# ---- design 1 ----
===== config.mk =====
export PLATFORM = sky130hd
export DESIGN_NAME = dmem_arbiter
export DESIGN_NICKNAME = d
export VERILOG_FILES = /design/src/rtl/dmem_arb_pkg.sv /design/src/rtl/rr_pick2.sv /design/src/rtl/dmem_arbiter.sv
export SDC_FILE = /design/constraint.sdc
export NUM_CORES = 1
export LEC_CHECK = 0
export CORE_MARGIN = 2
export CORE_UTILIZATION = 31
export DETAILED_ROUTE_END_ITERATION = 16
export PLACE_DENSITY = 0.71
export SLEW_MARGIN = 20
export SYNTH_ARGS = -nofsm -noshare
export SYNTH_HDL_FRONTEND = slang
export SYNTH_SLANG_ARGS = --single-unit

===== constraint.sdc =====
create_clock -name clk -period 3.7 [get_ports clk]
set_clock_uncertainty 0.15 [all_clocks]
set_input_delay 0.37 -clock clk [delete_from_list [all_inputs] [get_ports clk]]
set_output_delay 0.37 -clock clk [all_outputs]
set_load 0.005 [all_outputs]

===== src/rtl/dmem_arb_pkg.sv =====
// ============================================================================
//  Module   : dmem_arb_pkg
//  Brief    : Shared state encodings, master IDs and default widths for the
//             data-memory arbiter.
//  Revision : 1.0 - initial release
// ============================================================================
`default_nettype none

package dmem_arb_pkg;

   localparam logic [1:0] ST_IDLE  = 2'd0;
   localparam logic [1:0] ST_ISSUE = 2'd1;
   localparam logic [1:0] ST_RESP  = 2'd2;

   localparam logic M0 = 1'b0;
   localparam logic M1 = 1'b1;

   localparam int c_DEF_AW = 10;
   localparam int c_DEF_DW = 16;

endpackage

`default_nettype wire


===== src/rtl/rr_pick2.sv =====
// ============================================================================
//  Module   : rr_pick2
//  Brief    : Combinational two-way round-robin picker; on a tie the master
//             that did not win last time is chosen.
//  Revision : 1.0 - initial release
// ============================================================================
`default_nettype none

module rr_pick2
   import dmem_arb_pkg::*;
(
   input  logic [1:0] elig,
   input  logic       last,
   output logic       valid,
   output logic       winner
);

   always_comb begin
      valid  = |elig;
      winner = elig[1];
      if (elig == 2'b11) begin
         winner = (last == M1) ? M0 : M1;
      end
   end

endmodule

`default_nettype wire


===== src/rtl/dmem_arbiter.sv =====
// ============================================================================
//  Module   : dmem_arbiter
//  Brief    : Round-robin req/ack arbiter for two masters sharing a 1-cycle
//             synchronous single-port data RAM. Optional statistics counters
//             are enabled with the ARB_STATS_EN macro.
//  Revision : 1.0 - initial release
// ============================================================================
`default_nettype none

module dmem_arbiter
   import dmem_arb_pkg::*;
#(
   parameter int AW = c_DEF_AW,
   parameter int DW = c_DEF_DW
)
(
   input  logic          clk,
   input  logic          rst,
   input  logic          m0_req,
   input  logic          m0_we,
   input  logic [AW-1:0] m0_addr,
   input  logic [DW-1:0] m0_wdata,
   output logic          m0_ack,
   output logic [DW-1:0] m0_rdata,
   input  logic          m1_req,
   input  logic          m1_we,
   input  logic [AW-1:0] m1_addr,
   input  logic [DW-1:0] m1_wdata,
   output logic          m1_ack,
   output logic [DW-1:0] m1_rdata,
   output logic          mem_en,
   output logic          mem_we,
   output logic [AW-1:0] mem_addr,
   output logic [DW-1:0] mem_wdata,
   input  logic [DW-1:0] mem_rdata
`ifdef ARB_STATS_EN
   ,
   output logic [15:0]   stat_m0_grants,
   output logic [15:0]   stat_m1_grants,
   output logic [15:0]   stat_conflicts
`endif
);

   logic [1:0] r_state;
   logic [1:0] w_nextState;
   logic       r_owner;
   logic       r_we;
   logic       r_last;
   logic [1:0] w_elig;
   logic [1:0] w_cand;
   logic       w_pickValid;
   logic       w_winner;
   logic       w_load;
   logic       w_respond;

   // A request seen during its own ack cycle is the transaction just finished.
   assign w_elig = {m1_req & ~m1_ack, m0_req & ~m0_ack};

   always_comb begin
      w_cand = w_elig;
      if (r_state == ST_RESP) begin
         w_cand = w_elig & ((r_owner == M1) ? 2'b01 : 2'b10);
      end
   end

   rr_pick2 u_pick (
      .elig   (w_cand),
      .last   (r_last),
      .valid  (w_pickValid),
      .winner (w_winner)
   );

   always_ff @(posedge clk or posedge rst) begin
      if (rst) begin
         r_state <= ST_IDLE;
      end else begin
         r_state <= w_nextState;
      end
   end

   always_comb begin
      w_nextState = ST_IDLE;
      case (r_state)
         ST_IDLE:  w_nextState = w_pickValid ? ST_ISSUE : ST_IDLE;
         ST_ISSUE: w_nextState = ST_RESP;
         ST_RESP:  w_nextState = w_pickValid ? ST_ISSUE : ST_IDLE;
         default:  w_nextState = ST_IDLE;
      endcase
   end

   always_comb begin
      w_load    = 1'b0;
      w_respond = 1'b0;
      case (r_state)
         ST_IDLE:  w_load = w_pickValid;
         ST_RESP: begin
            w_load    = w_pickValid;
            w_respond = 1'b1;
         end
         default: begin
            w_load    = 1'b0;
            w_respond = 1'b0;
         end
      endcase
   end

   // RAM-side and requester-side outputs are all registered here.
   always_ff @(posedge clk or posedge rst) begin
      if (rst) begin
         r_owner   <= M0;
         r_we      <= 1'b0;
         r_last    <= M1;
         m0_ack    <= 1'b0;
         m1_ack    <= 1'b0;
         m0_rdata  <= '0;
         m1_rdata  <= '0;
         mem_en    <= 1'b0;
         mem_we    <= 1'b0;
         mem_addr  <= '0;
         mem_wdata <= '0;
      end else begin
         m0_ack <= 1'b0;
         m1_ack <= 1'b0;
         mem_en <= 1'b0;
         mem_we <= 1'b0;
         if (w_respond) begin
            if (r_owner == M0) begin
               m0_ack <= 1'b1;
               if (!r_we) m0_rdata <= mem_rdata;
            end else begin
               m1_ack <= 1'b1;
               if (!r_we) m1_rdata <= mem_rdata;
            end
         end
         if (w_load) begin
            r_owner   <= w_winner;
            r_last    <= w_winner;
            r_we      <= (w_winner == M1) ? m1_we    : m0_we;
            mem_en    <= 1'b1;
            mem_we    <= (w_winner == M1) ? m1_we    : m0_we;
            mem_addr  <= (w_winner == M1) ? m1_addr  : m0_addr;
            mem_wdata <= (w_winner == M1) ? m1_wdata : m0_wdata;
         end
      end
   end

`ifdef ARB_STATS_EN
   // A conflict is a grant made while both candidates were competing.
   always_ff @(posedge clk or posedge rst) begin
      if (rst) begin
         stat_m0_grants <= '0;
         stat_m1_grants <= '0;
         stat_conflicts <= '0;
      end else if (w_load) begin
         if (w_winner == M0 && stat_m0_grants != 16'hFFFF)
            stat_m0_grants <= stat_m0_grants + 16'd1;
         if (w_winner == M1 && stat_m1_grants != 16'hFFFF)
            stat_m1_grants <= stat_m1_grants + 16'd1;
         if (w_cand == 2'b11 && stat_conflicts != 16'hFFFF)
            stat_conflicts <= stat_conflicts + 16'd1;
      end
   end
`endif

endmodule

`default_nettype wire


==> design_1/metal_density.png <==
The die is cut into 20 by 20 equal tiles; dark blue is low, red is high, scaled to the fullest tile. Values are wire area over tile area, all layers added.
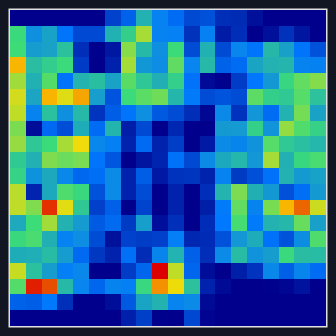
fullest tile: 0.39
tiles over half the peak: 15%
emptiest ninth of the die: middle
nearly empty tiles: 15%
mean over tiles: 0.11

==> design_1/clocks.png <==
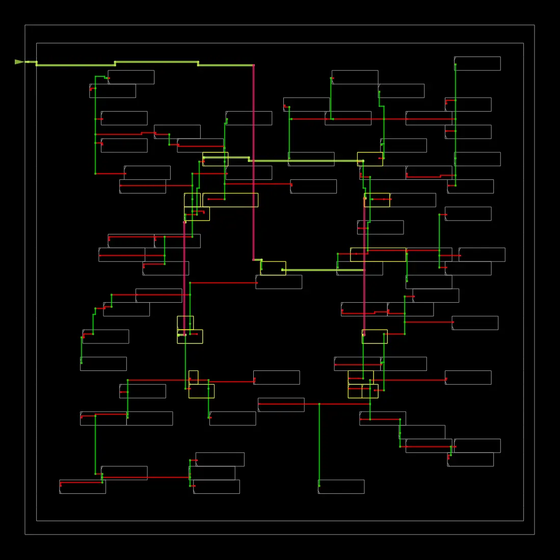
number of buffers created by CTS: 9
Late-Pin Clk Latency: 0.34 ns
clk_buf instances: 9

==> results.ini <==
[global_routing]
grtUsageMet3_pct=5.45
grt_pass1_wl_mm=10.1
grt_usage_pct=12.8
top_usage_layer=met2

[critical_path]
crit_chain=nand3b_1, nand2_1, a21oi_4, buf_4, mux2_4
critPathRequiredTime_ns=3.77
setup.worst_path.end_class=flip-flop
crit_start=mem_en
cp_num_buf_inv=1
crit_fanout=25
r2r_cells=5
r2r-end=mem_wdata[5]
slowest_stage=a21oi_4

[cts]
post_cts_buffers=0
cts_resized=0
htreeDepth=3
cts_tree=yes
clockRootBuffer=clkbuf_8

[cells_and_area]
largest_cell_class=flip-flops and latches
fin_util_pct=50.6
nonClkBufAreaFrac_pct=29.7
area_growth_syn_to_layout_pct=58.6
combAreaFraction_pct=26.4
buffers_excl_clock=140

[routing]
wirelength_mm=6.66
routed_via_density=4.39
vias=2037

[yosys]
ys_cells=187
edf_count=0
most_common_cell=dfrtp_1
ys_seq_share_pct=56.0
topCombFamilyByArea=multiplexers

[floorplanning]
num_tap_cells=129
die_area_um2=10300
die_h_um=102
fp_util_pct=31.9

[pwr]
p_seq_share_pct=35.3
power.switching_mw=1.04
leakagePower_nw=1.99
switching_share_pct=28.2
power.internal_mw=2.65

[timing]
tns_ns=0
timing.hold.ws_ns=0.273
finalCritPeriodShare_pct=67.2

[status]
outcome=complete, no violations

[place]
gp_congestion=0.740


# ---- design 2 ----
File: src/rtl/alu8_cmd_sequencer.sv
// alu8_cmd_sequencer
// Byte-serial command front end for the 8-bit ALU datapath.
// It accepts an opcode byte and operand bytes on a valid/ready input stream,
// drives registered operands and control into the combinational ALU, waits
// EXEC_WAIT cycles for it to settle, and returns the result byte and then the
// flags byte ({4'b0, Z, N, C, V}) on a valid/ready output stream.
//
// Opcode byte: [2:0] ALUControl, [3] CHAIN, [7:4] reserved.
// Optional feature macro: ALU_SEQ_CHAIN_EN
//   defined   -> CHAIN=1 skips the A byte and reuses the last captured result.
//   undefined -> CHAIN is ignored and A always comes from the stream.
module alu8_cmd_sequencer #(
  parameter int unsigned EXEC_WAIT = 1   // legal range 1..15
) (
  input  logic       clk,
  input  logic       rst_n,
  input  logic [7:0] in_data,
  input  logic       in_valid,
  output logic       in_ready,
  output logic [7:0] out_data,
  output logic       out_valid,
  input  logic       out_ready,
  output logic [7:0] alu_a,
  output logic [7:0] alu_b,
  output logic [2:0] alu_ctrl,
  input  logic [7:0] alu_result,
  input  logic       alu_zero,
  input  logic       alu_neg,
  input  logic       alu_carry,
  input  logic       alu_ovf,
  output logic       busy
);

  localparam logic [3:0] WAIT_INIT = 4'(EXEC_WAIT);

  typedef enum logic [2:0] {
    IDLE    = 3'd0,
    GET_A   = 3'd1,
    GET_B   = 3'd2,
    EXEC    = 3'd3,
    OUT_RES = 3'd4,
    OUT_FLG = 3'd5
  } state_t;

  state_t     state;
  state_t     state_next;

  logic [3:0] wait_cnt;
  logic [7:0] res;
  logic [7:0] flg;

  logic       load_ctrl;
  logic       load_a;
  logic       load_b;
  logic       cnt_dec;
  logic       capture;
  logic       send_flg;
  logic       in_stage;

`ifdef ALU_SEQ_CHAIN_EN
  logic       load_a_chain;
  logic       unused_bits;
  assign unused_bits = ^in_data[7:4];
`else
  logic       unused_bits;
  assign unused_bits = ^{in_data[7:3], res};
`endif

  // in_ready is a pure state decode, forced low while reset is asserted so
  // nothing upstream sees a ready sequencer before it can actually accept.
  assign in_ready  = in_stage & rst_n;
  assign out_valid = (state == OUT_RES) || (state == OUT_FLG);
  assign busy      = (state != IDLE);

  // State register.
  always_ff @(posedge clk or negedge rst_n) begin
    if (!rst_n) begin
      state <= IDLE;
    end else begin
      state <= state_next;
    end
  end

  // Next-state decode and the load strobes that steer the datapath registers.
  always_comb begin
    state_next = state;
    in_stage   = 1'b0;
    load_ctrl  = 1'b0;
    load_a     = 1'b0;
    load_b     = 1'b0;
    cnt_dec    = 1'b0;
    capture    = 1'b0;
    send_flg   = 1'b0;
`ifdef ALU_SEQ_CHAIN_EN
    load_a_chain = 1'b0;
`endif
    case (state)
      IDLE: begin
        in_stage = 1'b1;
        if (in_valid) begin
          load_ctrl = 1'b1;
`ifdef ALU_SEQ_CHAIN_EN
          if (in_data[3]) begin
            load_a_chain = 1'b1;
            state_next   = GET_B;
          end else begin
            state_next = GET_A;
          end
`else
          state_next = GET_A;
`endif
        end
      end
      GET_A: begin
        in_stage = 1'b1;
        if (in_valid) begin
          load_a     = 1'b1;
          state_next = GET_B;
        end
      end
      GET_B: begin
        in_stage = 1'b1;
        if (in_valid) begin
          load_b     = 1'b1;
          state_next = EXEC;
        end
      end
      EXEC: begin
        cnt_dec = 1'b1;
        if (wait_cnt <= 4'd1) begin
          capture    = 1'b1;
          state_next = OUT_RES;
        end
      end
      OUT_RES: begin
        if (out_ready) begin
          send_flg   = 1'b1;
          state_next = OUT_FLG;
        end
      end
      OUT_FLG: begin
        if (out_ready) begin
          state_next = IDLE;
        end
      end
      default: begin
        state_next = IDLE;
      end
    endcase
  end

  // Operand and control registers; they hold until the next command reloads them.
  always_ff @(posedge clk or negedge rst_n) begin
    if (!rst_n) begin
      alu_ctrl <= 3'd0;
      alu_a    <= 8'd0;
      alu_b    <= 8'd0;
    end else begin
      if (load_ctrl) begin
        alu_ctrl <= in_data[2:0];
      end
`ifdef ALU_SEQ_CHAIN_EN
      if (load_a_chain) begin
        alu_a <= res;
      end else if (load_a) begin
        alu_a <= in_data;
      end
`else
      if (load_a) begin
        alu_a <= in_data;
      end
`endif
      if (load_b) begin
        alu_b <= in_data;
      end
    end
  end

  // Settle counter: loaded with the B byte, counted down while in EXEC.
  always_ff @(posedge clk or negedge rst_n) begin
    if (!rst_n) begin
      wait_cnt <= 4'd0;
    end else if (load_b) begin
      wait_cnt <= WAIT_INIT;
    end else if (cnt_dec && (wait_cnt != 4'd0)) begin
      wait_cnt <= wait_cnt - 4'd1;
    end
  end

  // Result/flag capture and the output byte, which only changes on a load so
  // it stays stable while the downstream side is stalling.
  always_ff @(posedge clk or negedge rst_n) begin
    if (!rst_n) begin
      res      <= 8'd0;
      flg      <= 8'd0;
      out_data <= 8'd0;
    end else if (capture) begin
      res      <= alu_result;
      flg      <= {4'b0000, alu_zero, alu_neg, alu_carry, alu_ovf};
      out_data <= alu_result;
    end else if (send_flg) begin
      out_data <= flg;
    end
  end

endmodule

File: config.mk
export PLATFORM = sky130hd
export DESIGN_NAME = alu8_cmd_sequencer
export DESIGN_NICKNAME = d
export VERILOG_FILES = /design/src/rtl/alu8_cmd_sequencer.sv
export SDC_FILE = /design/constraint.sdc
export NUM_CORES = 1
export LEC_CHECK = 0
export ABC_CLOCK_PERIOD_IN_PS = 2150
export CORE_MARGIN = 10
export CORE_UTILIZATION = 40
export DETAILED_ROUTE_END_ITERATION = 8
export PLACE_DENSITY = 0.7
export SYNTH_ARGS = -nofsm -noshare
export SYNTH_HDL_FRONTEND = slang
export SYNTH_SLANG_ARGS = --single-unit
File: constraint.sdc
create_clock -name clk -period 2.15 [get_ports clk]
set_input_delay 0.3225 -clock clk [delete_from_list [all_inputs] [get_ports clk]]
set_output_delay 0.3225 -clock clk [all_outputs]
set_load 0.05 [all_outputs]
==> design_2/flops_by_reg.png <==
Other sequential cells in the stronger grey, the rest of the logic in the fainter grey.
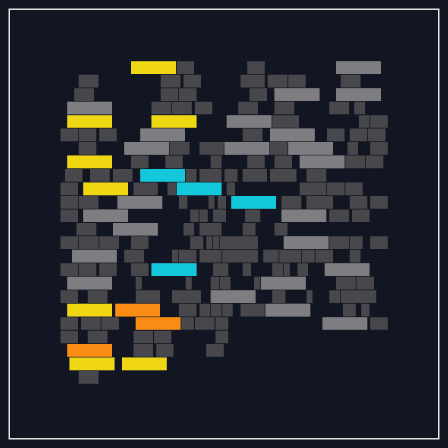
[cyan] wait_cnt | sequential cells: 4 | where: middle
[orange] alu_ctrl | sequential cells: 3
[yellow] alu_b | sequential cells: 8

==> results.ini <==
[status]
outcome=complete, no violations

[pwr]
peakVddDrop_v=0.000975
switching_share_pct=46.1
pwr-share-clk_pct=11.1
seq_power_mw=1.37
p_comb_share_pct=58.3

[cts]
cts_hold_buf=0
numCtsBuffers=5
clock_path_buffers=2
numClockSinks=38
cts_tree=yes

[global_routing]
top_usage_layer=met2

[cells_and_area]
n_antenna_cell=0
largest_cell_class=flip-flops and latches
nNetsFinal=212

[yosys]
ys_sh_adder_pct=2.13
yosysWarnings=0

[floorplanning]
dieWidth_um=86.4
fp_util_pct=40.8

[timing]
setup_viol_count_final=0

==> design_2/clocks.png <==
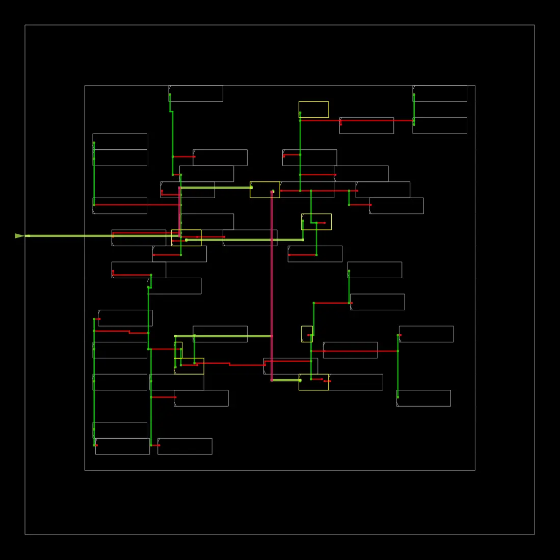
Late-Pin Clk Latency: 0.29 ns
Clock net power: 496 µW


# ---- design 3 ----
==> design_3/placement_by_type.png <==
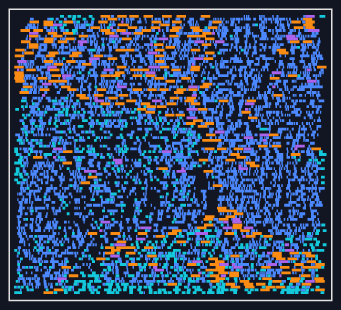
==> design_3/clocks.png <==
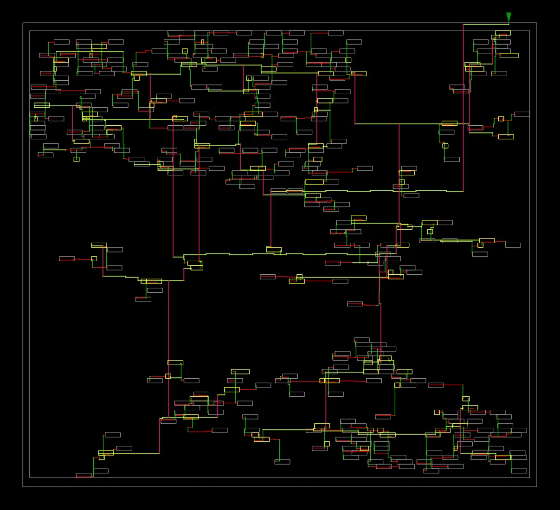
## config.mk

```make
export PLATFORM = sky130hd
export DESIGN_NAME = ex_stage_mdu
export DESIGN_NICKNAME = d
export VERILOG_FILES = /design/src/rtl/ex_stage_mdu.sv
export SDC_FILE = /design/constraint.sdc
export NUM_CORES = 2
export LEC_CHECK = 0
export ABC_AREA = 1
export CORE_ASPECT_RATIO = 0.9
export CORE_MARGIN = 4
export CORE_UTILIZATION = 39
export CTS_CLUSTER_DIAMETER = 50
export DETAILED_ROUTE_END_ITERATION = 6
export PLACE_DENSITY = 0.58
export SLEW_MARGIN = 15
export SYNTH_ARGS = -nofsm -noshare
export SYNTH_HDL_FRONTEND = slang
export SYNTH_SLANG_ARGS = --single-unit
export TNS_END_PERCENT = 50
```

## constraint.sdc

```tcl
create_clock -name clk -period 6.2 [get_ports clk]
set_input_delay 1.24 -clock clk [delete_from_list [all_inputs] [get_ports clk]]
set_output_delay 1.24 -clock clk [all_outputs]
set_load 0.03 [all_outputs]
```

## src/rtl/ex_stage_mdu.sv

```systemverilog
// EX stage: operand forwarding, ALU, EX/MEM register and an iterative MUL/DIV unit with HI/LO.
// Latency: ALU result 1 cycle to M; MUL/DIV busy DW cycles (define MDU_FAST_MUL_EN for 1-cycle multiply).
// Backpressure: StallE holds IF/ID/EX while an MDU op or HI/LO read waits on a busy MDU.
module ex_stage_mdu #(
  parameter int DW = 32,
  parameter int RW = 5,
  parameter int SW = 5
) (
  input  logic          clk,
  input  logic          reset_n,
  input  logic          RegWriteE,
  input  logic          MemtoRegE,
  input  logic          MemWriteE,
  input  logic          ALUSrcE,
  input  logic          RegDstE,
  input  logic          FlushE,
  input  logic [1:0]    ForwardAE,
  input  logic [1:0]    ForwardBE,
  input  logic [3:0]    ALUControlE,
  input  logic [2:0]    MduOpE,
  input  logic [RW-1:0] RsE,
  input  logic [RW-1:0] RtE,
  input  logic [RW-1:0] RdE,
  input  logic [SW-1:0] shamtE,
  input  logic [DW-1:0] RD1E,
  input  logic [DW-1:0] RD2E,
  input  logic [DW-1:0] SignImmE,
  input  logic [DW-1:0] ResultW,
  output logic          StallE,
  output logic          MduBusy,
  output logic [RW-1:0] WriteRegE,
  output logic          RegWriteM,
  output logic          MemtoRegM,
  output logic          MemWriteM,
  output logic [RW-1:0] WriteRegM,
  output logic [DW-1:0] ALUOutM,
  output logic [DW-1:0] WriteDataM
);

  localparam int CW = $clog2(DW);

  logic [DW-1:0] srcA, srcB, writeDataE, aluOut;
  logic [DW-1:0] hiReg, loReg;

  // RsE is consumed by the hazard unit, not here
  logic unusedRs;
  assign unusedRs = ^RsE;

  always_comb begin
    srcA = RD1E;
    case (ForwardAE)
      2'b01:   srcA = ResultW;
      2'b10:   srcA = ALUOutM;
      default: srcA = RD1E;
    endcase
    writeDataE = RD2E;
    case (ForwardBE)
      2'b01:   writeDataE = ResultW;
      2'b10:   writeDataE = ALUOutM;
      default: writeDataE = RD2E;
    endcase
    srcB = ALUSrcE ? SignImmE : writeDataE;
  end

  assign WriteRegE = RegDstE ? RdE : RtE;

  always_comb begin
    aluOut = '0;
    case (ALUControlE)
      4'b0000: aluOut = srcA & srcB;
      4'b0001: aluOut = srcA | srcB;
      4'b0010: aluOut = srcA + srcB;
      4'b0110: aluOut = srcA - srcB;
      4'b1000: aluOut = srcA ^ srcB;
      4'b1001: aluOut = ~(srcA | srcB);
      4'b0111: aluOut = {{(DW-1){1'b0}}, $signed(srcA) < $signed(srcB)};
      4'b1010: aluOut = {{(DW-1){1'b0}}, srcA < srcB};
      4'b0011: aluOut = srcB << shamtE;
      4'b0100: aluOut = srcB >> shamtE;
      4'b0101: aluOut = $signed(srcB) >>> shamtE;
      4'b1100: aluOut = hiReg;
      4'b1101: aluOut = loReg;
      default: aluOut = '0;
    endcase
  end

  // MDU op decode
  logic mulOp, divOp, mduAny, mfOp, canIssue, signedOp, startIter;
  assign mulOp    = (MduOpE == 3'b001) | (MduOpE == 3'b010);
  assign divOp    = (MduOpE == 3'b011) | (MduOpE == 3'b100);
  assign signedOp = (MduOpE == 3'b001) | (MduOpE == 3'b011);
  assign mduAny   = (MduOpE != 3'b000) & (MduOpE != 3'b111);
  assign mfOp     = (ALUControlE == 4'b1100) | (ALUControlE == 4'b1101);
  assign canIssue = ~MduBusy & ~FlushE;
  assign StallE   = MduBusy & ~FlushE & (mduAny | mfOp);

`ifdef MDU_FAST_MUL_EN
  logic            fastMul;
  logic [2*DW-1:0] fastProd;
  assign fastMul   = canIssue & mulOp;
  assign startIter = canIssue & divOp;
  assign fastProd  = signedOp ?
      ($signed({{DW{srcA[DW-1]}}, srcA}) * $signed({{DW{writeDataE[DW-1]}}, writeDataE})) :
      ({{DW{1'b0}}, srcA} * {{DW{1'b0}}, writeDataE});
`else
  assign startIter = canIssue & (mulOp | divOp);
`endif

  // Iteration runs on magnitudes; signs are reapplied when the result is committed
  logic          aNeg, bNeg;
  logic [DW-1:0] aMag, bMag;
  assign aNeg = signedOp & srcA[DW-1];
  assign bNeg = signedOp & writeDataE[DW-1];
  assign aMag = aNeg ? -srcA : srcA;
  assign bMag = bNeg ? -writeDataE : writeDataE;

  logic [CW-1:0]   cnt;
  logic            opDiv, negQ, negR, divZero;
  logic [DW-1:0]   dividendReg, opB, accHi, accLo;
  logic [DW-1:0]   nxtHi, nxtLo, resHi, resLo;
  logic [DW:0]     mulSum, remSh, trial;
  logic [2*DW-1:0] prodAbs, prodRes;

  // One shift-add (multiply) or restoring-subtract (divide) step per busy cycle
  always_comb begin
    nxtHi  = accHi;
    nxtLo  = accLo;
    mulSum = {1'b0, accHi} + (accLo[0] ? {1'b0, opB} : '0);
    remSh  = {accHi, accLo[DW-1]};
    trial  = remSh - {1'b0, opB};
    if (opDiv) begin
      if (!trial[DW]) begin
        nxtHi = trial[DW-1:0];
        nxtLo = {accLo[DW-2:0], 1'b1};
      end else begin
        nxtHi = remSh[DW-1:0];
        nxtLo = {accLo[DW-2:0], 1'b0};
      end
    end else begin
      nxtHi = mulSum[DW:1];
      nxtLo = {mulSum[0], accLo[DW-1:1]};
    end
  end

  always_comb begin
    prodAbs = {nxtHi, nxtLo};
    prodRes = negQ ? -prodAbs : prodAbs;
    resHi   = prodRes[2*DW-1:DW];
    resLo   = prodRes[DW-1:0];
    if (opDiv) begin
      if (divZero) begin
        resHi = dividendReg;
        resLo = '1;
      end else begin
        resHi = negR ? -nxtHi : nxtHi;
        resLo = negQ ? -nxtLo : nxtLo;
      end
    end
  end

  always_ff @(posedge clk or negedge reset_n) begin
    if (!reset_n) begin
      MduBusy     <= 1'b0;
      cnt         <= '0;
      opDiv       <= 1'b0;
      negQ        <= 1'b0;
      negR        <= 1'b0;
      divZero     <= 1'b0;
      dividendReg <= '0;
      opB         <= '0;
      accHi       <= '0;
      accLo       <= '0;
      hiReg       <= '0;
      loReg       <= '0;
    end else if (MduBusy) begin
      accHi <= nxtHi;
      accLo <= nxtLo;
      cnt   <= cnt + 1'b1;
      if (cnt == CW'(DW-1)) begin
        MduBusy <= 1'b0;
        hiReg   <= resHi;
        loReg   <= resLo;
      end
    end else if (startIter) begin
      MduBusy     <= 1'b1;
      cnt         <= '0;
      opDiv       <= divOp;
      negQ        <= aNeg ^ bNeg;
      negR        <= aNeg;
      divZero     <= (writeDataE == '0);
      dividendReg <= srcA;
      opB         <= bMag;
      accHi       <= '0;
      accLo       <= aMag;
    end
`ifdef MDU_FAST_MUL_EN
    else if (fastMul) begin
      hiReg <= fastProd[2*DW-1:DW];
      loReg <= fastProd[DW-1:0];
    end
`endif
    else if (canIssue && MduOpE == 3'b101) begin
      hiReg <= srcA;
    end else if (canIssue && MduOpE == 3'b110) begin
      loReg <= srcA;
    end
  end

  // EX/MEM register; a flushed or stalled instruction leaves as a bubble
  always_ff @(posedge clk or negedge reset_n) begin
    if (!reset_n) begin
      RegWriteM  <= 1'b0;
      MemtoRegM  <= 1'b0;
      MemWriteM  <= 1'b0;
      WriteRegM  <= '0;
      ALUOutM    <= '0;
      WriteDataM <= '0;
    end else begin
      RegWriteM  <= RegWriteE & ~(FlushE | StallE);
      MemtoRegM  <= MemtoRegE & ~(FlushE | StallE);
      MemWriteM  <= MemWriteE & ~(FlushE | StallE);
      WriteRegM  <= WriteRegE;
      ALUOutM    <= aluOut;
      WriteDataM <= writeDataE;
    end
  end

endmodule

```

==> results.ini <==
[cells_and_area]
seq_share_pct=17.1
nNetsFinal=6255

[routing]
top_layer=met5

[yosys]
ys_sh_adder_pct=6.91
topCombFamilyByArea=simple AND/OR/NAND/NOR gates

[timing]
tns_ns=0
setup_ws_ns=0.371
grt_setup_unrepaired=no

[critical_path]
cp_num_buf_inv=4
crit_start=accHi[23]
r2r_slack_ns=0.37

[pwr]
powerClk_mw=3.14
pwr-share-clk_pct=13.8
power_leader=combinational cells

[status]
outcome=complete, no violations

[floorplanning]
core_area_um2=81100

## Picture notes: design_3/placement_by_type.png
[blue] combinational and other logic | cells: 4884 | share of their area: 62%
[cyan] remaining buffers and delay cells | cells: 701 | share of their area: 15%
[purple] clock drivers and dummy loads | cells: 100 | share of their area: 4.8%
[orange] sequential cells | cells: 274 | share of their area: 18%

## Picture notes: design_3/clocks.png
Late-Pin Clk Latency: 0.65 ns
clk_buf instances: 60
clk sinks: 274
number of buffers created by CTS: 53


# ---- design 4 ----
==> design_4/clocks.png <==
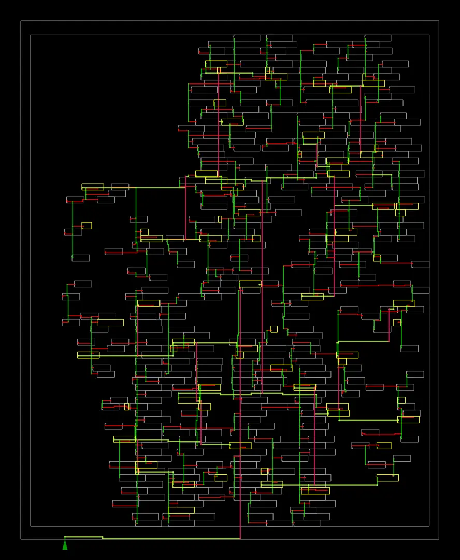
[src/rtl/io_uart.sv]
// io_uart: memory-mapped 8N1 UART peripheral on the CPU I/O window.
//   Two byte registers:
//     BASE_ADDR     DATA    read pops the RX FIFO; write pushes to the TX FIFO
//     BASE_ADDR+1   STATUS  {3'b0, framing_err, overrun, tx_idle, tx_not_full, rx_not_empty}
//   Ports:
//     i_clk, i_reset                  clock, synchronous active-high reset
//     i_ioNCE, i_ioNOE, i_ioNWE       active-low chip enable, read and write strobes
//     i_ioAddress, i_bus              I/O address and CPU write data
//     o_bus, o_busNOE                 read data and its active-low drive enable
//     i_rx, o_tx                      serial lines, both idle high
//     o_irqN                          active-low interrupt while RX data is waiting

module io_uart_fifo #(
  parameter int DEPTH = 16
) (
  input  logic       clk,
  input  logic       reset,
  input  logic       push,
  input  logic       pop,
  input  logic [7:0] din,
  output logic [7:0] head,
  output logic       empty,
  output logic       full
);
  localparam int AW = $clog2(DEPTH);

  logic [7:0]  mem [DEPTH];
  logic [AW:0] wr_ptr;
  logic [AW:0] rd_ptr;

  // The extra pointer MSB separates full from empty when the indices match
  assign empty = (wr_ptr == rd_ptr);
  assign full  = (wr_ptr[AW] != rd_ptr[AW]) && (wr_ptr[AW-1:0] == rd_ptr[AW-1:0]);
  assign head  = mem[rd_ptr[AW-1:0]];

  always_ff @(posedge clk) begin
    if (push) mem[wr_ptr[AW-1:0]] <= din;
  end

  always_ff @(posedge clk) begin
    if (reset) begin
      wr_ptr <= '0;
      rd_ptr <= '0;
    end else begin
      if (push) wr_ptr <= wr_ptr + 1'b1;
      if (pop)  rd_ptr <= rd_ptr + 1'b1;
    end
  end
endmodule

module io_uart #(
  parameter int         CLK_DIV    = 868,
  parameter int         FIFO_DEPTH = 16,
  parameter logic [7:0] BASE_ADDR  = 8'h00
) (
  input  logic       i_clk,
  input  logic       i_reset,
  input  logic       i_ioNCE,
  input  logic [7:0] i_ioAddress,
  input  logic       i_ioNOE,
  input  logic       i_ioNWE,
  input  logic [7:0] i_bus,
  output logic [7:0] o_bus,
  output logic       o_busNOE,
  input  logic       i_rx,
  output logic       o_tx,
  output logic       o_irqN
);
  localparam int               CNT_W       = $clog2(CLK_DIV);
  localparam logic [CNT_W-1:0] BIT_LAST    = CNT_W'(CLK_DIV - 1);
  localparam logic [CNT_W-1:0] HALF_LAST   = CNT_W'(CLK_DIV / 2 - 1);
  localparam logic [7:0]       STATUS_ADDR = BASE_ADDR + 8'd1;

  typedef enum logic [1:0] {IDLE, START, DATA, STOP} uart_state_t;

  logic       sel, rd, wr, rd_q, wr_q, rd_first, wr_first;
  logic       hit_data, hit_status, drive;
  logic [7:0] status;

  logic       tx_push, tx_pop, tx_empty, tx_full, tx_idle;
  logic [7:0] tx_head;
  logic       rx_push, rx_pop, rx_empty, rx_full;
  logic [7:0] rx_head;

  uart_state_t      tx_state, rx_state;
  logic [CNT_W-1:0] tx_cnt, rx_cnt;
  logic [2:0]       tx_bit, rx_bit;
  logic [7:0]       tx_shift, rx_shift;
  logic             tx_line;
  logic             rx_s1, rx_s2, rx_prev;
  logic             rx_stop_now, set_overrun, set_framing, status_clear;
  logic             overrun, framing_err, irq_n;

  assign sel        = !i_ioNCE;
  assign rd         = sel & !i_ioNOE;
  assign wr         = sel & !i_ioNWE;
  assign hit_data   = (i_ioAddress == BASE_ADDR);
  assign hit_status = (i_ioAddress == STATUS_ADDR);

  // Side effects fire once per access; a simultaneous write suppresses the read
  assign rd_first = rd & !wr & !rd_q;
  assign wr_first = wr & !wr_q;

  assign drive    = !i_reset & rd & !wr & (hit_data | hit_status);
  assign tx_idle  = (tx_state == IDLE) & tx_empty;
  assign status   = {3'b000, framing_err, overrun, tx_idle, !tx_full, !rx_empty};
  assign o_busNOE = !drive;
  assign o_bus    = !drive ? 8'h00 : hit_status ? status : (rx_empty ? 8'h00 : rx_head);

  assign rx_pop       = rd_first & hit_data & !rx_empty;
  assign status_clear = rd_first & hit_status;
  assign tx_push      = wr_first & hit_data & !tx_full;

  // The TX FIFO is drained either from IDLE or straight out of a finishing stop bit
  assign tx_pop = !tx_empty & ((tx_state == IDLE) | ((tx_state == STOP) & (tx_cnt == BIT_LAST)));

  // A CPU pop in the same cycle frees the slot a full RX FIFO needs
  assign rx_stop_now = (rx_state == STOP) & (rx_cnt == BIT_LAST);
  assign rx_push     = rx_stop_now & rx_s2 & (!rx_full | rx_pop);
  assign set_overrun = rx_stop_now & rx_s2 & rx_full & !rx_pop;
  assign set_framing = rx_stop_now & !rx_s2;

  assign o_tx   = tx_line;
  assign o_irqN = irq_n;

  io_uart_fifo #(.DEPTH(FIFO_DEPTH)) tx_fifo (
    .clk(i_clk), .reset(i_reset), .push(tx_push), .pop(tx_pop), .din(i_bus),
    .head(tx_head), .empty(tx_empty), .full(tx_full)
  );

  io_uart_fifo #(.DEPTH(FIFO_DEPTH)) rx_fifo (
    .clk(i_clk), .reset(i_reset), .push(rx_push), .pop(rx_pop), .din(rx_shift),
    .head(rx_head), .empty(rx_empty), .full(rx_full)
  );

  always_ff @(posedge i_clk) begin
    if (i_reset) begin
      rd_q        <= 1'b0;
      wr_q        <= 1'b0;
      overrun     <= 1'b0;
      framing_err <= 1'b0;
      irq_n       <= 1'b1;
    end else begin
      rd_q  <= rd;
      wr_q  <= wr;
      irq_n <= rx_empty;
      if (set_overrun)       overrun <= 1'b1;
      else if (status_clear) overrun <= 1'b0;
      if (set_framing)       framing_err <= 1'b1;
      else if (status_clear) framing_err <= 1'b0;
    end
  end

  // The line is a registered image of the state, so it trails the FSM by one cycle
  always_ff @(posedge i_clk) begin
    if (i_reset) begin
      tx_state <= IDLE;
      tx_cnt   <= '0;
      tx_bit   <= '0;
      tx_shift <= '0;
      tx_line  <= 1'b1;
    end else begin
      tx_line <= (tx_state == START) ? 1'b0 : (tx_state == DATA) ? tx_shift[0] : 1'b1;
      case (tx_state)
        IDLE: begin
          if (tx_pop) begin
            tx_shift <= tx_head;
            tx_cnt   <= '0;
            tx_state <= START;
          end
        end
        START: begin
          if (tx_cnt == BIT_LAST) begin
            tx_cnt   <= '0;
            tx_bit   <= '0;
            tx_state <= DATA;
          end else tx_cnt <= tx_cnt + 1'b1;
        end
        DATA: begin
          if (tx_cnt == BIT_LAST) begin
            tx_cnt   <= '0;
            tx_shift <= {1'b0, tx_shift[7:1]};
            if (tx_bit == 3'd7) tx_state <= STOP;
            else tx_bit <= tx_bit + 3'd1;
          end else tx_cnt <= tx_cnt + 1'b1;
        end
        STOP: begin
          if (tx_cnt == BIT_LAST) begin
            tx_cnt <= '0;
            if (tx_pop) begin
              tx_shift <= tx_head;
              tx_state <= START;
            end else tx_state <= IDLE;
          end else tx_cnt <= tx_cnt + 1'b1;
        end
        default: tx_state <= IDLE;
      endcase
    end
  end

  // RX samples each bit near its centre: half a bit after the falling edge, then once per bit
  always_ff @(posedge i_clk) begin
    if (i_reset) begin
      rx_s1    <= 1'b1;
      rx_s2    <= 1'b1;
      rx_prev  <= 1'b1;
      rx_state <= IDLE;
      rx_cnt   <= '0;
      rx_bit   <= '0;
      rx_shift <= '0;
    end else begin
      rx_s1   <= i_rx;
      rx_s2   <= rx_s1;
      rx_prev <= rx_s2;
      case (rx_state)
        IDLE: begin
          if (rx_prev & !rx_s2) begin
            rx_cnt   <= '0;
            rx_state <= START;
          end
        end
        START: begin
          if (rx_cnt == HALF_LAST) begin
            rx_cnt   <= '0;
            rx_bit   <= '0;
            rx_state <= rx_s2 ? IDLE : DATA;
          end else rx_cnt <= rx_cnt + 1'b1;
        end
        DATA: begin
          if (rx_cnt == BIT_LAST) begin
            rx_cnt   <= '0;
            rx_shift <= {rx_s2, rx_shift[7:1]};
            if (rx_bit == 3'd7) rx_state <= STOP;
            else rx_bit <= rx_bit + 3'd1;
          end else rx_cnt <= rx_cnt + 1'b1;
        end
        STOP: begin
          if (rx_cnt == BIT_LAST) begin
            rx_cnt   <= '0;
            rx_state <= IDLE;
          end else rx_cnt <= rx_cnt + 1'b1;
        end
        default: rx_state <= IDLE;
      endcase
    end
  end
endmodule

[config.mk]
export PLATFORM = sky130hd
export DESIGN_NAME = io_uart
export DESIGN_NICKNAME = d
export VERILOG_FILES = /design/src/rtl/io_uart.sv
export SDC_FILE = /design/constraint.sdc
export NUM_CORES = 1
export LEC_CHECK = 0
export ABC_CLOCK_PERIOD_IN_PS = 4750
export CAP_MARGIN = 10
export CORE_ASPECT_RATIO = 1.25
export CORE_MARGIN = 4
export CORE_UTILIZATION = 40
export CTS_CLUSTER_DIAMETER = 40
export CTS_CLUSTER_SIZE = 14
export DETAILED_ROUTE_END_ITERATION = 8
export PLACE_DENSITY = 0.61
export REMOVE_ABC_BUFFERS = 1
export SYNTH_ARGS = -nofsm -noshare
export SYNTH_HDL_FRONTEND = slang
export SYNTH_HIERARCHICAL = 1
export SYNTH_SLANG_ARGS = --single-unit
[constraint.sdc]
create_clock -name i_clk -period 4.75 [get_ports i_clk]
set_clock_uncertainty 0.15 [all_clocks]
set_input_delay 0.95 -clock i_clk [delete_from_list [all_inputs] [get_ports i_clk]]
set_output_delay 0.95 -clock i_clk [all_outputs]
set_load 0.01 [all_outputs]
==> results.ini <==
[routing]
wl_met3_mm=1.31
drt_iter0_drc=530
drt-wirelength-per-cell_um=20.0
dr.pass1.iters=5

[yosys]
edf_count=256
top_area_cell=edfxtp_1
synth-xor-area-share_pct=1.61
ys_seq_share_pct=66.2
yosysWarnings=6
yosys.stat.chipArea_um2=14100

[critical_path]
crit_start=i_ioAddress[5]
r2r_cells=9
r2r_slack_ns=1.18
cp.depth=9
crit_family=buffers and inverters
crit_fanout=3
crit_chain=clkdlybuf4s50_1, or4_4, or4_1, inv_1, buf_4, nand3_1, a21oi_1, buf_4, clkdlybuf4s50_1
crit_type=in2out
setup.worst_path.end_class=output port

[cts]
htreeDepth=2
clockRootBuffer=clkbuf_16
cts_hold_buf=0
clock_path_buffers=3
cts_tree=yes
cts_resized=0

[cells_and_area]
final_area_um2=16300
logic_gate_count=507
clk_share_pct=8.14
largest_cell_class=flip-flops and latches
lay_top_count=edfxtp_1
drive_gt1_share_pct=15.1
combAreaFraction_pct=27.1
seq_share_pct=57.4
nonClkBufAreaFrac_pct=3.28
nNetsFinal=1012
final_cells=1465
n_fill_cell=2953

[timing]
relSlewSlack_pct=39.6
tightest_slew_ns=0.906
hold_viol_final=0
grt_setup_unrepaired=yes
final_max_slew_viol_count=0
setup_viol_count_final=0
timing.hold.ws_ns=0.260
setup_ws_ns=0.0856

[pwr]
power_leader=registers
switching_share_pct=21.2
pwr-share-clk_pct=46.4
leakagePower_nw=5.30
total_power_mw=6.48
powerDensity_nw_per_um2=398

[place]
placed_cells=1394
gp_congestion=0.773
dpl.hpwl_mm=18.9
port_buffers=32
post-place-ws_ns=0.00614

[global_routing]
grt_usage_pct=15.3
use_met2_pct=26.5
antenna_found_initial=0
met1_usage_pct=19.8
grt_pass1_wl_mm=45.3

[status]
outcome=complete, no violations

[floorplanning]
num_tap_cells=468
rows=76

[worst_hold_path]
min_from=rx_s1
hold_path_depth=1

Notes on design_4/clocks.png above:
Clock net power: 3.01 mW
number of buffers created by CTS: 38
Late-Pin Clk Latency: 0.52 ns
clk_buf instances: 52
clk sinks: 339


# ---- design 5 ----
==> design_5/clk_routes.png <==
Scale bar: 20 µm.
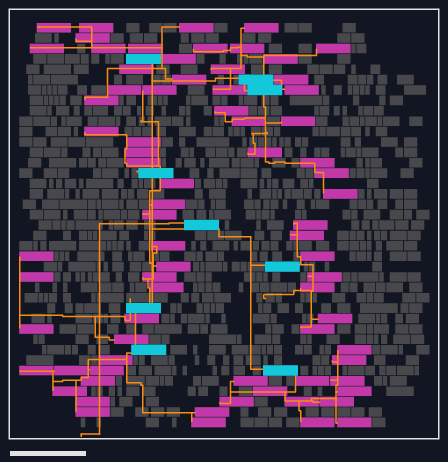
==> design_5/metal_density.png <==
The die is cut into 22 by 22 equal tiles; dark blue is low, red is high, scaled to the fullest tile. Values are wire area over tile area, all layers added.
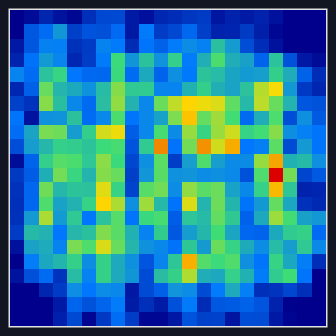
==> design_5/layer_met4.png <==
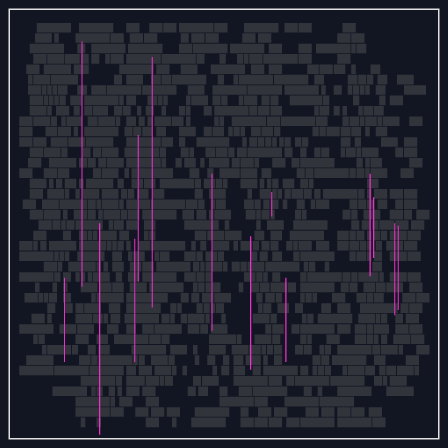
==> config.mk <==
export PLATFORM = sky130hd
export DESIGN_NAME = ticket_vending_ctrl
export DESIGN_NICKNAME = d
export VERILOG_FILES = /design/src/rtl/ticket_vending_ctrl.sv
export SDC_FILE = /design/constraint.sdc
export NUM_CORES = 1
export LEC_CHECK = 0
export CORE_MARGIN = 2
export CORE_UTILIZATION = 55
export DETAILED_ROUTE_END_ITERATION = 10
export HOLD_SLACK_MARGIN = 0.12
export PLACE_DENSITY = 0.81
export SLEW_MARGIN = 10
export SYNTH_ARGS = -nofsm -noshare
export SYNTH_HDL_FRONTEND = slang
export SYNTH_SLANG_ARGS = --single-unit
==> constraint.sdc <==
create_clock -name clk -period 8.5 [get_ports clk]
set_input_delay 1.275 -clock clk [delete_from_list [all_inputs] [get_ports clk]]
set_output_delay 1.275 -clock clk [all_outputs]
set_load 0.01 [all_outputs]
==> src/rtl/ticket_vending_ctrl.sv <==
// Ticket vending controller: prices a trip selection, collects coins, dispenses tickets and returns change.
// Define TVC_DENOM_CHECK_EN to accept only 1/5/10/50 coins while paying.
module ticket_vending_ctrl #(
  parameter int unsigned NUM_STATIONS = 8,
  parameter int unsigned STN_W        = 4,
  parameter int unsigned FARE_UNIT    = 5,
  parameter int unsigned MAX_TICKETS  = 15,
  parameter int unsigned CNT_W        = 4,
  parameter int unsigned MONEY_W      = 16
) (
  input  logic               clk,
  input  logic               reset,
  input  logic [STN_W-1:0]   origin,
  input  logic [STN_W-1:0]   destination,
  input  logic [CNT_W-1:0]   ticket_count,
  input  logic               sel_valid,
  input  logic               coin_valid,
  input  logic [MONEY_W-1:0] coin_value,
  input  logic               cancel,
  output logic [MONEY_W-1:0] cost_of_ticket,
  output logic [MONEY_W-1:0] money_to_pay,
  output logic [MONEY_W-1:0] total_money,
  output logic               busy,
  output logic               sel_error,
  output logic               coin_reject,
  output logic               dispense_valid,
  output logic [CNT_W-1:0]   tickets_out,
  output logic               change_valid,
  output logic [MONEY_W-1:0] change_amount
);

`ifdef TVC_DENOM_CHECK_EN
  localparam bit DENOM_EN = 1'b1;
`else
  localparam bit DENOM_EN = 1'b0;
`endif

  typedef enum logic [1:0] {IDLE, PAY, DISPENSE, CHANGE} state_t;

  state_t             state, state_d;
  logic [CNT_W-1:0]   count_q, count_d;
  logic [MONEY_W-1:0] cost_d, due_d, total_d, change_amount_d;
  logic [CNT_W-1:0]   tickets_out_d;
  logic               busy_d, sel_error_d, coin_reject_d, dispense_valid_d, change_valid_d;

  logic               sel_ok, coin_ok, coin_ovf, coin_accept;
  logic [STN_W-1:0]   hops;
  logic [MONEY_W-1:0] price, total_new;
  logic [MONEY_W:0]   coin_sum;

  // Selection validation and pricing (price truncated to MONEY_W)
  assign sel_ok = (32'(origin) < NUM_STATIONS) && (32'(destination) < NUM_STATIONS) &&
                  (origin != destination) && (ticket_count != '0) &&
                  (32'(ticket_count) <= MAX_TICKETS);
  assign hops   = (origin > destination) ? origin - destination : destination - origin;
  assign price  = MONEY_W'(hops) * MONEY_W'(FARE_UNIT) * MONEY_W'(ticket_count);

  // Coin acceptance; the extra sum bit flags wrap-around of the accumulator
`ifdef TVC_DENOM_CHECK_EN
  assign coin_ok = (coin_value == MONEY_W'(1))  || (coin_value == MONEY_W'(5)) ||
                   (coin_value == MONEY_W'(10)) || (coin_value == MONEY_W'(50));
`else
  assign coin_ok = (coin_value != '0);
`endif
  assign coin_sum    = {1'b0, total_money} + {1'b0, coin_value};
  assign coin_ovf    = coin_sum[MONEY_W];
  assign coin_accept = coin_valid && coin_ok && !coin_ovf;
  assign total_new   = coin_accept ? coin_sum[MONEY_W-1:0] : total_money;

  // Next state; pulses are computed on the transition so they align with the new state
  always_comb begin
    state_d          = state;
    count_d          = count_q;
    cost_d           = cost_of_ticket;
    due_d            = money_to_pay;
    total_d          = total_money;
    sel_error_d      = 1'b0;
    coin_reject_d    = 1'b0;
    dispense_valid_d = 1'b0;
    tickets_out_d    = '0;
    change_valid_d   = 1'b0;
    change_amount_d  = '0;

    case (state)
      IDLE: begin
        coin_reject_d = coin_valid;
        if (sel_valid) begin
          if (sel_ok) begin
            state_d = PAY;
            count_d = ticket_count;
            cost_d  = price;
            due_d   = price;
            total_d = '0;
          end else begin
            sel_error_d = 1'b1;
          end
        end
      end
      PAY: begin
        coin_reject_d = coin_valid && (coin_ok ? coin_ovf : DENOM_EN);
        total_d       = total_new;
        due_d         = (total_new >= cost_of_ticket) ? '0 : cost_of_ticket - total_new;
        if (cancel) begin
          state_d         = CHANGE;
          change_valid_d  = 1'b1;
          change_amount_d = total_new;
        end else if (total_new >= cost_of_ticket) begin
          state_d          = DISPENSE;
          dispense_valid_d = 1'b1;
          tickets_out_d    = count_q;
        end
      end
      DISPENSE: begin
        coin_reject_d   = coin_valid;
        state_d         = CHANGE;
        change_valid_d  = 1'b1;
        change_amount_d = total_money - cost_of_ticket;
      end
      CHANGE: begin
        coin_reject_d = coin_valid;
        state_d       = IDLE;
        cost_d        = '0;
        due_d         = '0;
        total_d       = '0;
      end
      default: state_d = IDLE;
    endcase

    busy_d = (state_d != IDLE);
  end

  // State and registered outputs
  always_ff @(posedge clk or posedge reset) begin
    if (reset) begin
      state          <= IDLE;
      count_q        <= '0;
      cost_of_ticket <= '0;
      money_to_pay   <= '0;
      total_money    <= '0;
      busy           <= 1'b0;
      sel_error      <= 1'b0;
      coin_reject    <= 1'b0;
      dispense_valid <= 1'b0;
      tickets_out    <= '0;
      change_valid   <= 1'b0;
      change_amount  <= '0;
    end else begin
      state          <= state_d;
      count_q        <= count_d;
      cost_of_ticket <= cost_d;
      money_to_pay   <= due_d;
      total_money    <= total_d;
      busy           <= busy_d;
      sel_error      <= sel_error_d;
      coin_reject    <= coin_reject_d;
      dispense_valid <= dispense_valid_d;
      tickets_out    <= tickets_out_d;
      change_valid   <= change_valid_d;
      change_amount  <= change_amount_d;
    end
  end

endmodule

==> results.ini <==
[status]
outcome=complete, no violations

[timing]
timing.hold.ws_ns=0.479
relSlewSlack_pct=39.1
fmax_mhz=140

[pwr]
power.internal_mw=1.74
switching_share_pct=47.3
p_comb_share_pct=70.6
p_comb_mw=2.33
peakVddDrop_v=0.000211
power_leader=combinational cells
leakagePower_nw=3.53
pwr-share-clk_pct=11.5
powerDensity_nw_per_um2=423

[cells_and_area]
final_cells=958
comb_area_um2=4190
largestRegisters=change_amount (16), money_to_pay (16), total_money (16)
ff_latch_area_um2=1850
final_area_um2=7800

[global_routing]
grt_max_degree=75
grt_usage_pct=28.3
top_usage_layer=met2
grt_pass1_vias=5807
grt_remaining_overflow=0
met1_usage_pct=35.3

[floorplanning]
fp_util_pct=56.3
dieWidth_um=112
core_area_um2=11400
die_h_um=112

[critical_path]
cp_common_cell=inv_1
critPathRequiredTime_ns=8.71
slowest_stage=fa_1
r2r-end=money_to_pay[1]
crit_family=adder cells
setup.worst_path.end_class=flip-flop
worstPathArrival_ns=7.37
r2r_cells=21

[worst_hold_path]
hold_path_depth=1
min_from=count_q[2]

[place]
dpl.hpwl_mm=13.8
port_buffers=100

[cts]
post_cts_buffers=0
clockRootBuffer=clkbuf_16
numCtsBuffers=9
cts_resized=0
cts_hold_buf=0
numClockSinks=74
htreeDepth=3

[routing]
top_layer=met4
ant_nets=0
dr.pass1.iters=5
wl_met1_mm=7.26
wl_met2_mm=8.91

[yosys]
synth.distinct_cells=66
yosys.stat.chipArea_um2=6420
synth-xor-area-share_pct=5.04
ys_top_cells_by_count=dfrtp_1 (74), ha_1 (70), inv_1 (66), a21oi_1 (52), nand2_1 (47)
ys_sh_adder_pct=18.6
topCellsByArea=dfrtp_1 (29%), ha_1 (14%), fa_1 (5.0%)
ys_sh_aoi_pct=20.6

About design_5/clk_routes.png:
[magenta] flip-flops | count: 74
[cyan] clock drivers | count: 9
[orange] clock wires | length: 963 µm
routed clock nets: 10

About design_5/metal_density.png:
nearly empty tiles: 6.8%
densest ninth of the die: middle
fullest tile: 0.71

About design_5/layer_met4.png:
main direction: vertical
longest straight run: 65.3 µm
wire length on this layer: 467 µm
share of all routed wire: 2.7%


# ---- design 6 ----
==> design_6/clocks.png <==
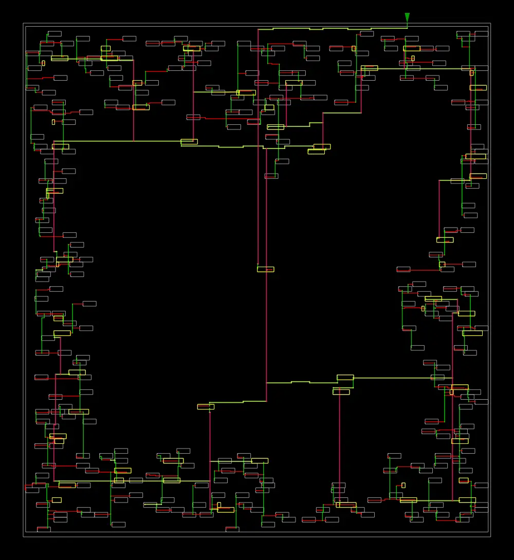
==> design_6/metal_density.png <==
The die is cut into 26 by 28 equal tiles; dark blue is low, red is high, scaled to the fullest tile. Values are wire area over tile area, all layers added.
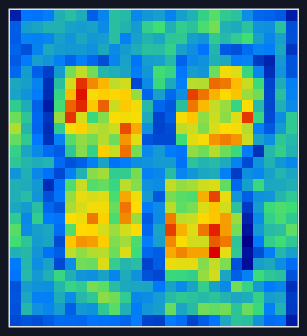
### src/rtl/aes_pkg.sv
`default_nettype none
// +----------------------------------------------------------------------+
// | aes_pkg                                                              |
// | Shared AES constants, key-length encoding, key-expander FSM states. |
// | Revision: 1.0                                                        |
// +----------------------------------------------------------------------+
package aes_pkg;

  localparam int AES_WORD_W     = 32;
  localparam int AES_BLK_W      = 128;
  localparam int AES128_LAST_RK = 10;
  localparam int AES256_LAST_RK = 14;

  localparam logic [7:0] RCON_INIT  = 8'h01;
  localparam logic [7:0] XTIME_POLY = 8'h1b;

  localparam logic KEY_LEN_128 = 1'b0;
  localparam logic KEY_LEN_256 = 1'b1;

  typedef enum logic [1:0] {
    ST_IDLE = 2'd0,
    ST_GEN  = 2'd1,
    ST_FIN  = 2'd2
  } kx_state_t;

  // Multiply by x in GF(2^8); used to advance the round constant.
  function automatic logic [7:0] xtime(input logic [7:0] x);
    return {x[6:0], 1'b0} ^ (x[7] ? XTIME_POLY : 8'h00);
  endfunction

endpackage
`default_nettype wire

### src/rtl/aes_sbox.sv
`default_nettype none
// +----------------------------------------------------------------------+
// | aes_sbox                                                             |
// | Combinational 8-bit AES forward S-box (table lookup).                |
// | Revision: 1.0                                                        |
// +----------------------------------------------------------------------+
module aes_sbox (
  input  logic [7:0] in_byte,
  output logic [7:0] out_byte
);

  // Entry 0x00 occupies the most significant byte.
  localparam logic [2047:0] c_sbox = {
    128'h637c777bf26b6fc53001672bfed7ab76,
    128'hca82c97dfa5947f0add4a2af9ca472c0,
    128'hb7fd9326363ff7cc34a5e5f171d83115,
    128'h04c723c31896059a071280e2eb27b275,
    128'h09832c1a1b6e5aa0523bd6b329e32f84,
    128'h53d100ed20fcb15b6acbbe394a4c58cf,
    128'hd0efaafb434d338545f9027f503c9fa8,
    128'h51a3408f929d38f5bcb6da2110fff3d2,
    128'hcd0c13ec5f974417c4a77e3d645d1973,
    128'h60814fdc222a908846eeb814de5e0bdb,
    128'he0323a0a4906245cc2d3ac629195e479,
    128'he7c8376d8dd54ea96c56f4ea657aae08,
    128'hba78252e1ca6b4c6e8dd741f4bbd8b8a,
    128'h703eb5664803f60e613557b986c11d9e,
    128'he1f8981169d98e949b1e87e9ce5528df,
    128'h8ca1890dbfe6426841992d0fb054bb16
  };

  logic [10:0] w_idx;

  assign w_idx    = 11'd2047 - {in_byte, 3'b000};
  assign out_byte = c_sbox[w_idx -: 8];

endmodule
`default_nettype wire

### src/rtl/aes_key_expand.sv
`default_nettype none
// +----------------------------------------------------------------------+
// | aes_key_expand                                                       |
// | AES-128/256 key schedule, one round key per cycle into key memory.   |
// | Optional abort input: define AES_KEY_EXPAND_ABORT_EN.                |
// | Revision: 1.0                                                        |
// +----------------------------------------------------------------------+
module aes_key_expand
  import aes_pkg::*;
#(
  parameter int NK_MAX = 8,
  parameter int ADDR_W = 4
) (
  input  logic                         clk,
  input  logic                         rst,
  input  logic                         start,
  input  logic                         key_len,
  input  logic [NK_MAX*AES_WORD_W-1:0] key_in,
`ifdef AES_KEY_EXPAND_ABORT_EN
  input  logic                         abort,
`endif
  output logic                         busy,
  output logic                         done,
  output logic                         mem_we,
  output logic [ADDR_W-1:0]            mem_addr,
  output logic [AES_BLK_W-1:0]         mem_data
);

  localparam int c_key_w = NK_MAX * AES_WORD_W;

  kx_state_t             r_state;
  logic                  r_len;
  logic [AES_BLK_W-1:0]  r_prev;
  logic [AES_BLK_W-1:0]  r_prev2;
  logic [7:0]            r_rcon;
  logic                  r_busy;
  logic                  r_done;
  logic                  r_we;
  logic [ADDR_W-1:0]     r_addr;
  logic [AES_BLK_W-1:0]  r_data;

  logic                  w_abort;
  logic [ADDR_W-1:0]     w_k;
  logic [ADDR_W-1:0]     w_last_addr;
  logic                  w_rot;
  logic [AES_WORD_W-1:0] w_sub_in;
  logic [AES_WORD_W-1:0] w_sub_out;
  logic [AES_WORD_W-1:0] w_t;
  logic [AES_BLK_W-1:0]  w_base;
  logic [AES_WORD_W-1:0] w_w0, w_w1, w_w2, w_w3;
  logic [AES_BLK_W-1:0]  w_next;

`ifdef AES_KEY_EXPAND_ABORT_EN
  assign w_abort = abort;
`else
  assign w_abort = 1'b0;
`endif

  assign w_k         = r_addr + ADDR_W'(1);
  assign w_last_addr = (r_len == KEY_LEN_256) ? ADDR_W'(AES256_LAST_RK) : ADDR_W'(AES128_LAST_RK);

  // AES-256 odd round keys take SubWord without rotation or round constant.
  assign w_rot    = (r_len == KEY_LEN_128) || !w_k[0];
  assign w_sub_in = w_rot ? {r_prev[23:0], r_prev[31:24]} : r_prev[31:0];

  genvar gi;
  generate
    for (gi = 0; gi < 4; gi++) begin : g_sbox
      aes_sbox u_sbox (
        .in_byte  (w_sub_in[8*gi +: 8]),
        .out_byte (w_sub_out[8*gi +: 8])
      );
    end
  endgenerate

  assign w_t    = w_sub_out ^ (w_rot ? {r_rcon, 24'h0} : 32'h0);
  assign w_base = (r_len == KEY_LEN_256) ? r_prev2 : r_prev;
  assign w_w0   = w_base[127:96] ^ w_t;
  assign w_w1   = w_base[95:64]  ^ w_w0;
  assign w_w2   = w_base[63:32]  ^ w_w1;
  assign w_w3   = w_base[31:0]   ^ w_w2;
  assign w_next = {w_w0, w_w1, w_w2, w_w3};

  always_ff @(posedge clk) begin
    if (rst) begin
      r_state <= ST_IDLE;
      r_len   <= KEY_LEN_128;
      r_prev  <= '0;
      r_prev2 <= '0;
      r_rcon  <= RCON_INIT;
      r_busy  <= 1'b0;
      r_done  <= 1'b0;
      r_we    <= 1'b0;
      r_addr  <= '0;
      r_data  <= '0;
    end else begin
      case (r_state)
        ST_IDLE: begin
          r_done <= 1'b0;
          if (start) begin
            r_len   <= key_len;
            r_prev  <= key_in[c_key_w-1 -: AES_BLK_W];
            r_prev2 <= key_in[c_key_w-AES_BLK_W-1 -: AES_BLK_W];
            r_rcon  <= RCON_INIT;
            r_we    <= 1'b1;
            r_addr  <= '0;
            r_data  <= key_in[c_key_w-1 -: AES_BLK_W];
            r_busy  <= 1'b1;
            r_state <= ST_GEN;
          end
        end
        ST_GEN: begin
          if (w_abort) begin
            r_we    <= 1'b0;
            r_busy  <= 1'b0;
            r_done  <= 1'b0;
            r_prev  <= '0;
            r_prev2 <= '0;
            r_state <= ST_IDLE;
          end else if (r_addr == w_last_addr) begin
            r_we    <= 1'b0;
            r_busy  <= 1'b0;
            r_done  <= 1'b1;
            r_state <= ST_FIN;
          end else begin
            r_we   <= 1'b1;
            r_addr <= w_k;
            if ((r_len == KEY_LEN_256) && (r_addr == '0)) begin
              // Second half of the 256-bit key is round key 1; swap history.
              r_data  <= r_prev2;
              r_prev  <= r_prev2;
              r_prev2 <= r_prev;
            end else begin
              r_data  <= w_next;
              r_prev  <= w_next;
              r_prev2 <= r_prev;
              if (w_rot) begin
                r_rcon <= xtime(r_rcon);
              end
            end
          end
        end
        ST_FIN: begin
          r_done  <= 1'b0;
          r_state <= ST_IDLE;
        end
        default: begin
          r_we    <= 1'b0;
          r_busy  <= 1'b0;
          r_done  <= 1'b0;
          r_state <= ST_IDLE;
        end
      endcase
    end
  end

  assign busy     = r_busy;
  assign done     = r_done;
  assign mem_we   = r_we;
  assign mem_addr = r_addr;
  assign mem_data = r_data;

endmodule
`default_nettype wire
### config.mk
export PLATFORM = sky130hd
export DESIGN_NAME = aes_key_expand
export DESIGN_NICKNAME = d
export VERILOG_FILES = /design/src/rtl/aes_pkg.sv /design/src/rtl/aes_sbox.sv /design/src/rtl/aes_key_expand.sv
export SDC_FILE = /design/constraint.sdc
export NUM_CORES = 2
export LEC_CHECK = 0
export ABC_AREA = 1
export CORE_ASPECT_RATIO = 1.1
export CORE_UTILIZATION = 40
export DETAILED_ROUTE_END_ITERATION = 12
export PLACE_DENSITY = 0.65
export REMOVE_ABC_BUFFERS = 1
export SYNTH_ARGS = -nofsm -noshare
export SYNTH_HDL_FRONTEND = slang
export SYNTH_HIERARCHICAL = 1
export SYNTH_SLANG_ARGS = --single-unit
### constraint.sdc
create_clock -name clk -period 10 [get_ports clk]
set_input_delay 2 -clock clk [delete_from_list [all_inputs] [get_ports clk]]
set_output_delay 2 -clock clk [all_outputs]
set_load 0.02 [all_outputs]
==> results.ini <==
[status]
outcome=complete, no violations

[timing]
post-route-min-period_ns=5.33
tightest_slew_ns=1.12
hold_viol_final=0
setup_viol_count_final=0
relSlewSlack_pct=25.4

[routing]
drt_iter0_drc=4912
drc=0
wl_met2_mm=60.5

[critical_path]
cp_num_buf_inv=4
crit_chain=nand2_8, o21ai_1, buf_4, inv_1, ha_1, inv_1, nand2_1, nand2_1, inv_1, nand2_1, nand3_1, nand3_1, nand3_1, nand3_1, nand2_1, xor2_1, nand2_1, nand3_1, nand3_1, o211ai_1, a21oi_1
r2r-end=mem_data[35]
cp_common_cell=nand3_1
setup.worst_path.start_class=flip-flop

[cells_and_area]
combAreaFraction_pct=59.9
logic_gate_count=4140
nonClkBufAreaFrac_pct=12.9
fin_util_pct=47.7
area_growth_syn_to_layout_pct=17.9
nNetsFinal=5601
num-nonclk-inverters=370

[floorplanning]
io_pins=395
rows=103
dieWidth_um=259
die_area_um2=73700

[pwr]
leakagePower_nw=15.1
peakVddDrop_v=0.000123
seq_power_mw=1.37
p_comb_share_pct=59.6
total_power_mw=6.79

[global_routing]
grt_pass1_wl_mm=209
grt_pass1_vias=34300

[yosys]
ys_sh_aoi_pct=23.7
edf_count=0
ys_seq_share_pct=18.9
mux_area_share_pct=0.551
top_area_cell=nand2_1
yosys.stat.chipArea_um2=29100
ys_sh_simple_pct=41.6

[cts]
htreeDepth=2
cts_hold_buf=0

[worst_hold_path]
hold_path_class=reg2reg

Notes on design_6/clocks.png above:
sequential cells: 274
clk_skew: 0.0186 ns
Clock net power: 1.37 mW
clk sinks: 274

Notes on design_6/metal_density.png above:
fullest tile: 0.73
nearly empty tiles: 0.10%
mean over tiles: 0.31
tiles over half the peak: 31%


# ---- design 7 ----
--- src/rtl/neuron_fixed_pkg.sv ---
// Shared constants and FSM state type for the Q3.12 perceptron trainer.
// Saturation limits are used when TRAIN_SAT_EN is defined.
package neuron_fixed_pkg;
    localparam int          FRAC_BITS = 12;
    localparam logic [15:0] Q_ONE     = 16'h1000;
    localparam logic [15:0] SAT_MAX   = 16'h7FFF;
    localparam logic [15:0] SAT_MIN   = 16'h8000;

    typedef enum logic [1:0] {
        IDLE   = 2'd0,
        EVAL   = 2'd1,
        UPDATE = 2'd2,
        DONE   = 2'd3
    } state_t;
endpackage

--- src/rtl/fixed_mul_q.sv ---
// Signed Q3.12 multiplier: full-width product, arithmetic shift right by
// FRAC_BITS, then clamp (TRAIN_SAT_EN defined) or truncate (default).
module fixed_mul_q
    import neuron_fixed_pkg::*;
#(
    parameter int W = 16
) (
    input  logic signed [W-1:0] a_i,
    input  logic signed [W-1:0] b_i,
    output logic signed [W-1:0] p_o
);
    logic signed [2*W-1:0] prod;

    assign prod = a_i * b_i;

`ifdef TRAIN_SAT_EN
    localparam logic signed [2*W-1:0] PMAX = {{W{1'b0}}, W'(SAT_MAX)};
    localparam logic signed [2*W-1:0] PMIN = {{W{1'b1}}, W'(SAT_MIN)};

    logic signed [2*W-1:0] shf;

    // Rescale and clamp to the representable Q3.12 range.
    always_comb begin
        shf = prod >>> FRAC_BITS;
        if (shf > PMAX)
            p_o = W'(SAT_MAX);
        else if (shf < PMIN)
            p_o = W'(SAT_MIN);
        else
            p_o = W'(shf);
    end
`else
    // Rescale and keep the low W bits (two's-complement wrap).
    assign p_o = W'(prod >>> FRAC_BITS);
`endif
endmodule

--- src/rtl/perceptron_trainer_fixed.sv ---
// Perceptron trainer over four Q3.12 samples. Each sample takes an EVAL
// cycle (compute s, register the error sign) and an UPDATE cycle (apply
// the correction). Two multipliers are shared: in EVAL they form w*x,
// in UPDATE they form LR*x. Macro TRAIN_SAT_EN selects saturating
// arithmetic; otherwise results wrap.
module perceptron_trainer_fixed
    import neuron_fixed_pkg::*;
#(
    parameter int             tam        = 16,
    parameter logic [tam-1:0] LR         = 16'h0400,
    parameter int             MAX_EPOCHS = 32
) (
    input  logic                 clk,
    input  logic                 rst,
    input  logic                 start,
    input  logic [3:0][tam-1:0]  in1,
    input  logic [3:0][tam-1:0]  in2,
    input  logic [3:0][tam-1:0]  d,
    input  logic [tam-1:0]       w0_init,
    input  logic [tam-1:0]       w1_init,
    input  logic [tam-1:0]       w2_init,
    output logic [tam-1:0]       w0,
    output logic [tam-1:0]       w1,
    output logic [tam-1:0]       w2,
    output logic                 busy,
    output logic                 done,
    output logic                 converged,
    output logic [7:0]           epoch_cnt
);
    // Two guard bits so a three-term sum never overflows before fitting.
    localparam int XW = tam + 2;

    function automatic logic signed [XW-1:0] ext(input logic [tam-1:0] v);
        ext = {{2{v[tam-1]}}, v};
    endfunction

    function automatic logic [tam-1:0] fit(input logic signed [XW-1:0] x);
`ifdef TRAIN_SAT_EN
        if (x > $signed({2'b00, tam'(SAT_MAX)}))
            fit = tam'(SAT_MAX);
        else if (x < $signed({2'b11, tam'(SAT_MIN)}))
            fit = tam'(SAT_MIN);
        else
            fit = tam'(x);
`else
        fit = tam'(x);
`endif
    endfunction

    state_t         state_q, state_d;
    logic [tam-1:0] w0_q, w1_q, w2_q;
    logic [1:0]     idx_q;
    logic [2:0]     errs_q;
    logic           err_q;    // current sample misclassified
    logic           pos_q;    // error sign: 1 -> e=+1, 0 -> e=-1
    logic           conv_q;
    logic [7:0]     epoch_q;

    logic [tam-1:0] x1, x2, ma1, ma2, p1, p2, s;
    logic [tam-1:0] w0_n, w1_n, w2_n;
    logic           tgt, y, last, clean, limit;

    assign x1  = in1[idx_q];
    assign x2  = in2[idx_q];
    assign tgt = (d[idx_q] != '0);

    assign ma1 = (state_q == UPDATE) ? LR : w1_q;
    assign ma2 = (state_q == UPDATE) ? LR : w2_q;

    fixed_mul_q #(.W(tam)) u_mul1 (.a_i(ma1), .b_i(x1), .p_o(p1));
    fixed_mul_q #(.W(tam)) u_mul2 (.a_i(ma2), .b_i(x2), .p_o(p2));

    assign s = fit(ext(w0_q) + ext(p1) + ext(p2));
    assign y = !s[tam-1] && (s != '0);

    // e is +1 when target is 1, -1 when target is 0 (only applied if err_q).
    assign w0_n = pos_q ? fit(ext(w0_q) + ext(LR)) : fit(ext(w0_q) - ext(LR));
    assign w1_n = pos_q ? fit(ext(w1_q) + ext(p1)) : fit(ext(w1_q) - ext(p1));
    assign w2_n = pos_q ? fit(ext(w2_q) + ext(p2)) : fit(ext(w2_q) - ext(p2));

    assign last  = (idx_q == 2'd3);
    assign clean = (errs_q == 3'd0) && !err_q;
    assign limit = ((epoch_q + 8'd1) == 8'(MAX_EPOCHS));

    // State register.
    always_ff @(posedge clk) begin
        if (rst) state_q <= IDLE;
        else     state_q <= state_d;
    end

    // Next-state logic.
    always_comb begin
        state_d = state_q;
        unique case (state_q)
            IDLE, DONE: if (start) state_d = EVAL;
            EVAL:       state_d = UPDATE;
            UPDATE: begin
                if (!last)                state_d = EVAL;
                else if (clean || limit)  state_d = DONE;
                else                      state_d = EVAL;
            end
            default:    state_d = IDLE;
        endcase
    end

    // Status outputs decoded from the state.
    always_comb begin
        busy = (state_q == EVAL) || (state_q == UPDATE);
        done = (state_q == DONE);
    end

    // Weights, sample index, error bookkeeping and epoch counter.
    always_ff @(posedge clk) begin
        if (rst) begin
            w0_q    <= '0;
            w1_q    <= '0;
            w2_q    <= '0;
            idx_q   <= '0;
            errs_q  <= '0;
            err_q   <= 1'b0;
            pos_q   <= 1'b0;
            conv_q  <= 1'b0;
            epoch_q <= '0;
        end else begin
            unique case (state_q)
                IDLE, DONE: begin
                    if (start) begin
                        w0_q    <= w0_init;
                        w1_q    <= w1_init;
                        w2_q    <= w2_init;
                        idx_q   <= '0;
                        errs_q  <= '0;
                        err_q   <= 1'b0;
                        conv_q  <= 1'b0;
                        epoch_q <= '0;
                    end
                end
                EVAL: begin
                    err_q <= (tgt != y);
                    pos_q <= tgt;
                end
                UPDATE: begin
                    if (err_q) begin
                        w0_q <= w0_n;
                        w1_q <= w1_n;
                        w2_q <= w2_n;
                    end
                    if (last) begin
                        epoch_q <= epoch_q + 8'd1;
                        idx_q   <= '0;
                        errs_q  <= '0;
                        if (clean) conv_q <= 1'b1;
                    end else begin
                        idx_q  <= idx_q + 2'd1;
                        errs_q <= errs_q + {2'b00, err_q};
                    end
                end
                default: ;
            endcase
        end
    end

    assign w0        = w0_q;
    assign w1        = w1_q;
    assign w2        = w2_q;
    assign converged = conv_q;
    assign epoch_cnt = epoch_q;
endmodule

--- config.mk ---
export PLATFORM = sky130hd
export DESIGN_NAME = perceptron_trainer_fixed
export DESIGN_NICKNAME = d
export VERILOG_FILES = /design/src/rtl/neuron_fixed_pkg.sv /design/src/rtl/fixed_mul_q.sv /design/src/rtl/perceptron_trainer_fixed.sv
export SDC_FILE = /design/constraint.sdc
export NUM_CORES = 2
export LEC_CHECK = 0
export ABC_AREA = 1
export CAP_MARGIN = 20
export CORE_UTILIZATION = 32
export CTS_CLUSTER_SIZE = 16
export DETAILED_ROUTE_END_ITERATION = 10
export DONT_BUFFER_PORTS = 1
export GPL_TIMING_DRIVEN = 1
export MAX_ROUTING_LAYER = met4
export PLACE_DENSITY_LB_ADDON = 0.1
export SLEW_MARGIN = 25
export SYNTH_ARGS = -nofsm -noshare
export SYNTH_HDL_FRONTEND = slang
export SYNTH_SLANG_ARGS = --single-unit
export TNS_END_PERCENT = 1
--- constraint.sdc ---
create_clock -name clk -period 16 [get_ports clk]
set_clock_uncertainty 0.2 [all_clocks]
set_input_delay 3.2 -clock clk [delete_from_list [all_inputs] [get_ports clk]]
set_output_delay 3.2 -clock clk [all_outputs]
set_load 0.02 [all_outputs]
==> results.ini <==
[yosys]
yosysWarnings=0
synth.distinct_cells=59
ys_ff=66
yosys.stat.chipArea_um2=25700
top_area_cell=fa_1
ys_sh_aoi_pct=6.78

[cells_and_area]
nNetsFinal=4390
largest_cell_class=multi-input combinational cells
lay_top_count=inv_1
final_cells=4525

[timing]
final_max_slew_viol_count=0
relSlewSlack_pct=39.1
timing.hold.ws_ns=0.286
setup_ws_ns=3.95
setup_viol_count_final=0

[routing]
drt_iter0_drc=1207
vias=21900
dr.pass1.iters=5

[critical_path]
r2r-end=w2[14]
crit_type=in2reg
r2r_cells=38
cp.depth=37
cp_num_buf_inv=3

[place]
port_buffers=0
dpl.hpwl_mm=76.9

[worst_hold_path]
hold_path_class=reg2reg

[global_routing]
grt_pass1_wl_mm=139
top_usage_layer=met2

[status]
outcome=complete, no violations

==> design_7/clocks.png <==
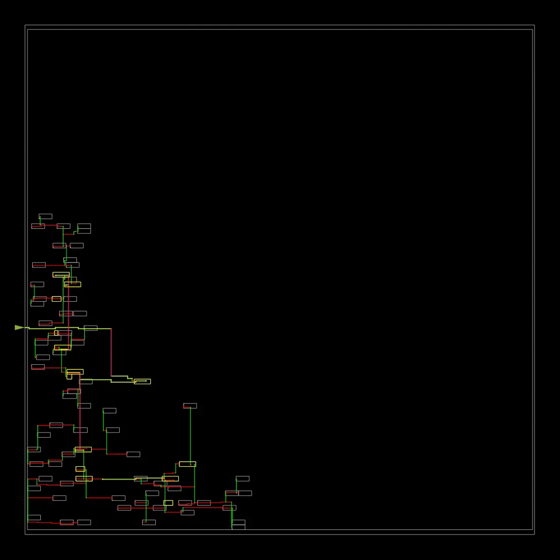
clk_buf instances: 12
number of buffers created by CTS: 9
clk sinks: 66
sequential cells: 66

==> design_7/layer_met4.png <==
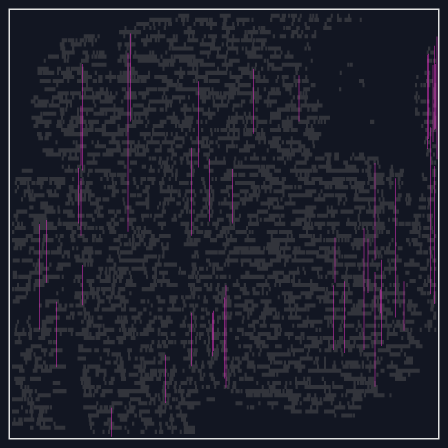
wire length on this layer: 2200 µm
nets with wire on the layer: 37
longest straight run: 119 µm
main direction: vertical

==> design_7/metal_density.png <==
The die is cut into 29 by 29 equal tiles; dark blue is low, red is high, scaled to the fullest tile. Values are wire area over tile area, all layers added.
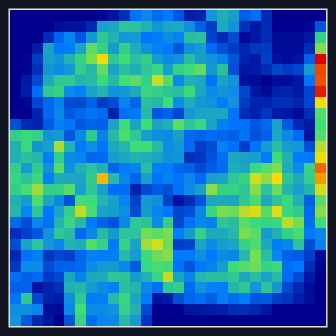
nearly empty tiles: 8.0%
densest ninth of the die: right middle
mean over tiles: 0.17
fullest tile: 0.60


# ---- design 8 ----
==> design_8/metal_density.png <==
The die is cut into 26 by 26 equal tiles; dark blue is low, red is high, scaled to the fullest tile. Values are wire area over tile area, all layers added.
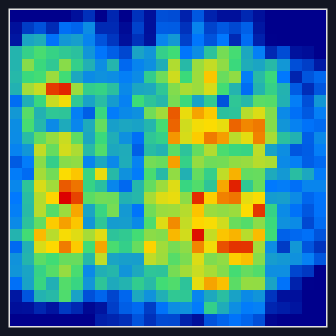
==> design_8/clk_routes.png <==
Scale bar: 50 µm.
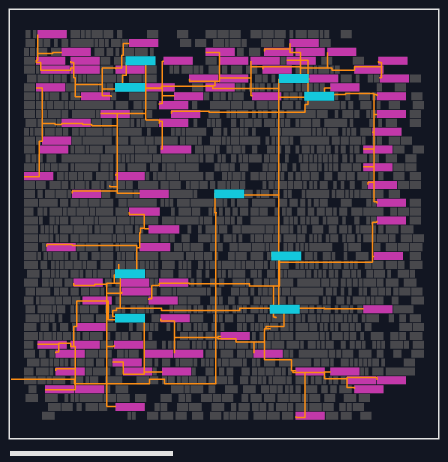
==> design_8/placement_by_type.png <==
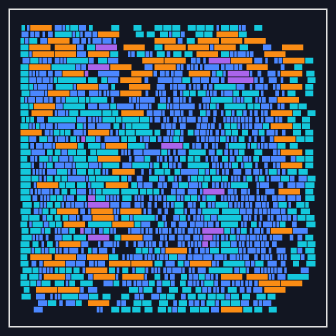
### src/rtl/lsu_pkg.sv
// Purpose : shared types and helpers for the RV32I load/store unit.
// Latency : n/a (types and pure functions only).
// Backpressure: n/a.
// Contents: funct3_t (RV32I width/extension codes), lsu_state_t (unit FSM),
//           is_misaligned() and is_illegal_funct3() request checks.
package lsu_pkg;

    // RV32I load/store funct3 codes. 011/110/111 are not memory ops.
    typedef enum logic [2:0] {
        F3_B  = 3'b000,
        F3_H  = 3'b001,
        F3_W  = 3'b010,
        F3_BU = 3'b100,
        F3_HU = 3'b101
    } funct3_t;

    typedef enum logic [1:0] {
        ST_IDLE      = 2'd0,
        ST_LOAD_WAIT = 2'd1,
        ST_RMW_MERGE = 2'd2,
        ST_RESP      = 2'd3
    } lsu_state_t;

    // Halfwords need an even address, words a 4-byte aligned one; bytes never misalign.
    function automatic logic is_misaligned(input logic [2:0] f3, input logic [1:0] addr_lo);
        logic mis;
        mis = 1'b0;
        case (f3)
            F3_H, F3_HU: mis = addr_lo[0];
            F3_W:        mis = (addr_lo != 2'b00);
            default:     mis = 1'b0;
        endcase
        return mis;
    endfunction

    // Unsigned variants only make sense for loads; 011/110/111 are never legal.
    function automatic logic is_illegal_funct3(input logic [2:0] f3, input logic is_store);
        logic bad;
        bad = 1'b0;
        case (f3)
            F3_B, F3_H, F3_W: bad = 1'b0;
            F3_BU, F3_HU:     bad = is_store;
            default:          bad = 1'b1;
        endcase
        return bad;
    endfunction

endpackage

### src/rtl/lsu_align.sv
// Purpose : lane steering for the load/store unit - load lane extract with sign/zero
//           extension, and sub-word store merge into a freshly read memory word.
// Latency : combinational. Backpressure: none (pure function of its inputs).
// Ports   : rd_word (word read from memory), lane (byte address [1:0]), funct3 (access code),
//           wdata (low 16 bits of store data), load_data (extended load result),
//           merge_data (rd_word with the store lane(s) replaced).
module lsu_align (
    input  logic [31:0] rd_word,
    input  logic [1:0]  lane,
    input  logic [2:0]  funct3,
    input  logic [15:0] wdata,
    output logic [31:0] load_data,
    output logic [31:0] merge_data
);
    import lsu_pkg::*;

    logic [7:0]  byte_sel;
    logic [15:0] half_sel;

    always_comb begin
        byte_sel = rd_word[7:0];
        case (lane)
            2'd0:    byte_sel = rd_word[7:0];
            2'd1:    byte_sel = rd_word[15:8];
            2'd2:    byte_sel = rd_word[23:16];
            default: byte_sel = rd_word[31:24];
        endcase
        // lane[0] is zero for any halfword that passed the alignment check
        half_sel = lane[1] ? rd_word[31:16] : rd_word[15:0];
    end

    always_comb begin
        load_data = rd_word;
        case (funct3)
            F3_B:    load_data = {{24{byte_sel[7]}}, byte_sel};
            F3_BU:   load_data = {24'h0, byte_sel};
            F3_H:    load_data = {{16{half_sel[15]}}, half_sel};
            F3_HU:   load_data = {16'h0, half_sel};
            default: load_data = rd_word;
        endcase
    end

    always_comb begin
        merge_data = rd_word;
        if (funct3 == F3_B) begin
            case (lane)
                2'd0:    merge_data[7:0]   = wdata[7:0];
                2'd1:    merge_data[15:8]  = wdata[7:0];
                2'd2:    merge_data[23:16] = wdata[7:0];
                default: merge_data[31:24] = wdata[7:0];
            endcase
        end else if (funct3 == F3_H) begin
            if (lane[1]) begin
                merge_data[31:16] = wdata;
            end else begin
                merge_data[15:0] = wdata;
            end
        end
    end

endmodule

### src/rtl/load_store_unit.sv
// Purpose : RV32I load/store initiator onto a word-wide, registered-read data memory.
// Latency : accept->resp_valid 1 cycle for SW and rejected requests, 2 cycles for loads and SB/SH.
// Backpressure: req_ready only in IDLE; response held in RESP until resp_ready, one request in flight.
// Ports   : req_* (execute-stage request, valid/ready), resp_* (response, valid/ready),
//           mem_* (word port: address with [1:0]=0, write data/enable, read data one cycle later).
module load_store_unit #(
    parameter int DATA_WIDTH    = 32,
    parameter int ADDRESS_WIDTH = 32,
    parameter int MEMORY_SIZE   = 16
) (
    input  logic                     clk,
    input  logic                     rst_n,
    input  logic                     req_valid,
    output logic                     req_ready,
    input  logic                     req_write,
    input  logic [2:0]               req_funct3,
    input  logic [ADDRESS_WIDTH-1:0] req_addr,
    input  logic [DATA_WIDTH-1:0]    req_wdata,
    output logic                     resp_valid,
    input  logic                     resp_ready,
    output logic [DATA_WIDTH-1:0]    resp_rdata,
    output logic                     resp_err,
    output logic [ADDRESS_WIDTH-1:0] mem_address,
    output logic [DATA_WIDTH-1:0]    mem_write_data,
    output logic                     mem_write_enable,
    input  logic [DATA_WIDTH-1:0]    mem_read_data
);
    import lsu_pkg::*;

    // Request latch. Direction is implied by the state path taken after accept,
    // and only the low halfword of store data is needed past the accept cycle
    // (SW writes straight from the request bus).
    lsu_state_t               state_q, state_d;
    logic [ADDRESS_WIDTH-1:0] addr_q, addr_d;
    logic [2:0]               funct3_q, funct3_d;
    logic [15:0]              wdata_q, wdata_d;

    // Response registers
    logic [DATA_WIDTH-1:0]    rdata_q, rdata_d;
    logic                     err_q, err_d;

    logic                     accept;
    logic                     out_of_range;
    logic                     req_err;
    logic [DATA_WIDTH-1:0]    load_data;
    logic [DATA_WIDTH-1:0]    merge_data;

    // Gate with rst_n so nothing is accepted while reset is held.
    assign req_ready = rst_n && (state_q == ST_IDLE);
    assign accept    = req_valid && req_ready;

    assign out_of_range = |req_addr[ADDRESS_WIDTH-1:MEMORY_SIZE+2];
    assign req_err      = out_of_range
                       || is_misaligned(req_funct3, req_addr[1:0])
                       || is_illegal_funct3(req_funct3, req_write);

    // Both the load and the RMW path work on the word returned for the latched address.
    lsu_align u_align (
        .rd_word    (mem_read_data),
        .lane       (addr_q[1:0]),
        .funct3     (funct3_q),
        .wdata      (wdata_q),
        .load_data  (load_data),
        .merge_data (merge_data)
    );

    always_comb begin
        state_d  = state_q;
        addr_d   = addr_q;
        funct3_d = funct3_q;
        wdata_d  = wdata_q;
        rdata_d  = rdata_q;
        err_d    = err_q;

        // Idle/waiting cycles still drive the port from the latch; only the
        // write enable carries meaning there, and it stays low.
        mem_address      = {addr_q[ADDRESS_WIDTH-1:2], 2'b00};
        mem_write_data   = merge_data;
        mem_write_enable = 1'b0;

        case (state_q)
            ST_IDLE: begin
                if (accept) begin
                    addr_d   = req_addr;
                    funct3_d = req_funct3;
                    wdata_d  = req_wdata[15:0];
                    rdata_d  = '0;
                    err_d    = req_err;
                    if (req_err) begin
                        // Rejected requests never reach memory.
                        state_d = ST_RESP;
                    end else begin
                        // Present the address this cycle so read data lands next cycle.
                        mem_address = {req_addr[ADDRESS_WIDTH-1:2], 2'b00};
                        if (!req_write) begin
                            state_d = ST_LOAD_WAIT;
                        end else if (req_funct3 == F3_W) begin
                            mem_write_data   = req_wdata;
                            mem_write_enable = 1'b1;
                            state_d          = ST_RESP;
                        end else begin
                            // Sub-word store: read the word now, merge and write back next cycle.
                            state_d = ST_RMW_MERGE;
                        end
                    end
                end
            end

            ST_LOAD_WAIT: begin
                rdata_d = load_data;
                state_d = ST_RESP;
            end

            ST_RMW_MERGE: begin
                mem_write_enable = 1'b1;
                state_d          = ST_RESP;
            end

            ST_RESP: begin
                // Return to IDLE only; the next request is accepted one cycle later.
                if (resp_ready) begin
                    state_d = ST_IDLE;
                end
            end

            default: begin
                state_d = ST_IDLE;
            end
        endcase
    end

    always_ff @(posedge clk or negedge rst_n) begin
        if (!rst_n) begin
            state_q  <= ST_IDLE;
            addr_q   <= '0;
            funct3_q <= '0;
            wdata_q  <= '0;
            rdata_q  <= '0;
            err_q    <= 1'b0;
        end else begin
            state_q  <= state_d;
            addr_q   <= addr_d;
            funct3_q <= funct3_d;
            wdata_q  <= wdata_d;
            rdata_q  <= rdata_d;
            err_q    <= err_d;
        end
    end

    assign resp_valid = (state_q == ST_RESP);
    assign resp_rdata = rdata_q;
    assign resp_err   = err_q;

endmodule

### config.mk
export PLATFORM = sky130hd
export DESIGN_NAME = load_store_unit
export DESIGN_NICKNAME = d
export VERILOG_FILES = /design/src/rtl/lsu_pkg.sv /design/src/rtl/lsu_align.sv /design/src/rtl/load_store_unit.sv
export SDC_FILE = /design/constraint.sdc
export NUM_CORES = 1
export LEC_CHECK = 0
export ABC_AREA = 1
export CAP_MARGIN = 30
export CORE_MARGIN = 4
export CORE_UTILIZATION = 43
export DETAILED_ROUTE_END_ITERATION = 10
export HOLD_SLACK_MARGIN = 0.03
export PLACE_DENSITY = 0.78
export SLEW_MARGIN = 20
export SYNTH_ARGS = -nofsm -noshare
export SYNTH_HDL_FRONTEND = slang
export SYNTH_HIERARCHICAL = 1
export SYNTH_SLANG_ARGS = --single-unit
### constraint.sdc
create_clock -name clk -period 1.6 [get_ports clk]
set_input_delay 0.24 -clock clk [delete_from_list [all_inputs] [get_ports clk]]
set_output_delay 0.24 -clock clk [all_outputs]
set_load 0.01 [all_outputs]
==> results.ini <==
[timing]
tns_ns=-69.23
setup_viol_count_final=125
final_max_slew_viol_count=0
timing.hold.ws_ns=0.215
tightest_slew_ns=0.801
setup_ws_ns=-0.654

[run]
warnings=32
maxCapViolCount=0

[global_routing]
grtUsageMet3_pct=8.03
met1_usage_pct=34.7
grt_remaining_overflow=0
antenna_found_initial=0

[floorplanning]
rows=44
num_tap_cells=184

[status]
violations=setup timing
outcome=finished with violations

[pwr]
power.switching_mw=10.0
powerDensity_nw_per_um2=1770
peakVddDrop_v=0.000997
powerClk_mw=2.25
p_comb_share_pct=70.7
switching_share_pct=46.9
leakagePower_nw=6.18

[routing]
drt_iter0_drc=1116
ant_nets=0
vias=9015
routed_via_density=5.76
wl_met1_mm=11.0
drc=0

[critical_path]
worstPathArrival_ns=2.01
cp.depth=12
crit_family=buffers and inverters
r2r_cells=16
crit_start=state_q[0]
crit_type=reg2out
crit_path_end=mem_write_data[27]
setup.worst_path.start_class=flip-flop
setup.worst_path.end_class=output port
crit_chain=inv_2, ha_4, nand2_4, inv_4, nand2_8, inv_8, nand3_4, buf_12, buf_12, nand2_4, nand2_2, buf_6

[worst_hold_path]
hold_path_class=in2reg

[cells_and_area]
largest_cell_class=multi-input combinational cells
ff_latch_area_um2=2160
comb_area_um2=4620
drive_gt1_share_pct=39.8
buffers_excl_clock=411
clk_share_pct=2.47
clock_buffers=9
logic_gate_count=756
fin_util_pct=82.0
seq_share_pct=17.9
nonClkBufAreaFrac_pct=35.8

[yosys]
ys_ff=86
ys_seq_share_pct=33.0
top_area_cell=dfrtp_1
synth.distinct_cells=26
synth-xor-area-share_pct=0
netlist_area_um2=6520

[place]
post-place-ws_ns=-0.969
port_buffers=201

[cts]
htreeDepth=3
post_cts_buffers=26
cts_hold_buf=2
worstSkewPairLatency_ns=0.35
clock_path_buffers=2

Notes on design_8/metal_density.png above:
emptiest ninth of the die: top right
fullest tile: 0.81
nearly empty tiles: 6.4%
tiles over half the peak: 35%
mean over tiles: 0.32

Notes on design_8/clk_routes.png above:
[orange] clock wires | length: 1420 µm
[magenta] flip-flops | count: 86
[cyan] clock drivers | count: 9
routed clock nets: 10
flops lie: spread over the die

Notes on design_8/placement_by_type.png above:
[purple] clock drivers and dummy loads | cells: 16 | share of their area: 2.5%
[orange] sequential cells | cells: 86 | share of their area: 18%
[cyan] remaining buffers and delay cells | cells: 411 | share of their area: 36%
[blue] combinational and other logic | cells: 868 | share of their area: 43%


# ---- design 9 ----
==> design_9/flops_by_reg.png <==
Other sequential cells in the stronger grey, the rest of the logic in the fainter grey.
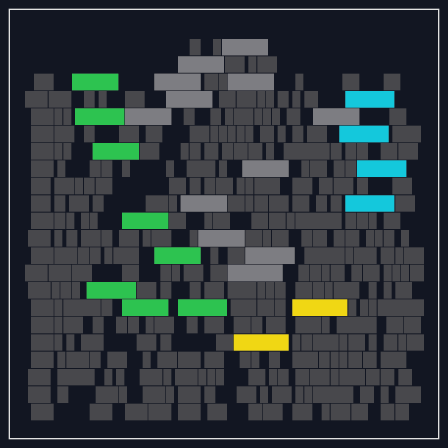
==> design_9/clk_routes.png <==
Scale bar: 20 µm.
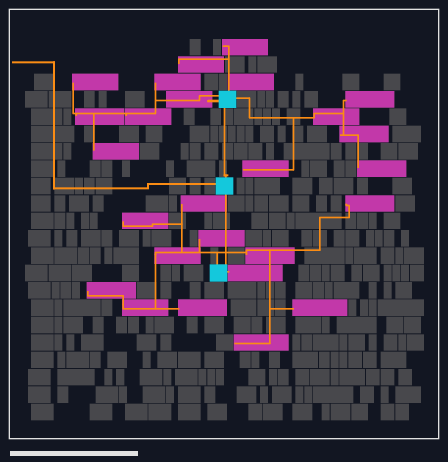
File: src/rtl/pes_dff_arbiter.sv
// ---------------------------------------------------------------------------
// pes_dff_arbiter
//
// Round-robin arbiter and sequencer that shares one DATA_W-bit data register
// among NUM_REQ requesters. One requester owns the register at a time. The
// owner's data is loaded once per cycle for up to MAX_HOLD cycles, and then
// the grant is released. A one-cycle IDLE bubble always separates two grants.
//
// Optional feature (compile-time macro PES_DFF_ARB_LOCK_EN):
//   This macro adds the i_lock input. While i_lock is high, the hold limit is
//   suspended and the owner keeps the grant for as long as it requests.
//
// Ports:
//   clk      - rising-edge clock
//   reset    - synchronous active-low reset
//   i_req    - per-requester request level
//   i_data   - requester k data at [k*DATA_W +: DATA_W]
//   i_lock   - (PES_DFF_ARB_LOCK_EN only) suspend the hold limit for the owner
//   o_gnt    - one-hot grant, all zero when no owner
//   o_owner  - index of the current owner, or of the last owner while idle
//   o_q      - shared data register
//   o_qb     - complement of o_q
//   o_valid  - high for the cycle after each load of o_q
// ---------------------------------------------------------------------------
module pes_dff_arbiter #(
    parameter int NUM_REQ  = 4,
    parameter int DATA_W   = 8,
    parameter int MAX_HOLD = 4
) (
    input  logic                         clk,
    input  logic                         reset,
    input  logic [NUM_REQ-1:0]           i_req,
    input  logic [NUM_REQ*DATA_W-1:0]    i_data,
`ifdef PES_DFF_ARB_LOCK_EN
    input  logic                         i_lock,
`endif
    output logic [NUM_REQ-1:0]           o_gnt,
    output logic [$clog2(NUM_REQ)-1:0]   o_owner,
    output logic [DATA_W-1:0]            o_q,
    output logic [DATA_W-1:0]            o_qb,
    output logic                         o_valid
);

    localparam int OW_W = $clog2(NUM_REQ);
    localparam int CW   = 8;

    localparam logic [CW-1:0]      HOLD_LAST = CW'(MAX_HOLD - 1);
    localparam logic [OW_W-1:0]    LAST_IDX  = OW_W'(NUM_REQ - 1);
    localparam logic [NUM_REQ-1:0] GNT_ONE   = NUM_REQ'(1);

    typedef enum logic {
        IDLE,
        OWN
    } state_t;

    state_t            state;
    logic [OW_W-1:0]   rr_ptr;
    logic [CW-1:0]     hold_cnt;

    logic [DATA_W-1:0] data_arr [NUM_REQ];
    logic [DATA_W-1:0] owner_data;
    logic              owner_req;
    logic              lock_on;
    logic [OW_W-1:0]   next_ptr;
    logic              pick_valid;
    logic [OW_W-1:0]   pick_idx;
    logic [OW_W-1:0]   cand;

    // Split the flat data bus into one slice per requester.
    for (genvar g = 0; g < NUM_REQ; g++) begin : g_slice
        assign data_arr[g] = i_data[g*DATA_W +: DATA_W];
    end

    assign owner_data = data_arr[o_owner];
    assign owner_req  = i_req[o_owner];
    assign o_qb       = ~o_q;

`ifdef PES_DFF_ARB_LOCK_EN
    assign lock_on = i_lock;
`else
    assign lock_on = 1'b0;
`endif

    // Round-robin pointer after the current owner, wrapping at NUM_REQ-1.
    always_comb begin
        next_ptr = o_owner + 1'b1;
        if (o_owner == LAST_IDX) begin
            next_ptr = '0;
        end
    end

    // Scan circularly from rr_ptr. The first requester found wins.
    always_comb begin
        pick_valid = 1'b0;
        pick_idx   = '0;
        cand       = '0;
        for (int unsigned i = 0; i < NUM_REQ; i++) begin
            cand = OW_W'((32'(rr_ptr) + i) % NUM_REQ);
            if (!pick_valid && i_req[cand]) begin
                pick_valid = 1'b1;
                pick_idx   = cand;
            end
        end
    end

    always_ff @(posedge clk) begin
        if (!reset) begin
            state    <= IDLE;
            o_gnt    <= '0;
            o_owner  <= '0;
            o_q      <= '0;
            o_valid  <= 1'b0;
            rr_ptr   <= '0;
            hold_cnt <= '0;
        end else begin
            o_valid <= 1'b0;
            case (state)
                IDLE: begin
                    if (pick_valid) begin
                        state    <= OWN;
                        o_gnt    <= GNT_ONE << pick_idx;
                        o_owner  <= pick_idx;
                        hold_cnt <= '0;
                    end
                end
                OWN: begin
                    if (owner_req) begin
                        o_q     <= owner_data;
                        o_valid <= 1'b1;
                        if (lock_on) begin
                            // While locked, the counter saturates at the last
                            // slot. This way the limit takes effect on the
                            // first cycle after the lock is released.
                            if (hold_cnt != HOLD_LAST) begin
                                hold_cnt <= hold_cnt + 1'b1;
                            end
                        end else begin
                            hold_cnt <= hold_cnt + 1'b1;
                            if (hold_cnt == HOLD_LAST) begin
                                state  <= IDLE;
                                o_gnt  <= '0;
                                rr_ptr <= next_ptr;
                            end
                        end
                    end else begin
                        state  <= IDLE;
                        o_gnt  <= '0;
                        rr_ptr <= next_ptr;
                    end
                end
                default: begin
                    state <= IDLE;
                    o_gnt <= '0;
                end
            endcase
        end
    end

endmodule

File: config.mk
export PLATFORM = sky130hd
export DESIGN_NAME = pes_dff_arbiter
export DESIGN_NICKNAME = d
export VERILOG_FILES = /design/src/rtl/pes_dff_arbiter.sv
export SDC_FILE = /design/constraint.sdc
export NUM_CORES = 1
export LEC_CHECK = 0
export ABC_AREA = 1
export CAP_MARGIN = 5
export CORE_MARGIN = 2
export CORE_UTILIZATION = 42
export CTS_BUF_LIST = sky130_fd_sc_hd__clkbuf_4
export DETAILED_ROUTE_END_ITERATION = 12
export PLACE_DENSITY = 0.79
export SYNTH_ARGS = -nofsm -noshare
export SYNTH_HDL_FRONTEND = slang
export SYNTH_SLANG_ARGS = --single-unit
File: constraint.sdc
create_clock -name clk -period 1.55 [get_ports clk]
set_input_delay 0.3875 -clock clk [delete_from_list [all_inputs] [get_ports clk]]
set_output_delay 0.3875 -clock clk [all_outputs]
set_load 0.005 [all_outputs]
==> results.ini <==
[yosys]
ys_cells=253
ys_ff=26
ys_sh_aoi_pct=20.8
ys_top_cells_by_count=nand2_1 (46), nor2_1 (37), dfxtp_1 (26), a21oi_1 (24), inv_1 (24)

[critical_path]
crit_path_end=o_gnt[0]
cpPeakStageDelay_ns=0.41
worstPathArrival_ns=1.88
crit_fanout=7

[routing]
routed_via_density=5.22
top_layer=met4
drt-wirelength-per-cell_um=12.8

[cells_and_area]
area_growth_syn_to_layout_pct=61.3
combAreaFraction_pct=41.5
n_fill_cell=318
n_antenna_cell=0

[floorplanning]
rows=22
core_area_um2=3740

[timing]
setup_viol_count_final=4
grt_setup_unrepaired=yes
setup_ws_ns=-0.0691

[global_routing]
grt_max_degree=20

[cts]
cts_resized=52

[status]
violations=setup timing
outcome=finished with violations

[run]
warnings=28

## Picture notes: design_9/flops_by_reg.png
[yellow] rr_ptr | sequential cells: 2
[green] o_q | sequential cells: 8
[cyan] o_gnt | sequential cells: 4
not coloured: 12

## Picture notes: design_9/clk_routes.png
[cyan] clock drivers | count: 3
[orange] clock wires | length: 309 µm
[magenta] flip-flops | count: 26
routed clock nets: 4


# ---- design 10 ----
## config.mk

```make
export PLATFORM = sky130hd
export DESIGN_NAME = fetch_stage
export DESIGN_NICKNAME = d
export VERILOG_FILES = /design/src/rtl/fetch_stage.sv
export SDC_FILE = /design/constraint.sdc
export NUM_CORES = 1
export LEC_CHECK = 0
export CORE_MARGIN = 3
export CORE_UTILIZATION = 63
export CTS_BUF_LIST = sky130_fd_sc_hd__clkbuf_16
export CTS_CLUSTER_SIZE = 25
export DETAILED_ROUTE_END_ITERATION = 8
export DONT_BUFFER_PORTS = 1
export PLACE_DENSITY = 0.79
export SYNTH_ARGS = -nofsm -noshare
export SYNTH_HDL_FRONTEND = slang
export SYNTH_SLANG_ARGS = --single-unit
```

## constraint.sdc

```tcl
create_clock -name clk -period 2.15 [get_ports clk]
set_input_delay 0.215 -clock clk [delete_from_list [all_inputs] [get_ports clk]]
set_output_delay 0.215 -clock clk [all_outputs]
set_load 0.05 [all_outputs]
```

## src/rtl/fetch_stage.sv

```systemverilog
`default_nettype none
// ============================================================================
//  Module      : fetch_stage
//  Description : Instruction fetch stage. Owns the PC, issues req/rdy fetches
//                to a variable-latency instruction memory, presents one
//                registered instruction per cycle with valid/stall flow
//                control, one-entry skid buffer, redirect flush and HLT stop.
//  Revision    : 1.0 - initial release
// ============================================================================
module fetch_stage #(
    parameter int                ADDR_W   = 16,
    parameter int                DATA_W   = 16,
    parameter logic [ADDR_W-1:0] RESET_PC = '0,
    parameter logic [3:0]        HLT_OPC  = 4'hF
) (
    input  logic              clk,
    input  logic              rst,
    output logic              imem_req,
    output logic [ADDR_W-1:0] imem_addr,
    input  logic              imem_rdy,
    input  logic [DATA_W-1:0] imem_data,
    input  logic              redirect,
    input  logic [ADDR_W-1:0] redirect_pc,
    input  logic              stall,
    output logic              if_valid,
    output logic [DATA_W-1:0] if_instr,
    output logic [ADDR_W-1:0] if_pc,
    output logic [ADDR_W-1:0] if_pc_plus2,
    output logic              fetch_halted
);

    localparam logic [ADDR_W-1:0] c_pc_step    = ADDR_W'(2);
    localparam logic [ADDR_W-1:0] c_align_mask = ~ADDR_W'(1);

    typedef enum logic [1:0] {
        S_REQ    = 2'd0,
        S_HOLD   = 2'd1,
        S_DRAIN  = 2'd2,
        S_HALTED = 2'd3
    } state_t;

    state_t             r_state,      w_state_nx;
    logic [ADDR_W-1:0]  r_pc,         w_pc_nx;
    logic               r_req,        w_req_nx;
    logic [ADDR_W-1:0]  r_addr,       w_addr_nx;
    logic               r_valid,      w_valid_nx;
    logic [DATA_W-1:0]  r_instr,      w_instr_nx;
    logic [ADDR_W-1:0]  r_if_pc,      w_if_pc_nx;
    logic [ADDR_W-1:0]  r_if_pc2,     w_if_pc2_nx;
    logic               r_skid_valid, w_skid_valid_nx;
    logic [DATA_W-1:0]  r_skid_instr, w_skid_instr_nx;
    logic [ADDR_W-1:0]  r_skid_pc,    w_skid_pc_nx;

    logic               w_slot_free;
    logic               w_consume;
    logic               w_data_hlt;
    logic               w_skid_hlt;
    logic [ADDR_W-1:0]  w_redir_pc;
    logic [ADDR_W-1:0]  w_pc_inc;

    assign w_slot_free = !r_valid || !stall;
    assign w_consume   = r_valid && !stall;
    assign w_data_hlt  = (imem_data[DATA_W-1 -: 4] == HLT_OPC);
    assign w_skid_hlt  = (r_skid_instr[DATA_W-1 -: 4] == HLT_OPC);
    assign w_redir_pc  = redirect_pc & c_align_mask;
    assign w_pc_inc    = r_pc + c_pc_step;

    always_comb begin
        w_state_nx      = r_state;
        w_pc_nx         = r_pc;
        w_req_nx        = r_req;
        w_addr_nx       = r_addr;
        w_valid_nx      = r_valid;
        w_instr_nx      = r_instr;
        w_if_pc_nx      = r_if_pc;
        w_if_pc2_nx     = r_if_pc2;
        w_skid_valid_nx = r_skid_valid;
        w_skid_instr_nx = r_skid_instr;
        w_skid_pc_nx    = r_skid_pc;

        if (w_consume) begin
            w_valid_nx = 1'b0;
        end

        if (redirect) begin
            // Flush beats stall; an unanswered request must still be drained.
            w_pc_nx         = w_redir_pc;
            w_valid_nx      = 1'b0;
            w_skid_valid_nx = 1'b0;
            if (r_req && !imem_rdy) begin
                w_state_nx = S_DRAIN;
            end else begin
                w_state_nx = S_REQ;
                w_req_nx   = 1'b0;
            end
        end else begin
            case (r_state)
                S_REQ: begin
                    if (!r_req) begin
                        w_req_nx  = 1'b1;
                        w_addr_nx = r_pc;
                    end else if (imem_rdy) begin
                        w_pc_nx = w_pc_inc;
                        if (w_slot_free) begin
                            w_valid_nx  = 1'b1;
                            w_instr_nx  = imem_data;
                            w_if_pc_nx  = r_addr;
                            w_if_pc2_nx = r_addr + c_pc_step;
                            if (w_data_hlt) begin
                                w_state_nx = S_HALTED;
                                w_req_nx   = 1'b0;
                            end else begin
                                w_req_nx  = 1'b1;
                                w_addr_nx = w_pc_inc;
                            end
                        end else begin
                            w_skid_valid_nx = 1'b1;
                            w_skid_instr_nx = imem_data;
                            w_skid_pc_nx    = r_addr;
                            w_state_nx      = S_HOLD;
                            w_req_nx        = 1'b0;
                        end
                    end
                end

                S_HOLD: begin
                    if (w_slot_free) begin
                        w_valid_nx      = 1'b1;
                        w_instr_nx      = r_skid_instr;
                        w_if_pc_nx      = r_skid_pc;
                        w_if_pc2_nx     = r_skid_pc + c_pc_step;
                        w_skid_valid_nx = 1'b0;
                        w_state_nx      = w_skid_hlt ? S_HALTED : S_REQ;
                    end
                end

                S_DRAIN: begin
                    if (imem_rdy) begin
                        w_req_nx   = 1'b0;
                        w_state_nx = S_REQ;
                    end
                end

                S_HALTED: begin
                    w_req_nx = 1'b0;
                end

                default: begin
                    w_state_nx = S_REQ;
                    w_req_nx   = 1'b0;
                end
            endcase
        end
    end

    always_ff @(posedge clk) begin
        if (!rst) begin
            r_state      <= S_REQ;
            r_pc         <= RESET_PC & c_align_mask;
            r_req        <= 1'b0;
            r_addr       <= '0;
            r_valid      <= 1'b0;
            r_instr      <= '0;
            r_if_pc      <= '0;
            r_if_pc2     <= '0;
            r_skid_valid <= 1'b0;
            r_skid_instr <= '0;
            r_skid_pc    <= '0;
        end else begin
            r_state      <= w_state_nx;
            r_pc         <= w_pc_nx;
            r_req        <= w_req_nx;
            r_addr       <= w_addr_nx;
            r_valid      <= w_valid_nx;
            r_instr      <= w_instr_nx;
            r_if_pc      <= w_if_pc_nx;
            r_if_pc2     <= w_if_pc2_nx;
            r_skid_valid <= w_skid_valid_nx;
            r_skid_instr <= w_skid_instr_nx;
            r_skid_pc    <= w_skid_pc_nx;
        end
    end

    assign imem_req     = r_req;
    assign imem_addr    = r_addr;
    assign if_valid     = r_valid;
    assign if_instr     = r_instr;
    assign if_pc        = r_if_pc;
    assign if_pc_plus2  = r_if_pc2;
    assign fetch_halted = (r_state == S_HALTED);

endmodule
`default_nettype wire

```

==> design_10/layer_met4.png <==
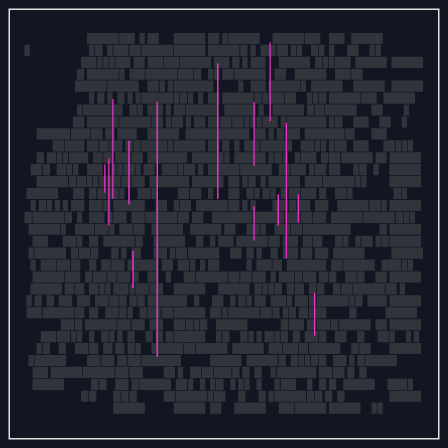
longest straight run: 57.8 µm
main direction: vertical

==> results.ini <==
[yosys]
mux_area_share_pct=7.03
ys_sh_simple_pct=22.2
synth.distinct_cells=46
netlist_area_um2=5290
yosys.stat.chipArea_um2=5290
synthFlopType=dfxtp_1
topCombFamilyByArea=simple AND/OR/NAND/NOR gates

[global_routing]
grt_remaining_overflow=0
grt_pass1_vias=4146
grtUsageMet3_pct=7.47
grt_pass1_wl_mm=20.3
antenna_found_initial=0

[pwr]
p_seq_share_pct=48.6
leakagePower_nw=1.99
power.switching_mw=1.57

[timing]
timing.hold.ws_ns=-0.000656
fmax_mhz=471
setup_viol_count_final=0
hold_viol_final=1
tightest_slew_ns=0.649
relSlewSlack_pct=56.7

[cells_and_area]
flops=111
comb_area_um2=2820
lay_top_count=dfxtp_1
combAreaFraction_pct=47.3
area_growth_syn_to_layout_pct=13.0
final_area_um2=5970
mostFrequentLayoutCells=dfxtp_1 (110), nand2_1 (93), nor2_1 (68), a21oi_1 (53), a211oi_1 (41)

[cts]
clkTransAtPathRegs_ns=0.08
numCtsBuffers=9
post_cts_buffers=0
htreeDepth=3

[worst_hold_path]
min_from=imem_data[12]
hold_path_class=in2reg
hold_path_depth=2

[place]
post-place-ws_ns=0.0377
place_area_um2=5510
gp_congestion=0.862

[routing]
drt_iter0_drc=244
top_layer=met4
wl_met1_mm=5.61
wl_met3_mm=1.15

[critical_path]
crit_path_end=if_instr[15]
crit_chain=inv_1, ha_1, nand2b_1, a211oi_4, clkbuf_16, nor2_1, a211oi_1
cpPeakStageDelay_ns=0.41
setup.worst_path.start_class=flip-flop
crit_type=reg2reg

[run]
maxCapViolCount=0

[status]
outcome=finished with violations
violations=hold timing

[floorplanning]
core_area_um2=7930
num_tap_cells=102

==> design_10/placement_by_type.png <==
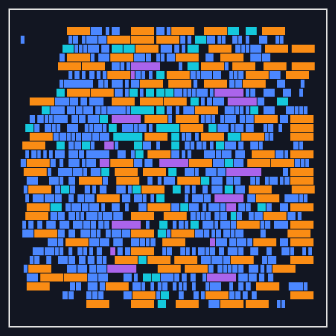
[orange] sequential cells | cells: 111 | share of their area: 38%
[blue] combinational and other logic | cells: 476 | share of their area: 49%
[cyan] remaining buffers and delay cells | cells: 55 | share of their area: 8.2%
[purple] clock drivers and dummy loads | cells: 16 | share of their area: 5.1%


# ---- design 11 ----
## src/rtl/lmac_fifo_pkg.sv

```systemverilog
// Shared types and helpers for the LMAC transmit FIFO: line-rate modes and read pacing divisors.
package lmac_fifo_pkg;

  localparam int unsigned PACE_W = 4;

  typedef enum logic [1:0] {
    MODE_10G  = 2'd0,
    MODE_5G   = 2'd1,
    MODE_2P5G = 2'd2,
    MODE_1G   = 2'd3
  } lmac_mode_e;

  // Cycles between consecutive reads for each line rate, relative to the 10G rate.
  function automatic logic [PACE_W-1:0] pace_div(input lmac_mode_e m);
    logic [PACE_W-1:0] d;
    case (m)
      MODE_10G:  d = 4'd1;
      MODE_5G:   d = 4'd2;
      MODE_2P5G: d = 4'd4;
      MODE_1G:   d = 4'd10;
      default:   d = 4'd1;
    endcase
    return d;
  endfunction

endpackage

```

## src/rtl/lmac_fifo_mem.sv

```systemverilog
// Simple dual-port storage for the TX FIFO: synchronous write, registered read.
module lmac_fifo_mem #(
  parameter int unsigned DATA_W = 64,
  parameter int unsigned DEPTH  = 16
) (
  input  logic                       clk,
  input  logic                       rst,
  input  logic                       wr_en,
  input  logic [$clog2(DEPTH)-1:0]   wr_addr,
  input  logic [DATA_W-1:0]          wr_data,
  input  logic                       rd_en,
  input  logic [$clog2(DEPTH)-1:0]   rd_addr,
  output logic [DATA_W-1:0]          rd_data
);

  logic [DATA_W-1:0] mem [DEPTH];

  // Storage array carries no reset; only the output register is cleared.
  always_ff @(posedge clk) begin
    if (wr_en) begin
      mem[wr_addr] <= wr_data;
    end
  end

  always_ff @(posedge clk) begin
    if (rst) begin
      rd_data <= '0;
    end else if (rd_en) begin
      rd_data <= mem[rd_addr];
    end
  end

endmodule

```

## src/rtl/lmac_txfifo_paced.sv

```systemverilog
// LMAC TX FIFO: buffers MAC words for the PCS encoder, drains at the active line rate, flags errors.
module lmac_txfifo_paced
  import lmac_fifo_pkg::*;
#(
  parameter int unsigned DATA_W   = 64,
  parameter int unsigned DEPTH    = 16,
  parameter int unsigned AF_LEVEL = DEPTH - 2,
  parameter int unsigned AE_LEVEL = 1
) (
  input  logic                         clk,
  input  logic                         rst,
  input  logic                         wr_en,
  input  logic [DATA_W-1:0]            wr_data,
  input  logic                         rd_req,
  input  logic [1:0]                   mode,
  input  logic                         clr_err,
  output logic                         rd_valid,
  output logic [DATA_W-1:0]            rd_data,
  output logic [$clog2(DEPTH+1)-1:0]   count,
  output logic                         full,
  output logic                         almost_full,
  output logic                         empty,
  output logic                         almost_empty,
  output logic                         overflow,
  output logic                         underflow
);

  localparam int unsigned AW = $clog2(DEPTH);
  localparam int unsigned CW = $clog2(DEPTH + 1);

  logic [AW-1:0]     wr_ptr;
  logic [AW-1:0]     rd_ptr;
  logic [PACE_W-1:0] pace_cnt;
  logic [1:0]        mode_q;

  logic              wr_fire;
  logic              rd_fire;
  logic              pace_ok;
  logic              mode_chg;
  lmac_mode_e        mode_e;
  logic [CW-1:0]     count_next;
  logic [PACE_W-1:0] pace_next;
  logic              overflow_next;
  logic              underflow_next;

  // Acceptance, occupancy and pacing decisions for this cycle.
  always_comb begin
    mode_e         = lmac_mode_e'(mode);
    mode_chg       = (mode != mode_q);
    pace_ok        = (pace_cnt == PACE_W'(0));
    wr_fire        = wr_en & ~full;
    rd_fire        = rd_req & ~empty & pace_ok;
    count_next     = count;
    pace_next      = pace_cnt;
    overflow_next  = overflow & ~clr_err;
    underflow_next = underflow & ~clr_err;

    case ({wr_fire, rd_fire})
      2'b10:   count_next = count + CW'(1);
      2'b01:   count_next = count - CW'(1);
      default: count_next = count;
    endcase

    // A rate switch restarts pacing so the new rate takes effect immediately.
    if (mode_chg) begin
      pace_next = '0;
    end else if (rd_fire) begin
      pace_next = pace_div(mode_e) - PACE_W'(1);
    end else if (pace_cnt != PACE_W'(0)) begin
      pace_next = pace_cnt - PACE_W'(1);
    end

    // Error set takes priority over a same-cycle clear.
    if (wr_en & full) begin
      overflow_next = 1'b1;
    end
    if (rd_req & empty) begin
      underflow_next = 1'b1;
    end
  end

  always_ff @(posedge clk) begin
    mode_q <= mode;
  end

  always_ff @(posedge clk) begin
    if (rst) begin
      wr_ptr   <= '0;
      rd_ptr   <= '0;
      pace_cnt <= '0;
      rd_valid <= 1'b0;
    end else begin
      if (wr_fire) begin
        wr_ptr <= wr_ptr + AW'(1);
      end
      if (rd_fire) begin
        rd_ptr <= rd_ptr + AW'(1);
      end
      pace_cnt <= pace_next;
      rd_valid <= rd_fire;
    end
  end

  // Flags follow the post-edge occupancy so they never lag the count.
  always_ff @(posedge clk) begin
    if (rst) begin
      count        <= '0;
      full         <= 1'b0;
      almost_full  <= 1'b0;
      empty        <= 1'b1;
      almost_empty <= 1'b1;
      overflow     <= 1'b0;
      underflow    <= 1'b0;
    end else begin
      count        <= count_next;
      full         <= (count_next == CW'(DEPTH));
      almost_full  <= (count_next >= CW'(AF_LEVEL));
      empty        <= (count_next == CW'(0));
      almost_empty <= (count_next <= CW'(AE_LEVEL));
      overflow     <= overflow_next;
      underflow    <= underflow_next;
    end
  end

  lmac_fifo_mem #(
    .DATA_W (DATA_W),
    .DEPTH  (DEPTH)
  ) u_mem (
    .clk     (clk),
    .rst     (rst),
    .wr_en   (wr_fire),
    .wr_addr (wr_ptr),
    .wr_data (wr_data),
    .rd_en   (rd_fire),
    .rd_addr (rd_ptr),
    .rd_data (rd_data)
  );

endmodule

```

## config.mk

```make
export PLATFORM = sky130hd
export DESIGN_NAME = lmac_txfifo_paced
export DESIGN_NICKNAME = d
export VERILOG_FILES = /design/src/rtl/lmac_fifo_pkg.sv /design/src/rtl/lmac_fifo_mem.sv /design/src/rtl/lmac_txfifo_paced.sv
export SDC_FILE = /design/constraint.sdc
export NUM_CORES = 1
export LEC_CHECK = 0
export CAP_MARGIN = 15
export CORE_MARGIN = 2
export CORE_UTILIZATION = 45
export DETAILED_ROUTE_END_ITERATION = 10
export PLACE_DENSITY_LB_ADDON = 0.05
export RECOVER_POWER = 100
export SYNTH_ARGS = -nofsm -noshare
export SYNTH_HDL_FRONTEND = slang
export SYNTH_SLANG_ARGS = --single-unit
```

## constraint.sdc

```tcl
create_clock -name clk -period 7.7 [get_ports clk]
set_input_delay 1.54 -clock clk [delete_from_list [all_inputs] [get_ports clk]]
set_output_delay 1.54 -clock clk [all_outputs]
set_load 0.05 [all_outputs]
```

==> design_11/clk_routes.png <==
Scale bar: 100 µm.
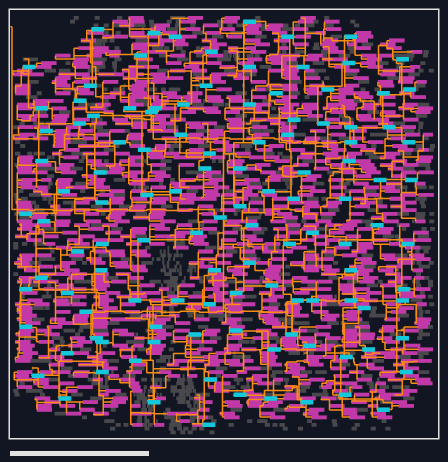
[cyan] clock drivers | count: 116
[orange] clock wires | length: 12800 µm
[magenta] flip-flops | count: 1114
flops lie: spread over the die
routed clock nets: 117

==> design_11/layer_met4.png <==
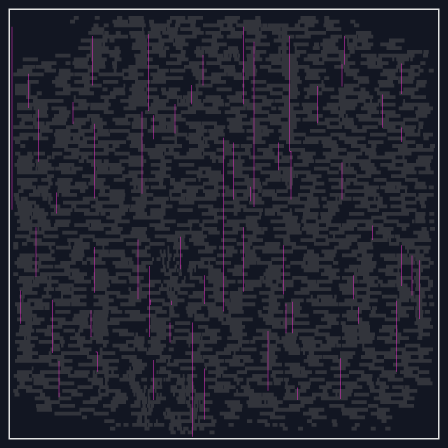
wire length on this layer: 2030 µm
nets with wire on the layer: 20

==> results.ini <==
[timing]
skew_ns=0.0159
final_max_slew_viol_count=855

[status]
violations=capacitance limit, slew limit
outcome=finished with violations

[cts]
numCtsBuffers=116
cts_resized=0

[pwr]
total_power_mw=13.9
power.internal_mw=10.7

[cells_and_area]
final_area_um2=48300
drive_gt1_share_pct=20.6

[global_routing]
met1_usage_pct=25.8
antenna_found_initial=3

[yosys]
synth_nets=1931
edf_count=1024

[run]
maxCapViolCount=23

[place]
post-place-ws_ns=2.57


# ---- design 12 ----
## src/rtl/bitpacker_scheduler_if.sv

```systemverilog
// Codeword request channels and the bitpacker write port of bitpacker_scheduler.
// The scheduler is the slave; whoever feeds codewords and consumes bp_* is the master.
interface bitpacker_scheduler_if #(
    parameter int NUM_REQ = 3
);
    // Handshake: channel i transfers on a rising clock edge when req_valid[i] && req_ready[i];
    // req_ready is combinational and at most one-hot, and bp_data_valid is a one-cycle strobe.
    logic [NUM_REQ-1:0]    req_valid;
    logic [32*NUM_REQ-1:0] req_data;
    logic [6*NUM_REQ-1:0]  req_length;
    logic [NUM_REQ-1:0]    req_ready;
    logic                  bp_data_valid;
    logic [31:0]           bp_data;
    logic [5:0]            bp_length;

    modport master (
        output req_valid, req_data, req_length,
        input  req_ready, bp_data_valid, bp_data, bp_length
    );

    modport slave (
        input  req_valid, req_data, req_length,
        output req_ready, bp_data_valid, bp_data, bp_length
    );
endinterface

```

## src/rtl/bitpacker_scheduler.sv

```systemverilog
// Round-robin scheduler that feeds Huffman codewords from several channels into one bitpacker,
// tracks the partial-word fill level, and pads to a 32-bit boundary on flush.
module bitpacker_scheduler #(
    parameter int NUM_REQ = 3,
    parameter int WCNT_W  = 16
) (
    input  logic                 clock,
    input  logic                 nreset,
    bitpacker_scheduler_if.slave bus,
    input  logic                 flush_request,
    output logic                 flush_done,
    output logic [4:0]           fill_level,
    output logic [WCNT_W-1:0]    word_count,
    output logic [1:0]           dbg_state
);
    localparam int PW = (NUM_REQ > 2) ? 2 : 1;

    typedef enum logic [1:0] {
        RUN  = 2'd0,
        PAD  = 2'd1,
        DONE = 2'd2
    } state_t;

    state_t            r_state;
    logic [PW-1:0]     r_ptr;
    logic              r_bp_valid;
    logic [31:0]       r_bp_data;
    logic [5:0]        r_bp_length;
    logic              r_flush_done;
    logic [4:0]        r_fill;
    logic [WCNT_W-1:0] r_wcnt;

    logic              w_gnt_any;
    logic [PW-1:0]     w_gnt_idx;
    logic [NUM_REQ-1:0] w_ready;
    logic [31:0]       w_sel_data;
    logic [5:0]        w_sel_len;
    logic [5:0]        w_sum;
    logic [PW-1:0]     w_next_ptr;

    // r_ptr is the channel searched first; flush in RUN blocks every grant that cycle.
    always_comb begin : p_arb
        int c;
        c         = 0;
        w_gnt_any = 1'b0;
        w_gnt_idx = '0;
        if (r_state == RUN && !flush_request) begin
            for (int k = 0; k < NUM_REQ; k++) begin
                c = int'(r_ptr) + k;
                if (c >= NUM_REQ) c = c - NUM_REQ;
                if (!w_gnt_any && bus.req_valid[PW'(c)]) begin
                    w_gnt_any = 1'b1;
                    w_gnt_idx = PW'(c);
                end
            end
        end
    end

    always_comb begin
        w_ready    = w_gnt_any ? (NUM_REQ'(1) << w_gnt_idx) : '0;
        w_sel_data = bus.req_data[32*w_gnt_idx +: 32];
        w_sel_len  = bus.req_length[6*w_gnt_idx +: 6];
        w_sum      = 6'(r_fill) + w_sel_len;
        w_next_ptr = (w_gnt_idx == PW'(NUM_REQ - 1)) ? '0 : w_gnt_idx + 1'b1;
    end

    // Legal lengths keep w_sum <= 63, so bit 5 is exactly "a full word was completed".
    always_ff @(posedge clock or negedge nreset) begin
        if (!nreset) begin
            r_state      <= RUN;
            r_ptr        <= '0;
            r_bp_valid   <= 1'b0;
            r_bp_data    <= '0;
            r_bp_length  <= '0;
            r_flush_done <= 1'b0;
            r_fill       <= '0;
            r_wcnt       <= '0;
        end else begin
            r_bp_valid   <= 1'b0;
            r_flush_done <= 1'b0;
            case (r_state)
                RUN: begin
                    if (flush_request) begin
                        r_state <= PAD;
                    end else if (w_gnt_any) begin
                        r_ptr <= w_next_ptr;
                        if (w_sel_len != 6'd0) begin
                            r_bp_valid  <= 1'b1;
                            r_bp_data   <= w_sel_data;
                            r_bp_length <= w_sel_len;
                            r_fill      <= w_sum[4:0];
                            if (w_sum[5]) r_wcnt <= r_wcnt + 1'b1;
                        end
                    end
                end
                PAD: begin
                    if (r_fill != 5'd0) begin
                        r_bp_valid  <= 1'b1;
                        r_bp_data   <= 32'hFFFF_FFFF;
                        r_bp_length <= 6'd32 - 6'(r_fill);
                        r_fill      <= '0;
                        r_wcnt      <= r_wcnt + 1'b1;
                    end
                    r_state <= DONE;
                end
                DONE: begin
                    r_flush_done <= 1'b1;
                    r_state      <= RUN;
                end
                default: r_state <= RUN;
            endcase
        end
    end

    assign bus.req_ready     = w_ready;
    assign bus.bp_data_valid = r_bp_valid;
    assign bus.bp_data       = r_bp_data;
    assign bus.bp_length     = r_bp_length;
    assign flush_done        = r_flush_done;
    assign fill_level        = r_fill;
    assign word_count        = r_wcnt;
    assign dbg_state         = r_state;
endmodule
```

## src/flat_wrapper.sv

```systemverilog
// flat-port wrapper written by rule: the top's interface ports become plain ports
module bitpacker_scheduler_flat 
#(
    parameter int NUM_REQ = 3,
    parameter int WCNT_W  = 16
)
  (clock, nreset, flush_request, flush_done, fill_level, word_count, dbg_state, bus_req_valid, bus_req_data, bus_req_length, bus_req_ready, bus_bp_data_valid, bus_bp_data, bus_bp_length);
  bitpacker_scheduler_if #(.NUM_REQ(NUM_REQ)) bus_i ();
  input  logic clock;
  input  logic nreset;
  input  logic flush_request;
  output logic flush_done;
  output logic [4:0] fill_level;
  output logic [WCNT_W-1:0] word_count;
  output logic [1:0] dbg_state;
  input wire logic [$bits(bus_i.req_valid)-1:0] bus_req_valid;
  input wire logic [$bits(bus_i.req_data)-1:0] bus_req_data;
  input wire logic [$bits(bus_i.req_length)-1:0] bus_req_length;
  output wire logic [$bits(bus_i.req_ready)-1:0] bus_req_ready;
  output wire logic [$bits(bus_i.bp_data_valid)-1:0] bus_bp_data_valid;
  output wire logic [$bits(bus_i.bp_data)-1:0] bus_bp_data;
  output wire logic [$bits(bus_i.bp_length)-1:0] bus_bp_length;
  assign bus_i.req_valid = bus_req_valid;
  assign bus_i.req_data = bus_req_data;
  assign bus_i.req_length = bus_req_length;
  assign bus_req_ready = bus_i.req_ready;
  assign bus_bp_data_valid = bus_i.bp_data_valid;
  assign bus_bp_data = bus_i.bp_data;
  assign bus_bp_length = bus_i.bp_length;
  bitpacker_scheduler #(.NUM_REQ(NUM_REQ), .WCNT_W(WCNT_W)) u_core (.clock(clock), .nreset(nreset), .bus(bus_i), .flush_request(flush_request), .flush_done(flush_done), .fill_level(fill_level), .word_count(word_count), .dbg_state(dbg_state));
endmodule
```

## config.mk

```make
export PLATFORM = sky130hd
export DESIGN_NAME = bitpacker_scheduler_flat
export DESIGN_NICKNAME = d
export VERILOG_FILES = /design/src/rtl/bitpacker_scheduler_if.sv /design/src/rtl/bitpacker_scheduler.sv /design/src/flat_wrapper.sv
export SDC_FILE = /design/constraint.sdc
export NUM_CORES = 1
export LEC_CHECK = 0
export CAP_MARGIN = 20
export CORE_MARGIN = 5
export CORE_UTILIZATION = 45
export DETAILED_ROUTE_END_ITERATION = 8
export PLACE_DENSITY = 0.87
export SYNTH_ARGS = -nofsm -noshare
export SYNTH_HDL_FRONTEND = slang
export SYNTH_SLANG_ARGS = --single-unit
```

## constraint.sdc

```tcl
create_clock -name clock -period 7.84 [get_ports clock]
set_input_delay 1.568 -clock clock [delete_from_list [all_inputs] [get_ports clock]]
set_output_delay 1.568 -clock clock [all_outputs]
set_load 0.005 [all_outputs]
```

==> results.ini <==
[status]
outcome=complete, no violations

[pwr]
p_comb_share_pct=56.3
powerDensity_nw_per_um2=329
power.switching_uw=778
switching_share_pct=39.3
total_power_mw=1.98
peakVddDrop_v=0.000143
power.internal_mw=1.20
p_seq_share_pct=28.9

[critical_path]
cp.depth=9
slowest_stage=clkdlybuf4s50_1
worstPathArrival_ns=4.57
r2r_cells=20
cpPeakStageDelay_ns=0.59
r2r-end=u_core.word_count[1]
setup.worst_path.end_class=output port

[timing]
post-route-min-period_ns=6.14
setup_ws_ns=1.70
grt_setup_unrepaired=no
finalCritPeriodShare_pct=78.3
setup_viol_count_final=0
tightest_slew_ns=0.861
timing.hold.ws_ns=0.472
fmax_mhz=163

[cts]
cts_resized=0
clkTransAtPathRegs_ns=0.08
numClockSinks=65
post_cts_buffers=0

[cells_and_area]
num-nonclk-inverters=16
seq_share_pct=27.0
logic_gate_count=288
comb_area_um2=2100
nNetsFinal=706
final_area_um2=6030
final_cells=686

[floorplanning]
fp_util_pct=45.6
die_area_um2=10700
io_pins=186
rows=34

[yosys]
ys_sh_adder_pct=4.34
mux_area_share_pct=3.86
synth-xor-area-share_pct=4.47
ys_sh_aoi_pct=25.2
yosysWarnings=0
synthDominantCellAreaShare_pct=41.5
top_area_cell=dfrtp_1
topCellsByArea=dfrtp_1 (42%), a41oi_1 (7.4%), a22oi_1 (6.3%)
synthArstFlopShare_pct=100
ys_top_cells_by_count=dfrtp_1 (65), nand2_1 (41), nor3_1 (37), a22oi_1 (33), a41oi_1 (33)
ys_ff=65
yosys.stat.chipArea_um2=3920
synthFlopType=dfrtp_1

[run]
maxCapViolCount=0

[global_routing]
grt_usage_pct=23.7
grt_max_degree=71
grt_pass1_vias=4019

[routing]
wl_met1_mm=4.60
routed_via_density=5.71
ant_nets=0

[worst_hold_path]
min_from=u_core.word_count[15]
hold_path_class=reg2reg
holdPathEnd=u_core.word_count[15]

[place]
placed_cells=670
port_buffers=185

==> design_12/clk_routes.png <==
Scale bar: 20 µm.
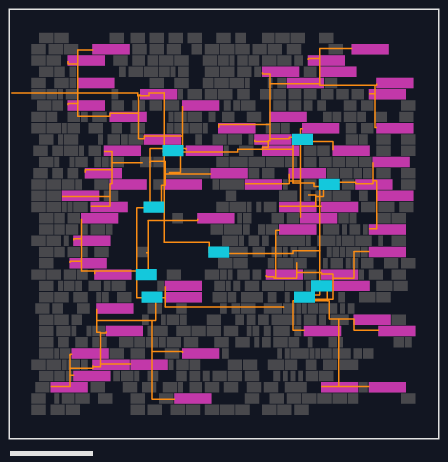
[magenta] flip-flops | count: 65
[orange] clock wires | length: 924 µm
[cyan] clock drivers | count: 9
routed clock nets: 10

==> design_12/metal_density.png <==
The die is cut into 21 by 21 equal tiles; dark blue is low, red is high, scaled to the fullest tile. Values are wire area over tile area, all layers added.
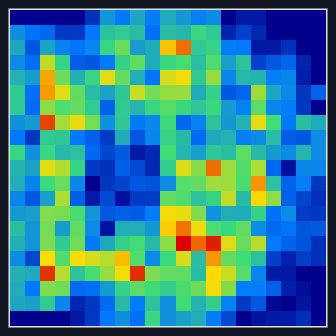
fullest tile: 0.53
nearly empty tiles: 7.0%
densest ninth of the die: bottom middle
tiles over half the peak: 25%
emptiest ninth of the die: top right

==> design_12/clocks.png <==
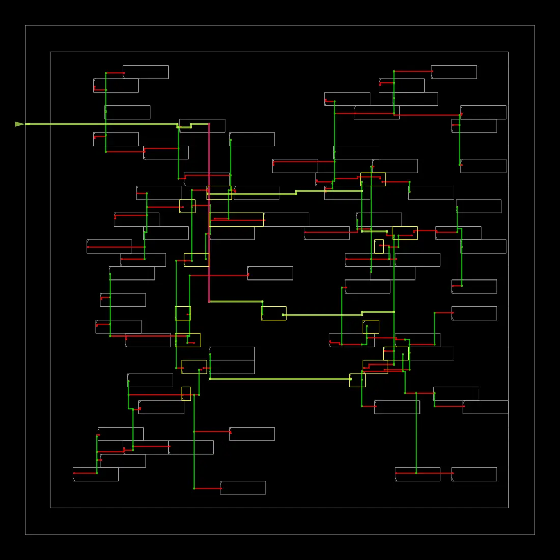
Clock net power: 294 µW
number of buffers created by CTS: 9
sequential cells: 65
clk_buf instances: 9



==> screenshots <==
Routed clock nets over the placement.
image #1
Scale bar: 100 µm.
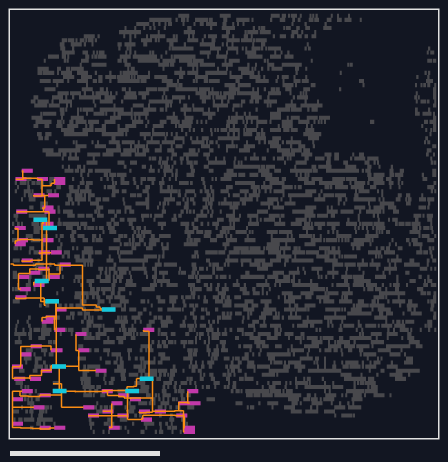
image #2
Scale bar: 20 µm.
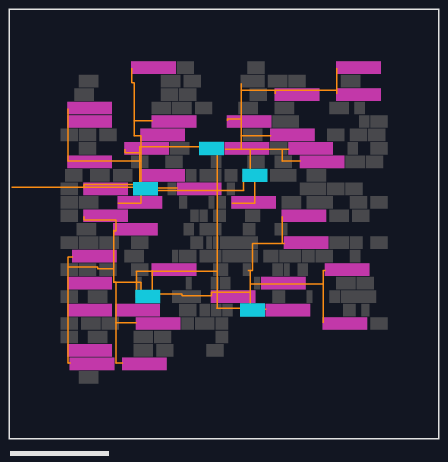
image #3
Scale bar: 50 µm.
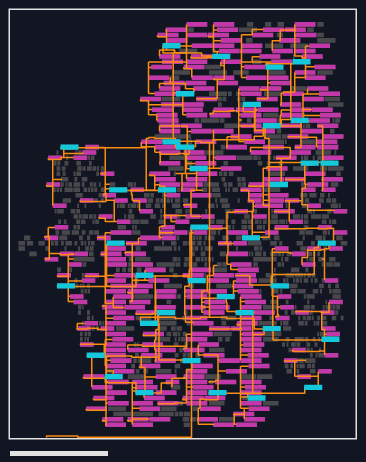
image #4
Scale bar: 20 µm.
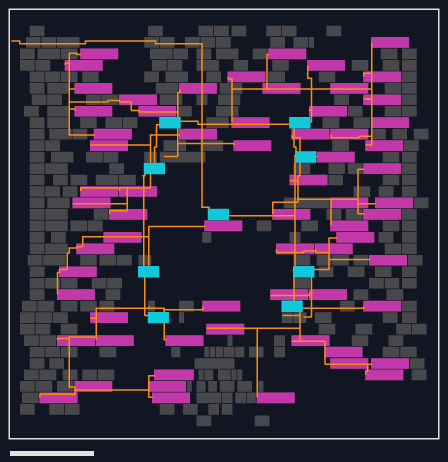
image #5
Scale bar: 100 µm.
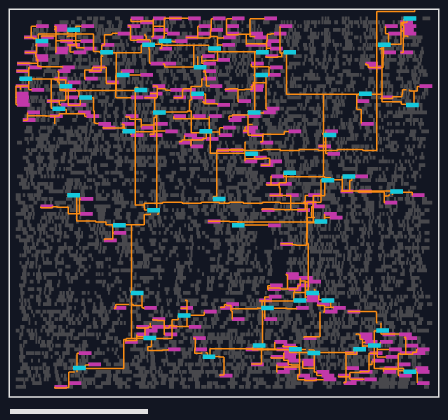
image #6
Scale bar: 20 µm.
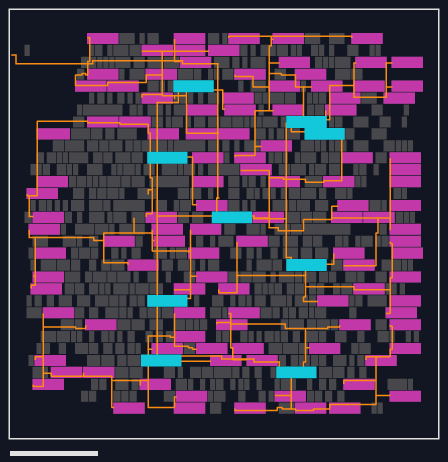
design 3 -> image #5
design 4 -> image #3
design 7 -> image #1
design 1 -> image #4
design 10 -> image #6
design 2 -> image #2
The one with the most sequential cells is image #3.
The one with the fewest sequential cells is image #2.

Key to image #6:
[magenta] flip-flops | count: 111
[cyan] clock drivers | count: 9
[orange] clock wires | length: 1200 µm
routed clock nets: 10


## Gallery

Signal metal coverage by tile.
picture 1
The die is cut into 31 by 31 equal tiles; dark blue is low, red is high, scaled to the fullest tile. Values are wire area over tile area, all layers added.
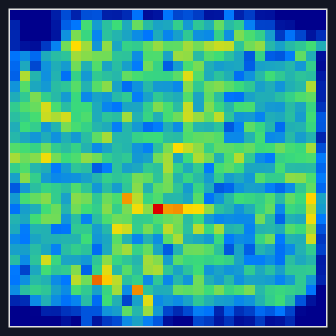
picture 2
The die is cut into 17 by 17 equal tiles; dark blue is low, red is high, scaled to the fullest tile. Values are wire area over tile area, all layers added.
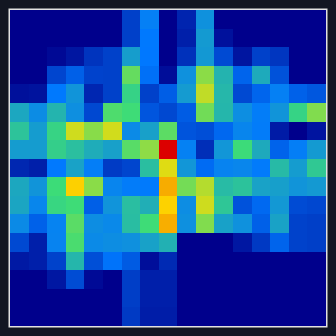
picture 3
The die is cut into 18 by 22 equal tiles; dark blue is low, red is high, scaled to the fullest tile. Values are wire area over tile area, all layers added.
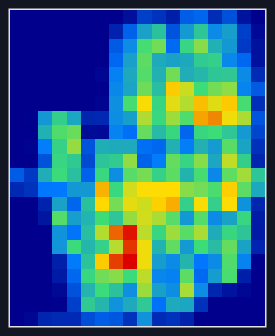
picture 4
The die is cut into 20 by 20 equal tiles; dark blue is low, red is high, scaled to the fullest tile. Values are wire area over tile area, all layers added.
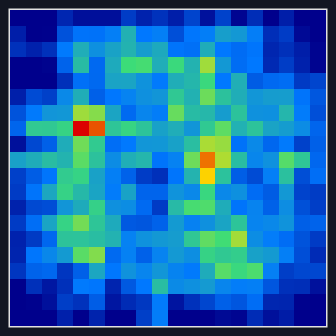
picture 5
The die is cut into 31 by 28 equal tiles; dark blue is low, red is high, scaled to the fullest tile. Values are wire area over tile area, all layers added.
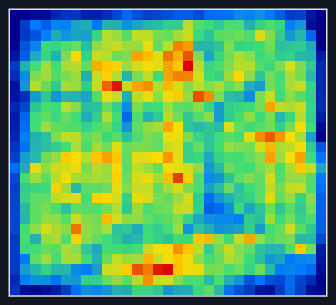
picture 6
The die is cut into 13 by 13 equal tiles; dark blue is low, red is high, scaled to the fullest tile. Values are wire area over tile area, all layers added.
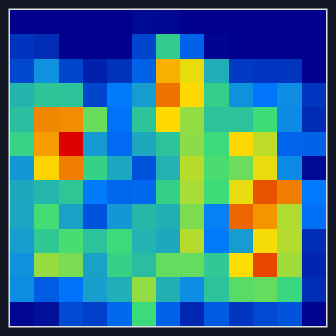
Picture 4 is design 10.
Picture 3 is design 4.
Picture 1 is design 11.
Picture 5 is design 3.
Picture 2 is design 2.
Picture 6 is design 9.

No activity file was given, so power comes from the tool's default toggle rates.
